==================== uart_receiver
**uart_receiver: register map, names as in the netlist**

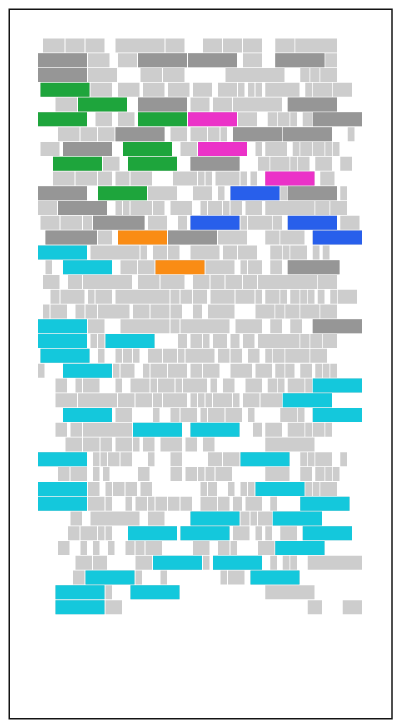

$ cat src/rtl/uart_pkg.sv
// Shared UART definitions: frame format, receiver states and baud divisor lookup.
package uart_pkg;

    localparam int unsigned DATA_BITS  = 8;
    localparam logic        PARITY_ODD = 1'b0;
    localparam logic        STOP_LEVEL = 1'b1;

    localparam int unsigned BAUD_300    = 300;
    localparam int unsigned BAUD_1200   = 1200;
    localparam int unsigned BAUD_4800   = 4800;
    localparam int unsigned BAUD_9600   = 9600;
    localparam int unsigned BAUD_19200  = 19200;
    localparam int unsigned BAUD_38400  = 38400;
    localparam int unsigned BAUD_57600  = 57600;
    localparam int unsigned BAUD_115200 = 115200;

    typedef enum logic [2:0] {
        IDLE,
        START,
        DATA,
        PARITY,
        STOP
    } rx_state_t;

    // Rounded clocks per sample tick; only ever called with constant arguments.
    function automatic logic [31:0] baud_divisor(input logic [2:0] sel,
                                                 input int unsigned clk_hz,
                                                 input int unsigned oversample);
        int unsigned baud;
        int unsigned den;
        case (sel)
            3'd0:    baud = BAUD_300;
            3'd1:    baud = BAUD_1200;
            3'd2:    baud = BAUD_4800;
            3'd3:    baud = BAUD_9600;
            3'd4:    baud = BAUD_19200;
            3'd5:    baud = BAUD_38400;
            3'd6:    baud = BAUD_57600;
            default: baud = BAUD_115200;
        endcase
        den = oversample * baud;
        return (clk_hz + den / 2) / den;
    endfunction

endpackage

$ cat src/rtl/uart_receiver_baud_controller.sv
// Oversampling tick generator: one-cycle sample_ENABLE every divisor clocks, restartable by clear.
module baud_controller
    import uart_pkg::*;
#(
    parameter int unsigned CLK_HZ     = 50_000_000,
    parameter int unsigned OVERSAMPLE = 16
) (
    input  logic       clock,
    input  logic       reset,
    input  logic [2:0] baud_select,
    input  logic       clear,
    output logic       sample_ENABLE
);

    logic [31:0] div_table [8];
    logic [31:0] cnt_reg;
    logic [31:0] div_last;

    // Divisors are folded to constants at elaboration; only a mux remains.
    generate
        for (genvar gi = 0; gi < 8; gi++) begin : g_div
            assign div_table[gi] = baud_divisor(3'(gi), CLK_HZ, OVERSAMPLE);
        end
    endgenerate

    assign div_last      = div_table[baud_select] - 32'd1;
    assign sample_ENABLE = (cnt_reg == div_last) && !clear;

    always_ff @(posedge clock or negedge reset) begin
        if (!reset) begin
            cnt_reg <= '0;
        end else if (clear || sample_ENABLE) begin
            cnt_reg <= '0;
        end else begin
            cnt_reg <= cnt_reg + 32'd1;
        end
    end

endmodule

$ cat src/rtl/uart_receiver.sv
// UART receiver, 8E1 frames, 16x oversampling. Define UART_RX_MAJORITY_EN for 2-of-3 bit voting.
module uart_receiver
    import uart_pkg::*;
#(
    parameter int unsigned CLK_HZ     = 50_000_000,
    parameter int unsigned OVERSAMPLE = 16
) (
    input  logic       clock,
    input  logic       reset,
    input  logic [2:0] baud_select,
    input  logic       Rx_EN,
    input  logic       RxD,
    output logic [7:0] Rx_DATA,
    output logic       Rx_VALID,
    output logic       Rx_PERROR,
    output logic       Rx_FERROR
);

    rx_state_t   state_reg, state_next;
    logic        rxd_meta_reg, rxd_sync_reg, rxd_prev_reg;
    logic [1:0]  sync_ok_reg;
    logic [2:0]  baud_reg;
    logic [3:0]  tick_cnt_reg;
    logic [2:0]  bit_cnt_reg;
    logic [7:0]  shadow_reg;
    logic        parity_bad_reg;
    logic        tick, decide, bit_value;
    logic        start_det, shift_en, parity_en, finish;

    baud_controller #(
        .CLK_HZ     (CLK_HZ),
        .OVERSAMPLE (OVERSAMPLE)
    ) u_baud (
        .clock         (clock),
        .reset         (reset),
        .baud_select   (baud_reg),
        .clear         (start_det),
        .sample_ENABLE (tick)
    );

    // rxd_prev only reports a real line value once the synchronizer has flushed its reset state,
    // so a line that is already low when reset releases never looks like a start edge.
    always_ff @(posedge clock or negedge reset) begin
        if (!reset) begin
            rxd_meta_reg <= 1'b1;
            rxd_sync_reg <= 1'b1;
            rxd_prev_reg <= 1'b0;
            sync_ok_reg  <= 2'b00;
        end else begin
            rxd_meta_reg <= RxD;
            rxd_sync_reg <= rxd_meta_reg;
            rxd_prev_reg <= sync_ok_reg[1] ? rxd_sync_reg : 1'b0;
            sync_ok_reg  <= {sync_ok_reg[0], 1'b1};
        end
    end

`ifdef UART_RX_MAJORITY_EN
    logic [1:0] early_reg;

    always_ff @(posedge clock or negedge reset) begin
        if (!reset) begin
            early_reg <= 2'b11;
        end else if (tick && (tick_cnt_reg == 4'd6 || tick_cnt_reg == 4'd7)) begin
            early_reg <= {early_reg[0], rxd_sync_reg};
        end
    end

    assign decide    = tick && (tick_cnt_reg == 4'd8);
    assign bit_value = (early_reg[1] & early_reg[0]) | (early_reg[1] & rxd_sync_reg) |
                       (early_reg[0] & rxd_sync_reg);
`else
    assign decide    = tick && (tick_cnt_reg == 4'd7);
    assign bit_value = rxd_sync_reg;
`endif

    always_comb begin
        state_next = state_reg;
        start_det  = 1'b0;
        shift_en   = 1'b0;
        parity_en  = 1'b0;
        finish     = 1'b0;
        case (state_reg)
            IDLE: begin
                if (rxd_prev_reg && !rxd_sync_reg) begin
                    start_det  = 1'b1;
                    state_next = START;
                end
            end
            START: begin
                if (decide) state_next = bit_value ? IDLE : DATA;
            end
            DATA: begin
                if (decide) begin
                    shift_en = 1'b1;
                    if (bit_cnt_reg == 3'(DATA_BITS - 1)) state_next = PARITY;
                end
            end
            PARITY: begin
                if (decide) begin
                    parity_en  = 1'b1;
                    state_next = STOP;
                end
            end
            STOP: begin
                if (decide) begin
                    finish     = 1'b1;
                    state_next = IDLE;
                end
            end
            default: state_next = IDLE;
        endcase
        if (!Rx_EN) begin
            state_next = IDLE;
            start_det  = 1'b0;
            shift_en   = 1'b0;
            parity_en  = 1'b0;
            finish     = 1'b0;
        end
    end

    always_ff @(posedge clock or negedge reset) begin
        if (!reset) begin
            state_reg      <= IDLE;
            baud_reg       <= 3'd0;
            tick_cnt_reg   <= 4'd0;
            bit_cnt_reg    <= 3'd0;
            shadow_reg     <= 8'h00;
            parity_bad_reg <= 1'b0;
            Rx_DATA        <= 8'h00;
            Rx_VALID       <= 1'b0;
            Rx_PERROR      <= 1'b0;
            Rx_FERROR      <= 1'b0;
        end else begin
            state_reg <= state_next;
            Rx_VALID  <= 1'b0;
            if (start_det) begin
                baud_reg       <= baud_select;
                tick_cnt_reg   <= 4'd0;
                bit_cnt_reg    <= 3'd0;
                parity_bad_reg <= 1'b0;
                Rx_PERROR      <= 1'b0;
                Rx_FERROR      <= 1'b0;
            end else if (tick) begin
                tick_cnt_reg <= tick_cnt_reg + 4'd1;
            end
            if (shift_en) begin
                shadow_reg  <= {bit_value, shadow_reg[7:1]};
                bit_cnt_reg <= bit_cnt_reg + 3'd1;
            end
            if (parity_en) begin
                parity_bad_reg <= (^shadow_reg) ^ bit_value ^ PARITY_ODD;
            end
            if (finish) begin
                Rx_PERROR <= parity_bad_reg;
                Rx_FERROR <= (bit_value != STOP_LEVEL);
                if (bit_value == STOP_LEVEL && !parity_bad_reg) begin
                    Rx_DATA  <= shadow_reg;
                    Rx_VALID <= 1'b1;
                end
            end
        end
    end

endmodule

$ cat config.mk
export PLATFORM = sky130hd
export DESIGN_NAME = uart_receiver
export DESIGN_NICKNAME = d
export VERILOG_FILES = /design/src/rtl/uart_pkg.sv /design/src/rtl/uart_receiver_baud_controller.sv /design/src/rtl/uart_receiver.sv
export SDC_FILE = /design/constraint.sdc
export NUM_CORES = 1
export LEC_CHECK = 0
export CAP_MARGIN = 20
export CORE_ASPECT_RATIO = 2
export CORE_MARGIN = 5
export CORE_UTILIZATION = 55
export CTS_CLUSTER_DIAMETER = 50
export DETAILED_ROUTE_END_ITERATION = 8
export GPL_TIMING_DRIVEN = 0
export PLACE_DENSITY = 0.76
export SLEW_MARGIN = 20
export SYNTH_ARGS = -nofsm -noshare
export SYNTH_HDL_FRONTEND = slang
export SYNTH_SLANG_ARGS = --single-unit
$ cat constraint.sdc
create_clock -name clock -period 3.2 [get_ports clock]
set_input_delay 0.32 -clock clock [delete_from_list [all_inputs] [get_ports clock]]
set_output_delay 0.32 -clock clock [all_outputs]
set_load 0.03 [all_outputs]
==================== cnt_bus_arbiter_flat
[src/rtl/cnt_bus_arbiter_if.sv]
// Shared controller-register BRAM port: registered command out, read data in.
interface cnt_bus_if;
    logic        WE;
    logic [7:0]  ADDR;
    logic [15:0] DIN;
    logic [15:0] DOUT;

    modport out_port (output WE, output ADDR, output DIN, input DOUT);
    modport mem_port (input WE, input ADDR, input DIN, output DOUT);
endinterface

[src/rtl/cnt_bus_arbiter.sv]
// Two-port arbiter for the controller-register BRAM: fixed A-first priority
// with a starvation counter for B, per-port bus locking, and a read tag
// pipeline that routes returning data to the port that issued the read.
module cnt_bus_arbiter #(
    parameter int unsigned READ_LATENCY = 2,
    parameter int unsigned MAX_WAIT     = 8
) (
    input  logic        CLK,
    input  logic        RST,
    input  logic        A_REQ,
    input  logic        A_WE,
    input  logic        A_LOCK,
    input  logic [7:0]  A_ADDR,
    input  logic [15:0] A_DIN,
    output logic        A_GNT,
    output logic        A_RVALID,
    output logic [15:0] A_RDATA,
    input  logic        B_REQ,
    input  logic        B_WE,
    input  logic        B_LOCK,
    input  logic [7:0]  B_ADDR,
    input  logic [15:0] B_DIN,
    output logic        B_GNT,
    output logic        B_RVALID,
    output logic [15:0] B_RDATA,
    cnt_bus_if.out_port cnt_bus
);

    localparam logic [1:0] IDLE  = 2'd0;
    localparam logic [1:0] OWN_A = 2'd1;
    localparam logic [1:0] OWN_B = 2'd2;

    localparam logic [7:0] MAX_WAIT_C = 8'(MAX_WAIT);

    logic [1:0]  state_q, state_d;
    logic [7:0]  wait_cnt_q, wait_cnt_d;
    logic        own_a, own_b;
    logic        a_gnt, b_gnt;
    logic        we_q;
    logic [7:0]  addr_q;
    logic [15:0] din_q;
    logic [READ_LATENCY:0] tag_v_q;
    logic [READ_LATENCY:0] tag_p_q;
    logic        issue_rd;

    // A lock only holds ownership while LOCK stays high; the cycle it drops
    // the port is treated as idle so arbitration resumes immediately.
    assign own_a = (state_q == OWN_A) && A_LOCK;
    assign own_b = (state_q == OWN_B) && B_LOCK;

    // Grant decision: owner first, else A-first with forced B after MAX_WAIT
    always_comb begin
        a_gnt = 1'b0;
        b_gnt = 1'b0;
        if (!RST) begin
            if (own_a) begin
                a_gnt = A_REQ;
            end else if (own_b) begin
                b_gnt = B_REQ;
            end else if (A_REQ && B_REQ) begin
                if (wait_cnt_q == MAX_WAIT_C) begin
                    b_gnt = 1'b1;
                end else begin
                    a_gnt = 1'b1;
                end
            end else begin
                a_gnt = A_REQ;
                b_gnt = B_REQ;
            end
        end
    end

    // Owner and starvation-counter next-state
    always_comb begin
        state_d    = state_q;
        wait_cnt_d = wait_cnt_q;
        if (!(own_a || own_b)) begin
            if (a_gnt && A_LOCK) begin
                state_d = OWN_A;
            end else if (b_gnt && B_LOCK) begin
                state_d = OWN_B;
            end else begin
                state_d = IDLE;
            end
        end
        if (b_gnt || !B_REQ) begin
            wait_cnt_d = '0;
        end else if (a_gnt && !own_a) begin
            wait_cnt_d = (wait_cnt_q == MAX_WAIT_C) ? MAX_WAIT_C : wait_cnt_q + 8'd1;
        end
    end

    // Owner FSM and wait counter registers
    always_ff @(posedge CLK) begin
        if (RST) begin
            state_q    <= IDLE;
            wait_cnt_q <= '0;
        end else begin
            state_q    <= state_d;
            wait_cnt_q <= wait_cnt_d;
        end
    end

    // Register the granted command onto the bus; ADDR/DIN hold when idle
    always_ff @(posedge CLK) begin
        if (RST) begin
            we_q   <= 1'b0;
            addr_q <= '0;
            din_q  <= '0;
        end else if (a_gnt) begin
            we_q   <= A_WE;
            addr_q <= A_ADDR;
            din_q  <= A_DIN;
        end else if (b_gnt) begin
            we_q   <= B_WE;
            addr_q <= B_ADDR;
            din_q  <= B_DIN;
        end else begin
            we_q   <= 1'b0;
        end
    end

    assign issue_rd = (a_gnt && !A_WE) || (b_gnt && !B_WE);

    // Read tag pipeline: slot 0 aligns with the bus cycle, slot READ_LATENCY with DOUT
    always_ff @(posedge CLK) begin
        if (RST) begin
            tag_v_q <= '0;
            tag_p_q <= '0;
        end else begin
            tag_v_q <= {tag_v_q[READ_LATENCY-1:0], issue_rd};
            tag_p_q <= {tag_p_q[READ_LATENCY-1:0], b_gnt};
        end
    end

    assign A_GNT    = a_gnt;
    assign B_GNT    = b_gnt;
    assign A_RVALID = !RST && tag_v_q[READ_LATENCY] && !tag_p_q[READ_LATENCY];
    assign B_RVALID = !RST && tag_v_q[READ_LATENCY] &&  tag_p_q[READ_LATENCY];
    assign A_RDATA  = A_RVALID ? cnt_bus.DOUT : '0;
    assign B_RDATA  = B_RVALID ? cnt_bus.DOUT : '0;

    assign cnt_bus.WE   = we_q && !RST;
    assign cnt_bus.ADDR = RST ? '0 : addr_q;
    assign cnt_bus.DIN  = RST ? '0 : din_q;

endmodule
[src/flat_wrapper.sv]
// flat-port wrapper written by rule: the top's interface ports become plain ports
module cnt_bus_arbiter_flat 
#(
    parameter int unsigned READ_LATENCY = 2,
    parameter int unsigned MAX_WAIT     = 8
)
  (CLK, RST, A_REQ, A_WE, A_LOCK, A_ADDR, A_DIN, A_GNT, A_RVALID, A_RDATA, B_REQ, B_WE, B_LOCK, B_ADDR, B_DIN, B_GNT, B_RVALID, B_RDATA, cnt_bus_WE, cnt_bus_ADDR, cnt_bus_DIN, cnt_bus_DOUT);
  cnt_bus_if cnt_bus_i ();
  input  logic CLK;
  input  logic RST;
  input  logic A_REQ;
  input  logic A_WE;
  input  logic A_LOCK;
  input  logic [7:0] A_ADDR;
  input  logic [15:0] A_DIN;
  output logic A_GNT;
  output logic A_RVALID;
  output logic [15:0] A_RDATA;
  input  logic B_REQ;
  input  logic B_WE;
  input  logic B_LOCK;
  input  logic [7:0] B_ADDR;
  input  logic [15:0] B_DIN;
  output logic B_GNT;
  output logic B_RVALID;
  output logic [15:0] B_RDATA;
  output wire logic [$bits(cnt_bus_i.WE)-1:0] cnt_bus_WE;
  output wire logic [$bits(cnt_bus_i.ADDR)-1:0] cnt_bus_ADDR;
  output wire logic [$bits(cnt_bus_i.DIN)-1:0] cnt_bus_DIN;
  input wire logic [$bits(cnt_bus_i.DOUT)-1:0] cnt_bus_DOUT;
  assign cnt_bus_WE = cnt_bus_i.WE;
  assign cnt_bus_ADDR = cnt_bus_i.ADDR;
  assign cnt_bus_DIN = cnt_bus_i.DIN;
  assign cnt_bus_i.DOUT = cnt_bus_DOUT;
  cnt_bus_arbiter #(.READ_LATENCY(READ_LATENCY), .MAX_WAIT(MAX_WAIT)) u_core (.CLK(CLK), .RST(RST), .A_REQ(A_REQ), .A_WE(A_WE), .A_LOCK(A_LOCK), .A_ADDR(A_ADDR), .A_DIN(A_DIN), .A_GNT(A_GNT), .A_RVALID(A_RVALID), .A_RDATA(A_RDATA), .B_REQ(B_REQ), .B_WE(B_WE), .B_LOCK(B_LOCK), .B_ADDR(B_ADDR), .B_DIN(B_DIN), .B_GNT(B_GNT), .B_RVALID(B_RVALID), .B_RDATA(B_RDATA), .cnt_bus(cnt_bus_i));
endmodule
[config.mk]
export PLATFORM = sky130hd
export DESIGN_NAME = cnt_bus_arbiter_flat
export DESIGN_NICKNAME = d
export VERILOG_FILES = /design/src/rtl/cnt_bus_arbiter_if.sv /design/src/rtl/cnt_bus_arbiter.sv /design/src/flat_wrapper.sv
export SDC_FILE = /design/constraint.sdc
export NUM_CORES = 1
export LEC_CHECK = 0
export CAP_MARGIN = 20
export CORE_MARGIN = 5
export CORE_UTILIZATION = 42
export CTS_CLUSTER_SIZE = 20
export DETAILED_ROUTE_END_ITERATION = 8
export GPL_ROUTABILITY_DRIVEN = 0
export PLACE_DENSITY = 0.95
export SLEW_MARGIN = 20
export SYNTH_ARGS = -nofsm -noshare
export SYNTH_HDL_FRONTEND = slang
export SYNTH_SLANG_ARGS = --single-unit
[constraint.sdc]
create_clock -name CLK -period 3.21 [get_ports CLK]
set_clock_uncertainty 0.05 [all_clocks]
set_input_delay 0.321 -clock CLK [delete_from_list [all_inputs] [get_ports CLK]]
set_output_delay 0.321 -clock CLK [all_outputs]
set_load 0.05 [all_outputs]
==================== fetch_stage
## src/rtl/fetch_stage.sv

```systemverilog
// Instruction-fetch front end: PC register, IF/ID pipeline register, and saturating fetch/flush counters.
// Define FETCH_BTFN_PRED_EN to enable static backward-taken/forward-not-taken prediction.
module fetch_stage #(
  parameter int                PC_W      = 9,
  parameter int                INS_W     = 32,
  parameter logic [PC_W-1:0]   RESET_PC  = '0,
  parameter int                CNT_W     = 16,
  parameter logic [INS_W-1:0]  NOP_INSTR = 'h13
) (
  input  logic              clk,
  input  logic              reset,
  input  logic              stall,
  input  logic              ex_redirect,
  input  logic [PC_W-1:0]   ex_target,
  output logic [PC_W-1:0]   imem_addr,
  input  logic [INS_W-1:0]  imem_rdata,
  output logic [PC_W-1:0]   pc,
  output logic              id_valid,
  output logic [PC_W-1:0]   id_pc,
  output logic [PC_W-1:0]   id_pc_plus4,
  output logic [INS_W-1:0]  id_instr,
  output logic              id_pred_taken,
  output logic [CNT_W-1:0]  fetch_cnt,
  output logic [CNT_W-1:0]  flush_cnt
);

  logic [PC_W-1:0]  r_pc;
  logic             r_id_valid;
  logic [PC_W-1:0]  r_id_pc;
  logic [PC_W-1:0]  r_id_pc_plus4;
  logic [INS_W-1:0] r_id_instr;
  logic             r_id_pred_taken;
  logic [CNT_W-1:0] r_fetch_cnt;
  logic [CNT_W-1:0] r_flush_cnt;

  logic [PC_W-1:0]  w_pc_plus4;
  logic [PC_W-1:0]  w_redirect_pc;
  logic [PC_W-1:0]  w_pred_target;
  logic [PC_W-1:0]  w_pc_next;
  logic             w_pred_taken;
  logic             w_capture;

  function automatic logic [CNT_W-1:0] sat_inc(input logic [CNT_W-1:0] v);
    return (&v) ? v : v + CNT_W'(1);
  endfunction

  assign w_pc_plus4    = r_pc + PC_W'(4);
  // Clearing the low two bits covers both the JALR LSB clear and word alignment.
  assign w_redirect_pc = ex_target & ~PC_W'(3);
  assign w_capture     = !ex_redirect && !stall;

`ifdef FETCH_BTFN_PRED_EN
  logic [6:0]         w_opcode;
  logic signed [31:0] w_jimm;
  logic signed [31:0] w_bimm;

  assign w_opcode = imem_rdata[6:0];
  assign w_jimm   = {{12{imem_rdata[31]}}, imem_rdata[19:12], imem_rdata[20],
                     imem_rdata[30:21], 1'b0};
  assign w_bimm   = {{20{imem_rdata[31]}}, imem_rdata[7], imem_rdata[30:25],
                     imem_rdata[11:8], 1'b0};

  always_comb begin
    w_pred_taken  = 1'b0;
    w_pred_target = w_pc_plus4;
    if (w_capture) begin
      if (w_opcode == 7'b1101111) begin
        w_pred_taken  = 1'b1;
        w_pred_target = r_pc + w_jimm[PC_W-1:0];
      end else if (w_opcode == 7'b1100011 && imem_rdata[31]) begin
        w_pred_taken  = 1'b1;
        w_pred_target = r_pc + w_bimm[PC_W-1:0];
      end
    end
  end
`else
  assign w_pred_taken  = 1'b0;
  assign w_pred_target = w_pc_plus4;
`endif

  always_comb begin
    w_pc_next = r_pc;
    if (ex_redirect) begin
      w_pc_next = w_redirect_pc;
    end else if (stall) begin
      w_pc_next = r_pc;
    end else if (w_pred_taken) begin
      w_pc_next = w_pred_target;
    end else begin
      w_pc_next = w_pc_plus4;
    end
  end

  always_ff @(posedge clk or negedge reset) begin
    if (!reset) begin
      r_pc            <= RESET_PC;
      r_id_valid      <= 1'b0;
      r_id_pc         <= '0;
      r_id_pc_plus4   <= '0;
      r_id_instr      <= NOP_INSTR;
      r_id_pred_taken <= 1'b0;
      r_fetch_cnt     <= '0;
      r_flush_cnt     <= '0;
    end else begin
      r_pc <= w_pc_next;
      // Redirect flushes IF/ID but keeps the stale PC fields; stall holds everything.
      if (ex_redirect) begin
        r_id_valid      <= 1'b0;
        r_id_instr      <= NOP_INSTR;
        r_id_pred_taken <= 1'b0;
        r_flush_cnt     <= sat_inc(r_flush_cnt);
      end else if (w_capture) begin
        r_id_valid      <= 1'b1;
        r_id_instr      <= imem_rdata;
        r_id_pc         <= r_pc;
        r_id_pc_plus4   <= w_pc_plus4;
        r_id_pred_taken <= w_pred_taken;
        r_fetch_cnt     <= sat_inc(r_fetch_cnt);
      end
    end
  end

  assign imem_addr     = r_pc;
  assign pc            = r_pc;
  assign id_valid      = r_id_valid;
  assign id_pc         = r_id_pc;
  assign id_pc_plus4   = r_id_pc_plus4;
  assign id_instr      = r_id_instr;
  assign id_pred_taken = r_id_pred_taken;
  assign fetch_cnt     = r_fetch_cnt;
  assign flush_cnt     = r_flush_cnt;

endmodule

```

## config.mk

```make
export PLATFORM = sky130hd
export DESIGN_NAME = fetch_stage
export DESIGN_NICKNAME = d
export VERILOG_FILES = /design/src/rtl/fetch_stage.sv
export SDC_FILE = /design/constraint.sdc
export NUM_CORES = 1
export LEC_CHECK = 0
export ABC_AREA = 1
export ABC_CLOCK_PERIOD_IN_PS = 2000
export CORE_AREA = 2 2 100 102
export CTS_CLUSTER_DIAMETER = 40
export DETAILED_ROUTE_END_ITERATION = 7
export DIE_AREA = 0 0 102 104
export PLACE_DENSITY_LB_ADDON = 0.2
export SLEW_MARGIN = 15
export SYNTH_ARGS = -nofsm -noshare
export SYNTH_HDL_FRONTEND = slang
export SYNTH_SLANG_ARGS = --single-unit
```

## constraint.sdc

```tcl
create_clock -name clk -period 2 [get_ports clk]
set_clock_uncertainty 0.15 [all_clocks]
set_input_delay 0.3 -clock clk [delete_from_list [all_inputs] [get_ports clk]]
set_output_delay 0.3 -clock clk [all_outputs]
set_load 0.01 [all_outputs]
```

**cnt_bus_arbiter_flat: the metal 3 layer**

Scale bar: 20 um.
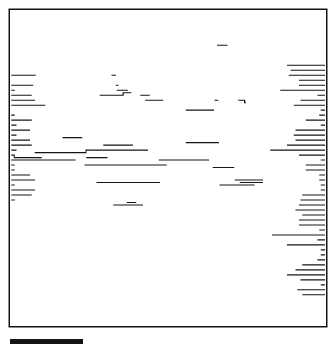
share of all routed wire: 6.8%
nets with wire on the layer: 87
main direction: horizontal
longest straight run: 22.1 um

**cnt_bus_arbiter_flat: signal wires on met2**

Cells faint in the background.
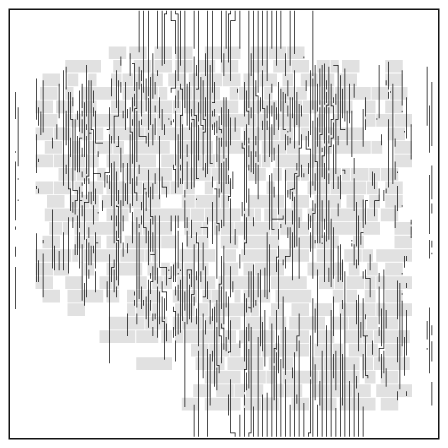
wire length on this layer: 4250 um
share of all routed wire: 51%
nets with wire on the layer: 429

==> results.toml, cnt_bus_arbiter_flat <==
# yosys + openroad results
[floorplanning]
die-height_um = 86.1
num_rows = 27
fp_util_pct = 43.7

[layout]
design_area_um2 = 4020
largest_reg_flops = 16
numSequentialCells = 41
lay_top_count = "clkdlybuf4s50_1"

[setup_path]
slowest_delay_ns = 0.57
crit_required_ns = 2.84
critPathLaunchType = "register"

[synth]
synth_area_um2 = 2430
ys_chip_area_um2 = 2430
xor_share_pct = 0.720

[power]
power_frac_seq_pct = 45.3
p_switching_uw = 349
clockPowerShare_pct = 28.0
ir_drop_mv = 0.277

[detailed_routing]
ant_nets = 0
dr_wl_met2_um = 4250

[global_route]
grt_overflow_total = 0
grt_max_degree = 60

[final_timing]
timing.fmax_mhz = 384

[outcome]
status = "finished, final reports clean"
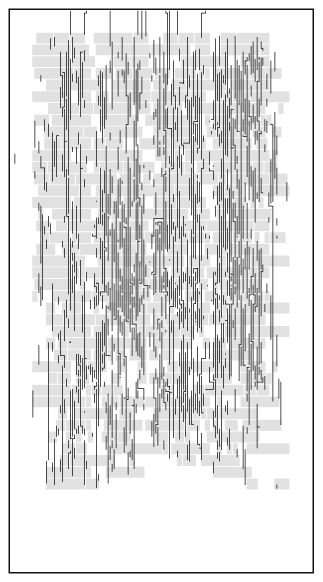
**Above:** uart_receiver (signal wires on met2).
Cells faint in the background.
wire length on this layer: 4550 um
nets with wire on the layer: 405

**uart_receiver: the metal 3 layer**

Scale bar: 20 um.
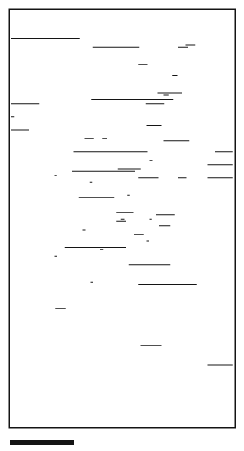
share of all routed wire: 3.2%
wire length on this layer: 294 um
main direction: horizontal
nets with wire on the layer: 31
longest straight run: 25.3 um
Global Route met3 Usage: 5.01%
WL final: 9120 um
Vias: 3104

Notes on 'register map, names as in the netlist' of uart_receiver above:
| name in the netlist | color | placed flops |
|---|---|---|
| shadow_reg | green | 8 |
| u_baud.cnt_reg | cyan | 32 |
| tick_cnt_reg | blue | 4 |
| bit_cnt_reg | magenta | 3 |
| sync_ok_reg | orange | 2 |
not colored: 21
final cell utilization of the core: 68.0%
seq pwr: 1.03 mW
Reg area: 1760 um2
Seq/total area: 36.1%

==> results.toml, uart_receiver <==
# yosys + openroad results
[outcome]
status = "finished, final reports clean"

[global_route]
grt_max_degree = 59
use_met2_pct = 33.6

[placement]
dp_hpwl_um = 5830
dpl-instance-area_um2 = 4290

[final_timing]
fin_crit_sh_pct = 98.5
timing.fmax_mhz = 317
tightest_slew_ns = 0.900
fin_ws_ns = 0.0477
finalClockSkew_ns = 0.00486

[setup_path]
path_class = "reg -> reg"
crit_path_end_kind = "register"
r2r_cells = 11

[layout]
largest_reg_flops = 32
buf_share_pct = 8.53
design_area_um2 = 4870
lay_top_count = "dfrtp_1"

[floorplanning]
die_w_um = 70.1
dieArea_um2 = 9140
pin_count = 18

[clocking]
cts_tree = "built"

[synth]
top_cells_by_count = "dfrtp_1 (68), nor2_1 (54), nand2_1 (37)"
syn_area_per_cell_um2 = 9.85
ys_chip_area_um2 = 3980

[detailed_routing]
wl_met3_um = 293
vias_per_cell = 5.72
**fetch_stage: track usage over the die**

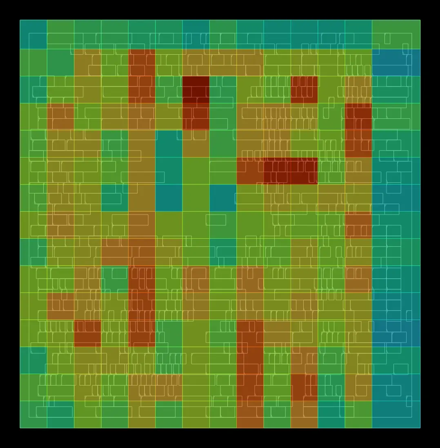
met1 usage: 25.8%
Global Route met3 Usage: 5.58%

**fetch_stage: the metal 3 layer**

Scale bar: 20 um.
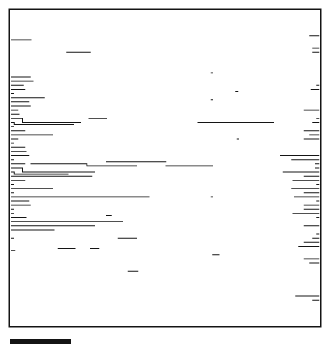
main direction: horizontal
wire length on this layer: 670 um
longest straight run: 45.3 um
share of all routed wire: 6.7%
Vias: 3637
WL final: 10000 um

==> results.toml, fetch_stage <==
# yosys + openroad results
[outcome]
status = "finished, final reports clean"

[run]
drv_cap = 0

[global_route]
grt_overflow_total = 0

[clocking]
postCtsSetupRepairBufs = 0
hold_buffers = 1

[hold_path]
hold_class = "in -> async"

[final_timing]
tightest_slew_ns = 0.530
relSlewSlack_pct = 64.7
fin_setup_tns_ns = 0
hold_ws_ns = 0.317

[placement]
dpl-instance-area_um2 = 5630
portBuffers = 135
place_ws_ns = 0.0892

[layout]
clock_cell_area_share_pct = 3.11
final_nets = 666
numSequentialCells = 86
largest_reg_flops = 32
final_util_pct = 61.0
lay_top_count = "nand2_1"

[setup_path]
crit_family = "buffers and inverters"
crit-reg2reg-launch = "flush_cnt[0]"
critPathSlowestCell = "clkdlybuf4s50_1"
rr_endpoint = "flush_cnt[4]"

[power]
p_per_area_nw_per_um2 = 768
p_switching_mw = 1.34

[synth]
yosys.area.top_type = "dfrtp_1"
yosysWarnings = 0
ys_cells = 483

[floorplanning]
num_rows = 36

==> layout pictures side by side <==
Selected gate families.
Plate I
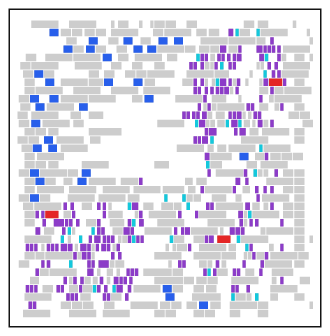
Plate II
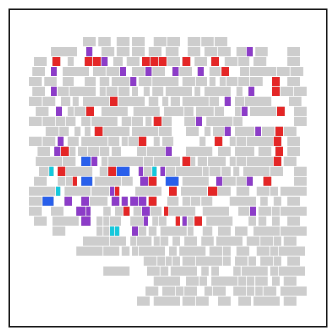
Plate III
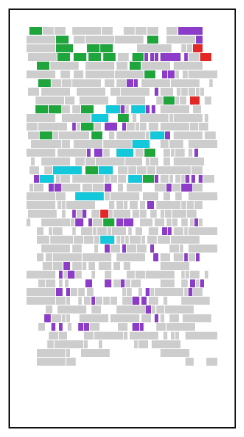
| from | picture |
|---|---|
| uart_receiver | Plate III |
| fetch_stage | Plate I |
| cnt_bus_arbiter_flat | Plate II |

Key to Plate III:
| family | color | cells |
|---|---|---|
| nand cells | purple | 72 |
| mux cells | green | 27 |
| non-inverting ao/oa cells | red | 4 |
| fa/ha/maj cells | cyan | 12 |


==================== adder_share_arbiter
[src/rtl/adder_arb_pkg.sv]
// +--------------------------------------------------------------------+
// | adder_arb_pkg: shared widths and slot state type for the adder arb |
// | Revision: 1.0                                                      |
// +--------------------------------------------------------------------+
`default_nettype none

package adder_arb_pkg;

  localparam int ADD_W   = 4;
  localparam int MAX_REQ = 4;
  localparam int ID_W    = $clog2(MAX_REQ);

  typedef enum logic {
    EMPTY = 1'b0,
    FULL  = 1'b1
  } slot_state_t;

endpackage

`default_nettype wire

[src/rtl/ripple_carry_adder_4bit.sv]
// +--------------------------------------------------------------------+
// | ripple_carry_adder_4bit: unsigned ADD_W-bit adder, carry-in tied 0 |
// | Revision: 1.0                                                      |
// +--------------------------------------------------------------------+
`default_nettype none

module ripple_carry_adder_4bit
  import adder_arb_pkg::*;
(
  input  logic [ADD_W-1:0] a,
  input  logic [ADD_W-1:0] b,
  output logic [ADD_W-1:0] sum,
  output logic             cout
);

  logic [ADD_W:0] carry;

  assign carry[0] = 1'b0;

  generate
    for (genvar i = 0; i < ADD_W; i++) begin : g_bit
      assign sum[i]     = a[i] ^ b[i] ^ carry[i];
      assign carry[i+1] = (a[i] & b[i]) | (carry[i] & (a[i] ^ b[i]));
    end
  endgenerate

  assign cout = carry[ADD_W];

endmodule

`default_nettype wire

[src/rtl/adder_share_arbiter.sv]
// +--------------------------------------------------------------------+
// | adder_share_arbiter: round-robin share of one 4-bit adder, 1-deep  |
// | registered response slot.  Revision: 1.0                           |
// +--------------------------------------------------------------------+
`default_nettype none

module adder_share_arbiter
  import adder_arb_pkg::*;
#(
  parameter int NUM_REQ = 2
) (
  input  logic                     clk,
  input  logic                     rst_n,
  input  logic [NUM_REQ-1:0]       req_valid,
  output logic [NUM_REQ-1:0]       req_ready,
  input  logic [NUM_REQ*ADD_W-1:0] req_a,
  input  logic [NUM_REQ*ADD_W-1:0] req_b,
  output logic                     rsp_valid,
  input  logic                     rsp_ready,
  output logic [ADD_W-1:0]         rsp_sum,
  output logic                     rsp_cout,
  output logic [ID_W-1:0]          rsp_id
);

  localparam logic [ID_W-1:0] LAST_ID   = ID_W'(NUM_REQ - 1);
  localparam logic [ID_W:0]   NUM_REQ_W = (ID_W + 1)'(NUM_REQ);

  slot_state_t                 state;
  logic [ID_W-1:0]             rr_ptr;
  logic [ID_W-1:0]             winner;
  logic                        found;
  logic                        accept;
  logic [ID_W:0]               cand;
  logic [(2**(ID_W+1))-1:0]    valid_ext;
  logic [ADD_W-1:0]            add_a;
  logic [ADD_W-1:0]            add_b;
  logic [ADD_W-1:0]            add_sum;
  logic                        add_cout;

  // Scan from the far end back toward rr_ptr so the last hit is the
  // closest valid requester at or after the pointer.
  always_comb begin
    valid_ext = '0;
    valid_ext[NUM_REQ-1:0] = req_valid;
    found  = 1'b0;
    winner = '0;
    cand   = '0;
    for (int k = NUM_REQ - 1; k >= 0; k--) begin
      cand = {1'b0, rr_ptr} + (ID_W + 1)'(k);
      if (cand >= NUM_REQ_W) cand = cand - NUM_REQ_W;
      if (valid_ext[cand]) begin
        found  = 1'b1;
        winner = cand[ID_W-1:0];
      end
    end
  end

  assign accept = rst_n & found & ((state == EMPTY) | rsp_ready);

  always_comb begin
    req_ready = '0;
    add_a     = '0;
    add_b     = '0;
    for (int i = 0; i < NUM_REQ; i++) begin
      if (winner == ID_W'(i)) begin
        req_ready[i] = accept;
        add_a        = req_a[i*ADD_W +: ADD_W];
        add_b        = req_b[i*ADD_W +: ADD_W];
      end
    end
  end

  ripple_carry_adder_4bit u_adder (
    .a    (add_a),
    .b    (add_b),
    .sum  (add_sum),
    .cout (add_cout)
  );

  always_ff @(posedge clk or negedge rst_n) begin
    if (!rst_n) begin
      state    <= EMPTY;
      rr_ptr   <= '0;
      rsp_sum  <= '0;
      rsp_cout <= 1'b0;
      rsp_id   <= '0;
    end else if (accept) begin
      state    <= FULL;
      rsp_sum  <= add_sum;
      rsp_cout <= add_cout;
      rsp_id   <= winner;
      rr_ptr   <= (winner == LAST_ID) ? '0 : winner + 1'b1;
    end else if (state == FULL && rsp_ready) begin
      state <= EMPTY;
    end
  end

  assign rsp_valid = (state == FULL);

endmodule

`default_nettype wire
[config.mk]
export PLATFORM = sky130hd
export DESIGN_NAME = adder_share_arbiter
export DESIGN_NICKNAME = d
export VERILOG_FILES = /design/src/rtl/adder_arb_pkg.sv /design/src/rtl/ripple_carry_adder_4bit.sv /design/src/rtl/adder_share_arbiter.sv
export SDC_FILE = /design/constraint.sdc
export NUM_CORES = 1
export LEC_CHECK = 0
export CORE_AREA = 2 2 42 44
export CTS_BUF_LIST = sky130_fd_sc_hd__clkbuf_4 sky130_fd_sc_hd__clkbuf_8
export DETAILED_ROUTE_END_ITERATION = 8
export DIE_AREA = 0 0 44 46
export GPL_ROUTABILITY_DRIVEN = 0
export PLACE_DENSITY_LB_ADDON = 0.1
export SLEW_MARGIN = 20
export SYNTH_ARGS = -nofsm -noshare
export SYNTH_HDL_FRONTEND = slang
export SYNTH_SLANG_ARGS = --single-unit
export TNS_END_PERCENT = 10
[constraint.sdc]
create_clock -name clk -period 7 [get_ports clk]
set_input_delay 1.4 -clock clk [delete_from_list [all_inputs] [get_ports clk]]
set_output_delay 1.4 -clock clk [all_outputs]
set_load 0.005 [all_outputs]
==================== lfsr_rng_stream_flat
`src/rtl/lfsr_rng_stream_if.sv`:
```
// Sample stream carried from lfsr_rng_stream to its consumer.
// The master drives data and valid; the slave drives ready.
interface lfsr_rng_stream_if #(
  parameter int unsigned OUT_W = 4
);
  logic [OUT_W-1:0] out_data;
  logic             out_valid;
  logic             out_ready;

  modport master (output out_data, output out_valid, input out_ready);
  modport slave  (input out_data, input out_valid, output out_ready);
endinterface

```
`src/rtl/lfsr_rng_stream.sv`:
```
// Galois LFSR random source with warm-up discard, seed load, zero-lockup recovery and a valid/ready sample stream.
// Optional macro RNG_LEAP_EN: each warm-up cycle and each sample advances the LFSR LEAP steps instead of one.
module lfsr_rng_stream #(
  parameter int unsigned      WIDTH        = 16,
  parameter logic [WIDTH-1:0] TAPS         = WIDTH'(16'hB400),
  parameter logic [WIDTH-1:0] DEFAULT_SEED = WIDTH'(16'h0001),
  parameter int unsigned      OUT_W        = 4,
  parameter int unsigned      WARMUP       = 8,
  parameter int unsigned      CNT_W        = 16,
  parameter int unsigned      LEAP         = 4
) (
  input  logic                clock,
  input  logic                reset,
  input  logic                enable,
  input  logic                seed_load,
  input  logic [WIDTH-1:0]    seed,
  lfsr_rng_stream_if.master   stream,
  output logic [WIDTH-1:0]    state_out,
  output logic                lockup,
  output logic [CNT_W-1:0]    sample_count
);

`ifdef RNG_LEAP_EN
  localparam int unsigned STEPS = LEAP;
`else
  // Single step per advance; LEAP has no effect in this build.
  localparam int unsigned STEPS = 1 + 0 * LEAP;
`endif
  localparam int unsigned WCNT_W = (WARMUP > 1) ? $clog2(WARMUP) : 1;

  typedef enum logic [0:0] {S_WARMUP = 1'b0, S_RUN = 1'b1} fsm_t;

  fsm_t              fsm_q, fsm_d;
  logic [WCNT_W-1:0] wcnt_q, wcnt_d;
  logic [WIDTH-1:0]  lfsr_q, lfsr_d;
  logic [OUT_W-1:0]  data_q, data_d;
  logic              valid_q, valid_d;
  logic              lockup_q, lockup_d;
  logic [CNT_W-1:0]  count_q, count_d;

  logic              accept_c;
  logic              running_c;
  logic [WIDTH-1:0]  stepped_c;

  // STEPS applications of the Galois step, unrolled into one combinational cone.
  function automatic logic [WIDTH-1:0] advance(input logic [WIDTH-1:0] s);
    logic [WIDTH-1:0] r;
    r = s;
    for (int unsigned i = 0; i < STEPS; i++) begin
      r = (r >> 1) ^ (r[0] ? TAPS : '0);
    end
    return r;
  endfunction

  always_ff @(posedge clock) begin
    if (reset) begin
      fsm_q    <= S_WARMUP;
      wcnt_q   <= '0;
      lfsr_q   <= DEFAULT_SEED;
      data_q   <= '0;
      valid_q  <= 1'b0;
      lockup_q <= 1'b0;
      count_q  <= '0;
    end else begin
      fsm_q    <= fsm_d;
      wcnt_q   <= wcnt_d;
      lfsr_q   <= lfsr_d;
      data_q   <= data_d;
      valid_q  <= valid_d;
      lockup_q <= lockup_d;
      count_q  <= count_d;
    end
  end

  always_comb begin
    fsm_d     = fsm_q;
    wcnt_d    = wcnt_q;
    lfsr_d    = lfsr_q;
    data_d    = data_q;
    valid_d   = valid_q;
    lockup_d  = 1'b0;
    count_d   = count_q;
    accept_c  = valid_q && stream.out_ready;
    running_c = (fsm_q == S_RUN) || (WARMUP == 0);
    stepped_c = advance(lfsr_q);

    if (seed_load) begin
      // Seed load drops any pending sample and restarts warm-up; no handshake is counted.
      valid_d = 1'b0;
      wcnt_d  = '0;
      fsm_d   = S_WARMUP;
      if (seed == '0) begin
        lfsr_d   = DEFAULT_SEED;
        lockup_d = 1'b1;
      end else begin
        lfsr_d = seed;
      end
    end else begin
      if (accept_c) begin
        count_d = count_q + CNT_W'(1);
        valid_d = 1'b0;
      end
      if (enable) begin
        if (lfsr_q == '0) begin
          lfsr_d   = DEFAULT_SEED;
          lockup_d = 1'b1;
        end else if (running_c) begin
          if (!valid_q || stream.out_ready) begin
            lfsr_d  = stepped_c;
            data_d  = stepped_c[OUT_W-1:0];
            valid_d = 1'b1;
          end
        end else begin
          lfsr_d = stepped_c;
          if (wcnt_q == WCNT_W'(WARMUP - 1)) begin
            fsm_d  = S_RUN;
            wcnt_d = '0;
          end else begin
            wcnt_d = wcnt_q + WCNT_W'(1);
          end
        end
      end
    end
  end

  assign stream.out_data  = data_q;
  assign stream.out_valid = valid_q;
  assign state_out        = lfsr_q;
  assign lockup           = lockup_q;
  assign sample_count     = count_q;

endmodule
```
`src/flat_wrapper.sv`:
```
// flat-port wrapper written by rule: the top's interface ports become plain ports
module lfsr_rng_stream_flat 
#(
  parameter int unsigned      WIDTH        = 16,
  parameter logic [WIDTH-1:0] TAPS         = WIDTH'(16'hB400),
  parameter logic [WIDTH-1:0] DEFAULT_SEED = WIDTH'(16'h0001),
  parameter int unsigned      OUT_W        = 4,
  parameter int unsigned      WARMUP       = 8,
  parameter int unsigned      CNT_W        = 16,
  parameter int unsigned      LEAP         = 4
)
  (clock, reset, enable, seed_load, seed, state_out, lockup, sample_count, stream_out_data, stream_out_valid, stream_out_ready);
  lfsr_rng_stream_if #(.OUT_W(OUT_W)) stream_i ();
  input  logic clock;
  input  logic reset;
  input  logic enable;
  input  logic seed_load;
  input  logic [WIDTH-1:0] seed;
  output logic [WIDTH-1:0] state_out;
  output logic lockup;
  output logic [CNT_W-1:0] sample_count;
  output wire logic [$bits(stream_i.out_data)-1:0] stream_out_data;
  output wire logic [$bits(stream_i.out_valid)-1:0] stream_out_valid;
  input wire logic [$bits(stream_i.out_ready)-1:0] stream_out_ready;
  assign stream_out_data = stream_i.out_data;
  assign stream_out_valid = stream_i.out_valid;
  assign stream_i.out_ready = stream_out_ready;
  lfsr_rng_stream #(.WIDTH(WIDTH), .TAPS(TAPS), .DEFAULT_SEED(DEFAULT_SEED), .OUT_W(OUT_W), .WARMUP(WARMUP), .CNT_W(CNT_W), .LEAP(LEAP)) u_core (.clock(clock), .reset(reset), .enable(enable), .seed_load(seed_load), .seed(seed), .stream(stream_i), .state_out(state_out), .lockup(lockup), .sample_count(sample_count));
endmodule
```
`config.mk`:
```
export PLATFORM = sky130hd
export DESIGN_NAME = lfsr_rng_stream_flat
export DESIGN_NICKNAME = d
export VERILOG_FILES = /design/src/rtl/lfsr_rng_stream_if.sv /design/src/rtl/lfsr_rng_stream.sv /design/src/flat_wrapper.sv
export SDC_FILE = /design/constraint.sdc
export NUM_CORES = 1
export LEC_CHECK = 0
export CAP_MARGIN = 20
export CELL_PAD_IN_SITES_DETAIL_PLACEMENT = 0
export CELL_PAD_IN_SITES_GLOBAL_PLACEMENT = 1
export CORE_MARGIN = 2
export CORE_UTILIZATION = 36
export CTS_CLUSTER_DIAMETER = 150
export DETAILED_ROUTE_END_ITERATION = 7
export GPL_TIMING_DRIVEN = 0
export PLACE_DENSITY_LB_ADDON = 0.1
export RECOVER_POWER = 50
export SYNTH_ARGS = -nofsm -noshare
export SYNTH_HDL_FRONTEND = slang
export SYNTH_SLANG_ARGS = --single-unit
```
`constraint.sdc`:
```
create_clock -name clock -period 2.8 [get_ports clock]
set_input_delay 0.42 -clock clock [delete_from_list [all_inputs] [get_ports clock]]
set_output_delay 0.42 -clock clock [all_outputs]
set_load 0.03 [all_outputs]
```
==================== spatz_vrf_write_arbiter
<file path="config.mk">
export PLATFORM = sky130hd
export DESIGN_NAME = spatz_vrf_write_arbiter
export DESIGN_NICKNAME = d
export VERILOG_FILES = /design/src/rtl/spatz_vrf_write_arbiter.sv
export SDC_FILE = /design/constraint.sdc
export NUM_CORES = 1
export LEC_CHECK = 0
export ABC_AREA = 1
export CAP_MARGIN = 20
export CELL_PAD_IN_SITES_DETAIL_PLACEMENT = 1
export CELL_PAD_IN_SITES_GLOBAL_PLACEMENT = 2
export CORE_MARGIN = 4
export CORE_UTILIZATION = 16
export CTS_CLUSTER_SIZE = 20
export DETAILED_ROUTE_END_ITERATION = 7
export MAX_ROUTING_LAYER = met4
export PLACE_DENSITY_LB_ADDON = 0.12
export SYNTH_ARGS = -nofsm -noshare
export SYNTH_HDL_FRONTEND = slang
export SYNTH_SLANG_ARGS = --single-unit
</file>
<file path="constraint.sdc">
create_clock -name clk_i -period 1.7 [get_ports clk_i]
set_input_delay 0.425 -clock clk_i [delete_from_list [all_inputs] [get_ports clk_i]]
set_output_delay 0.425 -clock clk_i [all_outputs]
set_load 0.02 [all_outputs]
</file>
<file path="src/rtl/spatz_vrf_write_arbiter.sv">
// -----------------------------------------------------------------------------
// spatz_vrf_write_arbiter
//   Round-robin arbiter that merges several VRF write requesters (VFU, VLSU,
//   VSLDU) onto the single VRF write port through a one-entry output register.
//   The register accepts a new write whenever it is empty or retiring in the
//   same cycle, so the port sustains one write per cycle.
//
//   Optional feature macro: SPATZ_WARB_BYPASS_EN
//     When defined, a grant made while the output register is empty drives the
//     VRF port combinationally in the same cycle. If the VRF accepts it
//     immediately the write completes with zero latency; otherwise it is
//     captured and presented again from the next cycle.
//
// Ports
//   clk_i         rising-edge clock
//   rst_i         synchronous active-high reset
//   req_valid_i   per-requester write request
//   req_ready_o   per-requester accept (one-hot, granted index only)
//   req_waddr_i   flattened per-requester word address
//   req_wdata_i   flattened per-requester write data
//   req_wbe_i     flattened per-requester byte enables
//   req_wdone_o   per-requester pulse when its write commits in the VRF
//   vrf_waddr_o   VRF write address
//   vrf_wdata_o   VRF write data
//   vrf_wbe_o     VRF byte enables
//   vrf_we_o      VRF write enable
//   vrf_wvalid_i  VRF accepted the presented write this cycle
// -----------------------------------------------------------------------------
module spatz_vrf_write_arbiter #(
  parameter int unsigned NrRequesters = 3,
  parameter int unsigned AddrWidth    = 7,
  parameter int unsigned DataWidth    = 128
) (
  input  logic                                  clk_i,
  input  logic                                  rst_i,
  input  logic [NrRequesters-1:0]               req_valid_i,
  output logic [NrRequesters-1:0]               req_ready_o,
  input  logic [NrRequesters*AddrWidth-1:0]     req_waddr_i,
  input  logic [NrRequesters*DataWidth-1:0]     req_wdata_i,
  input  logic [NrRequesters*(DataWidth/8)-1:0] req_wbe_i,
  output logic [NrRequesters-1:0]               req_wdone_o,
  output logic [AddrWidth-1:0]                  vrf_waddr_o,
  output logic [DataWidth-1:0]                  vrf_wdata_o,
  output logic [DataWidth/8-1:0]                vrf_wbe_o,
  output logic                                  vrf_we_o,
  input  logic                                  vrf_wvalid_i
);

  localparam int unsigned BeWidth  = DataWidth / 8;
  localparam int unsigned IdxWidth = (NrRequesters > 1) ? $clog2(NrRequesters) : 1;
  localparam logic [IdxWidth-1:0] LastIdx = IdxWidth'(NrRequesters - 1);

  // Unpacked views of the flattened request buses.
  logic [AddrWidth-1:0] addr_arr [NrRequesters];
  logic [DataWidth-1:0] data_arr [NrRequesters];
  logic [BeWidth-1:0]   be_arr   [NrRequesters];

  for (genvar gi = 0; gi < NrRequesters; gi++) begin : g_unpack
    assign addr_arr[gi] = req_waddr_i[gi*AddrWidth +: AddrWidth];
    assign data_arr[gi] = req_wdata_i[gi*DataWidth +: DataWidth];
    assign be_arr[gi]   = req_wbe_i[gi*BeWidth +: BeWidth];
  end

  // State
  logic [IdxWidth-1:0]  rr_q, rr_d;
  logic                 out_valid_q, out_valid_d;
  logic [AddrWidth-1:0] out_addr_q, out_addr_d;
  logic [DataWidth-1:0] out_data_q, out_data_d;
  logic [BeWidth-1:0]   out_be_q, out_be_d;
  logic [IdxWidth-1:0]  out_src_q, out_src_d;

  // Round-robin search: hi_* is the lowest valid index at or above rr_q,
  // lo_* the lowest valid index overall (used when the search wraps).
  logic                hi_found, lo_found;
  logic [IdxWidth-1:0] hi_idx, lo_idx, grant_idx;

  always_comb begin
    hi_found = 1'b0;
    lo_found = 1'b0;
    hi_idx   = '0;
    lo_idx   = '0;
    // Descending scan so that the last hit is the lowest index.
    for (int i = int'(NrRequesters) - 1; i >= 0; i--) begin
      if (req_valid_i[i]) begin
        lo_found = 1'b1;
        lo_idx   = IdxWidth'(i);
        if (IdxWidth'(i) >= rr_q) begin
          hi_found = 1'b1;
          hi_idx   = IdxWidth'(i);
        end
      end
    end
    grant_idx = hi_found ? hi_idx : lo_idx;
  end

  logic accept, transfer, retire, bypass, byp_done, capture;

  // Reset gates every handshake so nothing transfers or completes while
  // rst_i is high, including a write pending in the output register.
  assign accept   = ~rst_i & (~out_valid_q | vrf_wvalid_i);
  assign transfer = lo_found & accept;
  assign retire   = out_valid_q & vrf_wvalid_i & ~rst_i;

`ifdef SPATZ_WARB_BYPASS_EN
  assign bypass   = transfer & ~out_valid_q;
  assign byp_done = bypass & vrf_wvalid_i;
`else
  assign bypass   = 1'b0;
  assign byp_done = 1'b0;
`endif

  // A bypassed write that the VRF took immediately never enters the register.
  assign capture = transfer & ~byp_done;

  always_comb begin
    out_valid_d = out_valid_q;
    out_addr_d  = out_addr_q;
    out_data_d  = out_data_q;
    out_be_d    = out_be_q;
    out_src_d   = out_src_q;
    rr_d        = rr_q;
    if (retire) begin
      out_valid_d = 1'b0;
    end
    if (capture) begin
      out_valid_d = 1'b1;
      out_addr_d  = addr_arr[grant_idx];
      out_data_d  = data_arr[grant_idx];
      out_be_d    = be_arr[grant_idx];
      out_src_d   = grant_idx;
    end
    if (transfer) begin
      rr_d = (grant_idx == LastIdx) ? '0 : grant_idx + 1'b1;
    end
  end

  always_ff @(posedge clk_i) begin
    if (rst_i) begin
      rr_q        <= '0;
      out_valid_q <= 1'b0;
      out_addr_q  <= '0;
      out_data_q  <= '0;
      out_be_q    <= '0;
      out_src_q   <= '0;
    end else begin
      rr_q        <= rr_d;
      out_valid_q <= out_valid_d;
      out_addr_q  <= out_addr_d;
      out_data_q  <= out_data_d;
      out_be_q    <= out_be_d;
      out_src_q   <= out_src_d;
    end
  end

  assign vrf_we_o    = (out_valid_q & ~rst_i) | bypass;
  assign vrf_waddr_o = bypass ? addr_arr[grant_idx] : out_addr_q;
  assign vrf_wdata_o = bypass ? data_arr[grant_idx] : out_data_q;
  assign vrf_wbe_o   = bypass ? be_arr[grant_idx]   : out_be_q;

  for (genvar gi = 0; gi < NrRequesters; gi++) begin : g_resp
    assign req_ready_o[gi] = transfer & (grant_idx == IdxWidth'(gi));
    assign req_wdone_o[gi] = (retire & (out_src_q == IdxWidth'(gi)))
                           | (byp_done & (grant_idx == IdxWidth'(gi)));
  end

endmodule

</file>
==================== load_store_unit_flat
### src/rtl/load_store_unit_if.sv
// Wishbone-classic data bus of the load/store unit, plus the memory-operation type shared with the control unit.
package load_store_unit_pkg;
   typedef enum logic [1:0] {
      MEM_NONE   = 2'd0,
      LOAD_DATA  = 2'd1,
      STORE_DATA = 2'd2
   } memory_operation_t;
endpackage

interface load_store_unit_if;
   logic [31:0] wb_adr_o;
   logic [31:0] wb_dat_o;
   logic [3:0]  wb_sel_o;
   logic        wb_we_o;
   logic        wb_cyc_o;
   logic        wb_stb_o;
   logic [31:0] wb_dat_i;
   logic        wb_ack_i;

   modport master (
      output wb_adr_o, wb_dat_o, wb_sel_o, wb_we_o, wb_cyc_o, wb_stb_o,
      input  wb_dat_i, wb_ack_i
   );

   modport slave (
      input  wb_adr_o, wb_dat_o, wb_sel_o, wb_we_o, wb_cyc_o, wb_stb_o,
      output wb_dat_i, wb_ack_i
   );
endinterface

### src/rtl/load_store_unit.sv
// Load/store unit: one registered Wishbone-classic access at a time; build option LSU_MISALIGN_TRAP_EN.
// Latency: load ack at accept, data_valid one cycle after wb_ack_i; store ack one cycle after wb_ack_i.
// Backpressure: cyc is held by the control unit until ack; requests are only sampled in IDLE.
module load_store_unit
   import load_store_unit_pkg::*;
(
   input  logic              clk,
   input  logic              rst,
   input  logic              cyc,
   input  memory_operation_t memory_operation,
   input  logic [2:0]        funct3,
   input  logic [31:0]       rs1_data,
   input  logic [31:0]       rs2_data,
   input  logic [11:0]       i_imm,
   input  logic [11:0]       s_imm,
   output logic              ack,
   output logic              data_valid,
   output logic [31:0]       load_data,
   output logic              misaligned,
   load_store_unit_if.master wb
);
   typedef enum logic [1:0] {IDLE, LOAD_BUS, STORE_BUS, LOAD_RESP} state_t;

   state_t      state;
   logic [31:0] adr_q, dat_q;
   logic [3:0]  sel_q;
   logic        we_q, bus_q, fault_q;
   logic [2:0]  f3_q;
   logic [1:0]  off_q;

   logic        is_load, is_store, legal, fault;
   logic [11:0] imm;
   logic [31:0] ea, sdat, shifted, ext;
   logic [1:0]  off;
   logic [3:0]  sel;

   assign is_load  = cyc && (memory_operation == LOAD_DATA);
   assign is_store = cyc && (memory_operation == STORE_DATA);
   assign imm      = is_store ? s_imm : i_imm;
   assign ea       = rs1_data + {{20{imm[11]}}, imm};

   always_comb begin
      if (is_store) legal = funct3 inside {3'b000, 3'b001, 3'b010};
      else          legal = funct3 inside {3'b000, 3'b001, 3'b010, 3'b100, 3'b101};
   end

`ifdef LSU_MISALIGN_TRAP_EN
   assign fault = ((funct3[1:0] == 2'b01) && ea[0]) ||
                  ((funct3[1:0] == 2'b10) && (ea[1:0] != 2'b00));
   assign off   = ea[1:0];
`else
   // Misaligned halves/words drop the offending low bits and proceed.
   assign fault = 1'b0;
   always_comb begin
      case (funct3[1:0])
         2'b00:   off = ea[1:0];
         2'b01:   off = {ea[1], 1'b0};
         default: off = 2'b00;
      endcase
   end
`endif

   always_comb begin
      case (funct3[1:0])
         2'b00: begin
            sel  = 4'b0001 << off;
            sdat = {4{rs2_data[7:0]}};
         end
         2'b01: begin
            sel  = off[1] ? 4'b1100 : 4'b0011;
            sdat = {2{rs2_data[15:0]}};
         end
         default: begin
            sel  = 4'b1111;
            sdat = rs2_data;
         end
      endcase
   end

   assign shifted = wb.wb_dat_i >> {off_q, 3'b000};

   always_comb begin
      case (f3_q)
         3'b000:  ext = {{24{shifted[7]}}, shifted[7:0]};
         3'b001:  ext = {{16{shifted[15]}}, shifted[15:0]};
         3'b100:  ext = {24'b0, shifted[7:0]};
         3'b101:  ext = {16'b0, shifted[15:0]};
         default: ext = shifted;
      endcase
   end

   always_ff @(posedge clk or negedge rst) begin
      if (!rst) begin
         state      <= IDLE;
         ack        <= 1'b0;
         data_valid <= 1'b0;
         misaligned <= 1'b0;
         load_data  <= 32'b0;
         adr_q      <= 32'b0;
         dat_q      <= 32'b0;
         sel_q      <= 4'b0;
         we_q       <= 1'b0;
         bus_q      <= 1'b0;
         fault_q    <= 1'b0;
         f3_q       <= 3'b0;
         off_q      <= 2'b0;
      end else begin
         ack        <= 1'b0;
         data_valid <= 1'b0;
         misaligned <= 1'b0;
         case (state)
            IDLE: begin
               if (is_load || is_store) begin
                  f3_q    <= funct3;
                  off_q   <= off;
                  fault_q <= fault;
                  if (!legal || fault) begin
                     ack <= 1'b1;
                     if (is_load) state      <= LOAD_RESP;
                     else         misaligned <= fault;
                  end else begin
                     adr_q <= {ea[31:2], 2'b00};
                     sel_q <= sel;
                     dat_q <= is_store ? sdat : 32'b0;
                     we_q  <= is_store;
                     bus_q <= 1'b1;
                     if (is_load) begin
                        ack   <= 1'b1;
                        state <= LOAD_BUS;
                     end else begin
                        state <= STORE_BUS;
                     end
                  end
               end
            end
            LOAD_BUS, STORE_BUS: begin
               if (wb.wb_ack_i) begin
                  bus_q <= 1'b0;
                  we_q  <= 1'b0;
                  adr_q <= 32'b0;
                  sel_q <= 4'b0;
                  dat_q <= 32'b0;
                  state <= IDLE;
                  if (state == LOAD_BUS) begin
                     load_data  <= ext;
                     data_valid <= 1'b1;
                  end else begin
                     ack <= 1'b1;
                  end
               end
            end
            LOAD_RESP: begin
               load_data  <= 32'b0;
               data_valid <= 1'b1;
               misaligned <= fault_q;
               state      <= IDLE;
            end
            default: state <= IDLE;
         endcase
      end
   end

   assign wb.wb_adr_o = adr_q;
   assign wb.wb_dat_o = dat_q;
   assign wb.wb_sel_o = sel_q;
   assign wb.wb_we_o  = we_q;
   assign wb.wb_cyc_o = bus_q;
   assign wb.wb_stb_o = bus_q;
endmodule

### src/flat_wrapper.sv
// flat-port wrapper written by rule: the top's interface ports become plain ports
module load_store_unit_flat import load_store_unit_pkg::*;
  (clk, rst, cyc, memory_operation, funct3, rs1_data, rs2_data, i_imm, s_imm, ack, data_valid, load_data, misaligned, wb_wb_adr_o, wb_wb_dat_o, wb_wb_sel_o, wb_wb_we_o, wb_wb_cyc_o, wb_wb_stb_o, wb_wb_dat_i, wb_wb_ack_i);
  load_store_unit_if wb_i ();
  input  logic clk;
  input  logic rst;
  input  logic cyc;
  input  memory_operation_t memory_operation;
  input  logic [2:0] funct3;
  input  logic [31:0] rs1_data;
  input  logic [31:0] rs2_data;
  input  logic [11:0] i_imm;
  input  logic [11:0] s_imm;
  output logic ack;
  output logic data_valid;
  output logic [31:0] load_data;
  output logic misaligned;
  output wire logic [$bits(wb_i.wb_adr_o)-1:0] wb_wb_adr_o;
  output wire logic [$bits(wb_i.wb_dat_o)-1:0] wb_wb_dat_o;
  output wire logic [$bits(wb_i.wb_sel_o)-1:0] wb_wb_sel_o;
  output wire logic [$bits(wb_i.wb_we_o)-1:0] wb_wb_we_o;
  output wire logic [$bits(wb_i.wb_cyc_o)-1:0] wb_wb_cyc_o;
  output wire logic [$bits(wb_i.wb_stb_o)-1:0] wb_wb_stb_o;
  input wire logic [$bits(wb_i.wb_dat_i)-1:0] wb_wb_dat_i;
  input wire logic [$bits(wb_i.wb_ack_i)-1:0] wb_wb_ack_i;
  assign wb_wb_adr_o = wb_i.wb_adr_o;
  assign wb_wb_dat_o = wb_i.wb_dat_o;
  assign wb_wb_sel_o = wb_i.wb_sel_o;
  assign wb_wb_we_o = wb_i.wb_we_o;
  assign wb_wb_cyc_o = wb_i.wb_cyc_o;
  assign wb_wb_stb_o = wb_i.wb_stb_o;
  assign wb_i.wb_dat_i = wb_wb_dat_i;
  assign wb_i.wb_ack_i = wb_wb_ack_i;
  load_store_unit u_core (.clk(clk), .rst(rst), .cyc(cyc), .memory_operation(memory_operation), .funct3(funct3), .rs1_data(rs1_data), .rs2_data(rs2_data), .i_imm(i_imm), .s_imm(s_imm), .ack(ack), .data_valid(data_valid), .load_data(load_data), .misaligned(misaligned), .wb(wb_i));
endmodule
### config.mk
export PLATFORM = sky130hd
export DESIGN_NAME = load_store_unit_flat
export DESIGN_NICKNAME = d
export VERILOG_FILES = /design/src/rtl/load_store_unit_if.sv /design/src/rtl/load_store_unit.sv /design/src/flat_wrapper.sv
export SDC_FILE = /design/constraint.sdc
export NUM_CORES = 1
export LEC_CHECK = 0
export ABC_CLOCK_PERIOD_IN_PS = 2050
export CORE_ASPECT_RATIO = 0.5
export CORE_MARGIN = 2
export CORE_UTILIZATION = 42
export DETAILED_ROUTE_END_ITERATION = 10
export PLACE_DENSITY = 0.75
export SYNTH_ARGS = -nofsm -noshare
export SYNTH_HDL_FRONTEND = slang
export SYNTH_SLANG_ARGS = --single-unit
### constraint.sdc
create_clock -name clk -period 2.05 [get_ports clk]
set_input_delay 0.3075 -clock clk [delete_from_list [all_inputs] [get_ports clk]]
set_output_delay 0.3075 -clock clk [all_outputs]
set_load 0.01 [all_outputs]
**load_store_unit_flat: selected gate families**

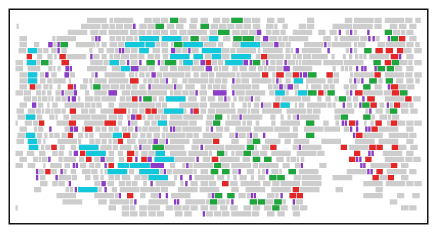
| family | color | cells | most used |
|---|---|---|---|
| fa/ha/maj cells | cyan | 43 | ha_1 |
| nand cells | purple | 154 | nand2_1 |
| non-inverting ao/oa cells | red | 74 | a22o_1 |
| mux cells | green | 59 | mux2i_1 |

==> results.toml, load_store_unit_flat <==
# yosys + openroad results
[detailed_routing]
wl_met1_um = 10800
num_vias = 7739
totalWireLength_um = 26700
wl_met3_um = 1510

[setup_path]
crit_family = "AND-OR/OR-AND gates"
crit_chain = "buf_6, nand3b_1, buf_12, mux2_4, ha_4, a21oi_4, nand4b_1, buf_4, a2111oi_4, buf_4, nor2_4, o21a_1, o21a_1, o211ai_1"
slowest_delay_ns = 0.32
critPathSlowestCell = "mux2_4"
r2r_cells = 9

[clocking]
postCtsSetupRepairBufs = 13
cts_resized = 76

[final_timing]
finalClockSkew_ns = 0.00868
finalSetupViolations = 27
fin_ws_ns = -0.822
fin_setup_tns_ns = -14.87
fin_crit_ns = 2.87
finalMaxSlewViolations = 0

[outcome]
status = "finished with violations"
violations = "setup timing"

[layout]
comb_cells = 611
seq_share_pct = 22.7
syn2layout_area_growth_pct = 69.7

[synth]
async_flop_share_pct = 100
synth_cell_types = 64

[power]
p_seq_mw = 3.14
p_total_mw = 11.3

[global_route]
busiest_layer = "met2"
antenna_found_initial = 0

[placement]
portBuffers = 231
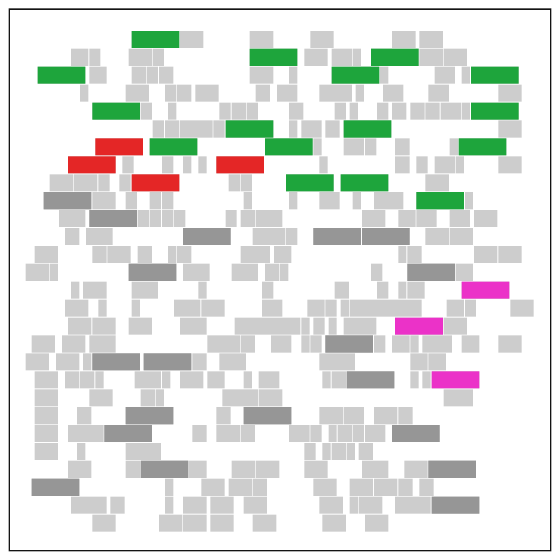
**Above:** lfsr_rng_stream_flat (register map, names as in the netlist).
| name in the netlist | color | placed flops |
|---|---|---|
| u_core.stream.out_data | red | 4 |
| u_core.wcnt_q | magenta | 3 |
| u_core.sample_count | green | 16 |
not colored: 19

**lfsr_rng_stream_flat: selected gate families**

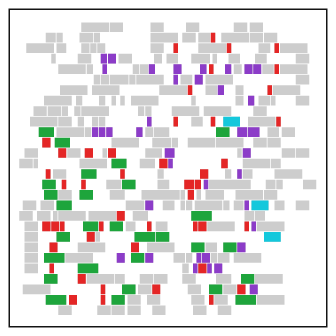
| family | color | cells | most used |
|---|---|---|---|
| fa/ha/maj cells | cyan | 3 | ha_1 |
| nand cells | purple | 37 | nand2_1 |
| nor cells | red | 46 | nor2_1 |
| mux cells | green | 28 | mux2i_1 |

==> results.toml, lfsr_rng_stream_flat <==
# yosys + openroad results
[power]
p_switching_uw = 363
p_seq_uw = 636

[setup_path]
critical_path_depth = 6
path_class = "in -> reg"

[hold_path]
whs_path_depth = 2

[clocking]
cts-root-buf = "clkbuf_8"
hold_buffers = 0
cts_resized = 0
clkLatencyLatePin_ns = 0.30
clkTransAtPathRegs_ns = 0.08

[synth]
yosysWarnings = 0
synth-compound-area-share_pct = 11.5
most_common_cell = "dfxtp_1"

[layout]
syn2layout_area_growth_pct = 35.6
nFillCells = 588
final_util_pct = 50.4

[floorplanning]
fp_util_pct = 37.2
die_w_um = 82.0

[global_route]
busiest_layer = "met1"
met1_usage_pct = 26.7

[detailed_routing]
vias_per_cell = 5.07

[placement]
gp_congestion = 0.762
portBuffers = 57

[final_timing]
finalClockSkew_ns = 0.00504
hold_ws_ns = 0.487

[outcome]
status = "finished, final reports clean"
**adder_share_arbiter: register map, names as in the netlist**

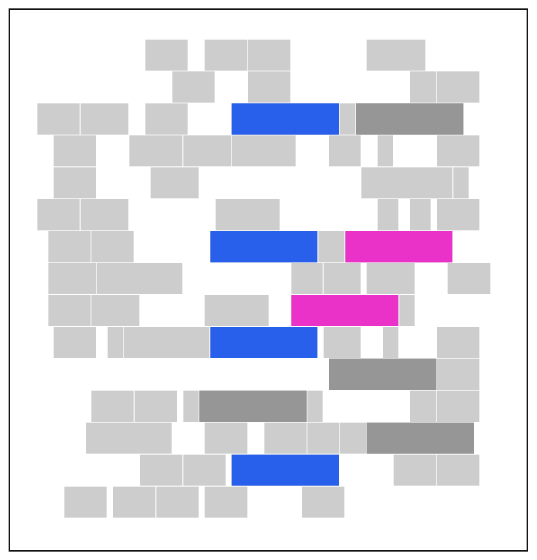
| name in the netlist | color | placed flops |
|---|---|---|
| rsp_sum | blue | 4 |
| rr_ptr | magenta | 2 |
not colored: 4
final cell utilization of the core: 58.8%
Reg area: 250 um2
seq pwr: 79.9 uW
Seq/total area: 26.4%

==> results.toml, adder_share_arbiter <==
# yosys + openroad results
[layout]
buf_share_pct = 31.7
lay_top_count = "clkdlybuf4s50_1"
clock_cell_area_share_pct = 3.83
comb_cells = 30

[setup_path]
startpoint = "req_valid[0]"
crit_chain = "clkdlybuf4s50_1, inv_1, o21ai_1, nor2b_1, clkdlybuf4s50_1"
critPathSlowestCell = "o21ai_1"
path_buffers = 3

[floorplanning]
num_rows = 15
dieArea_um2 = 2020
taps = 17

[final_timing]
finalClockSkew_ns = 0.00375
fin_ws_ns = 2.21
relSlewSlack_pct = 34.4
fin_setup_tns_ns = 0
hold_ws_ns = 0.492

[clocking]
clock_sinks = 10
cts-root-buf = "clkbuf_4"
cts_resized = 0

[synth]
ys_seq_share_pct = 41.8
ys_sh_mux_pct = 25.5
most_common_cell = "dfrtp_1"

[power]
p_comb_uw = 79.8
p_comb_share_pct = 37.7
power_frac_seq_pct = 37.8

[hold_path]
min-delay-start = "rsp_id[1]"

[outcome]
status = "finished, final reports clean"

[detailed_routing]
num_vias = 462

[placement]
place_ws_ns = 2.18
**spatz_vrf_write_arbiter: register map, names as in the netlist**

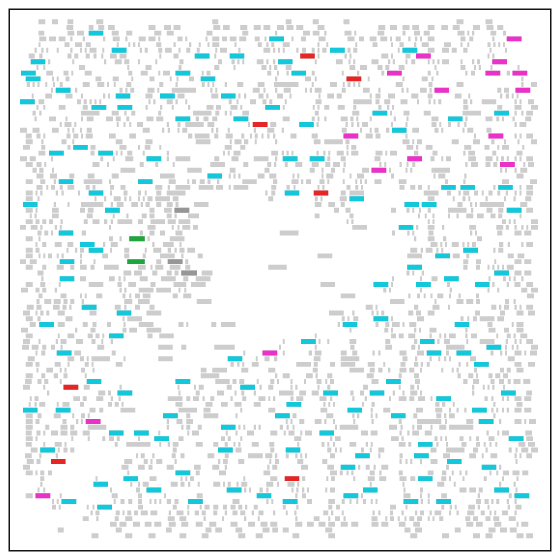
| name in the netlist | color | placed flops |
|---|---|---|
| vrf_waddr_o | red | 7 |
| vrf_wbe_o | magenta | 16 |
| rr_q | green | 2 |
| vrf_wdata_o | cyan | 128 |

==> results.toml, spatz_vrf_write_arbiter <==
# yosys + openroad results
[layout]
final_cell_mix = "nand2_1 (570), clkdlybuf4s50_1 (453), inv_1 (272)"
clock_cell_area_share_pct = 2.83
nFillCells = 7519
numSequentialCells = 156
final_nets = 2713
clockBufferCount = 22

[synth]
synth-simple-area-share_pct = 45.2
ys_sh_mux_pct = 0
synth-compound-area-share_pct = 6.60
most_common_cell = "nand2_1"

[power]
p_comb_mw = 4.86

[global_route]
use_met2_pct = 34.9
met1_usage_pct = 23.2
grt_usage_pct = 20.4

[placement]
gp_congestion = 0.801

[detailed_routing]
ant_nets = 0
wl_met1_um = 28200
num_vias = 13372

[hold_path]
min-delay-start = "vrf_wdata_o[51]"

[final_timing]
hold_ws_ns = 0.489
finalSetupViolations = 65
hold_violations = 0
fin_ws_ns = -0.327

[floorplanning]
fp_util_pct = 16.1
taps = 837
dieArea_um2 = 66100

[outcome]
violations = "setup timing"
status = "finished with violations"

## Gallery

Track usage over the die.
image #1
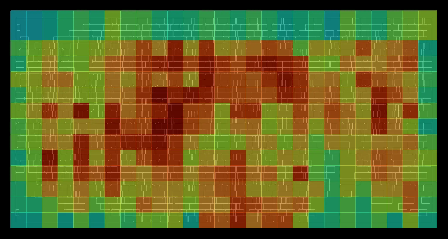
image #2
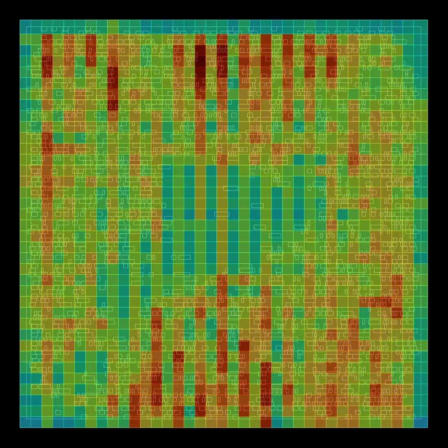
image #3
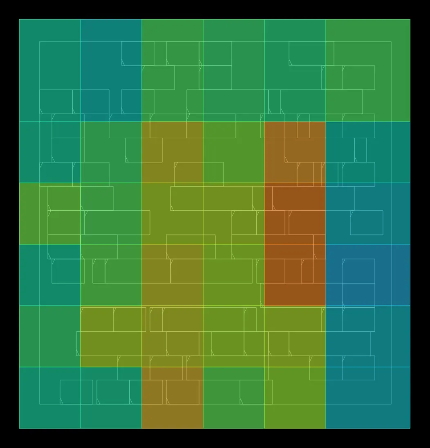
image #4
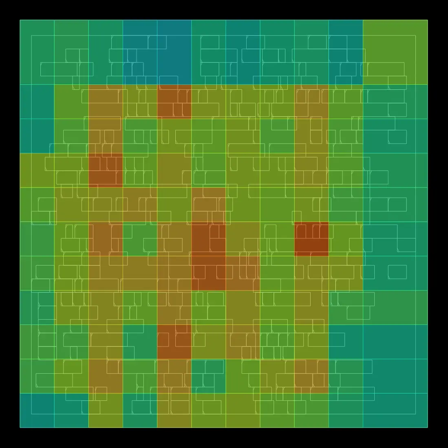
lfsr_rng_stream_flat is image #4.
load_store_unit_flat is image #1.
adder_share_arbiter is image #3.
spatz_vrf_write_arbiter is image #2.



==> notes/layouts.md <==
Pictures saved along the way, in no particular order.

Register map, names as in the netlist.
panel A
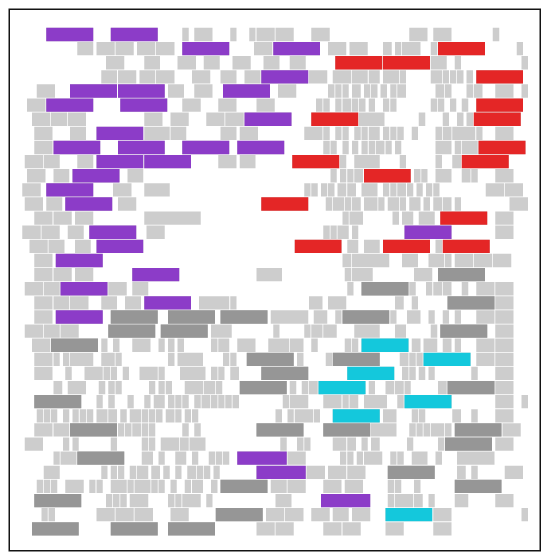
panel B
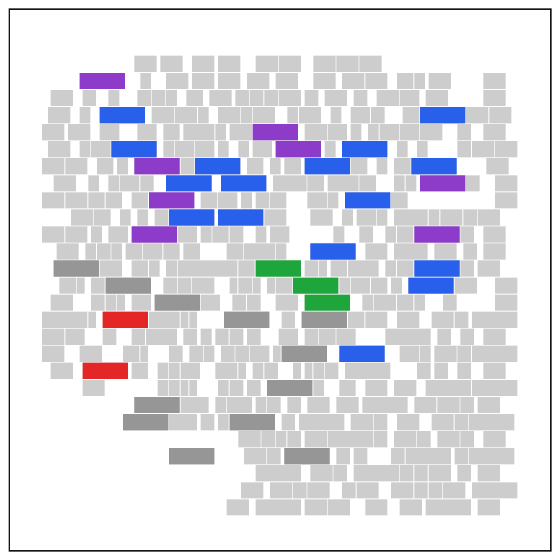
panel C
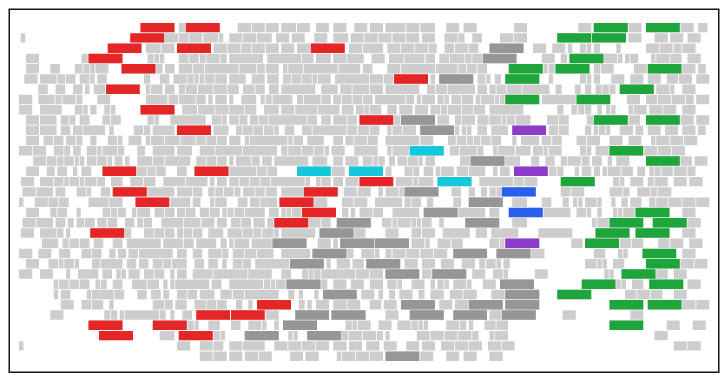
- cnt_bus_arbiter_flat = panel B
- fetch_stage = panel A
- load_store_unit_flat = panel C
- fewest cells: panel B
- most cells: panel C


## Gallery

Signal wires on met2.
Cells faint in the background.
picture 1
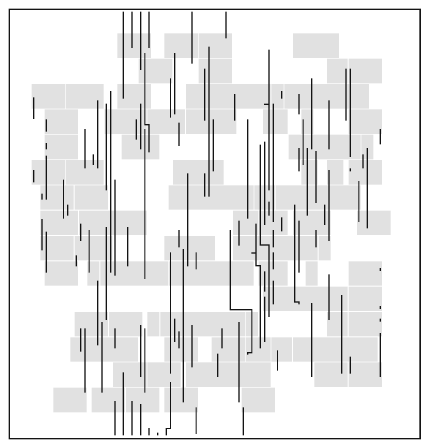
picture 2
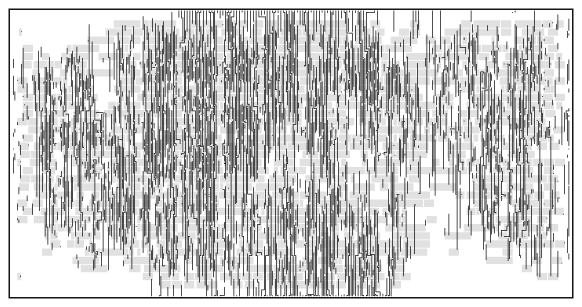
picture 3
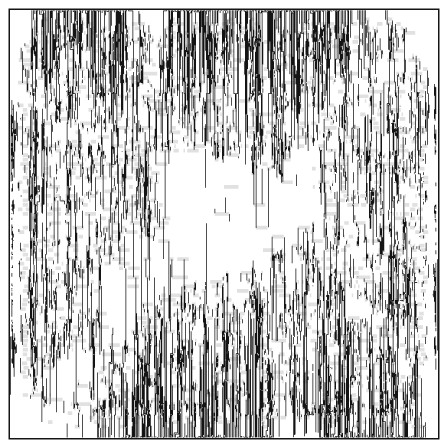
picture 4
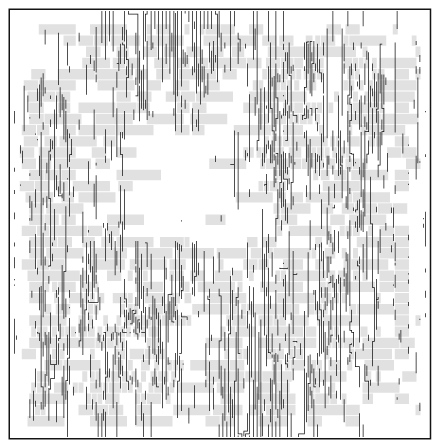
picture 5
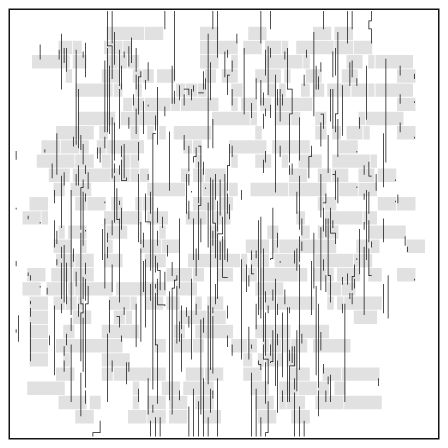
picture 3 -> spatz_vrf_write_arbiter
picture 2 -> load_store_unit_flat
picture 1 -> adder_share_arbiter
picture 4 -> fetch_stage
picture 5 -> lfsr_rng_stream_flat

Key to picture 2:
wire length on this layer: 13200 um
longest straight run: 49.0 um
share of all routed wire: 50%
main direction: vertical
nets with wire on the layer: 1176

Power is estimated from default activity; no workload was simulated.
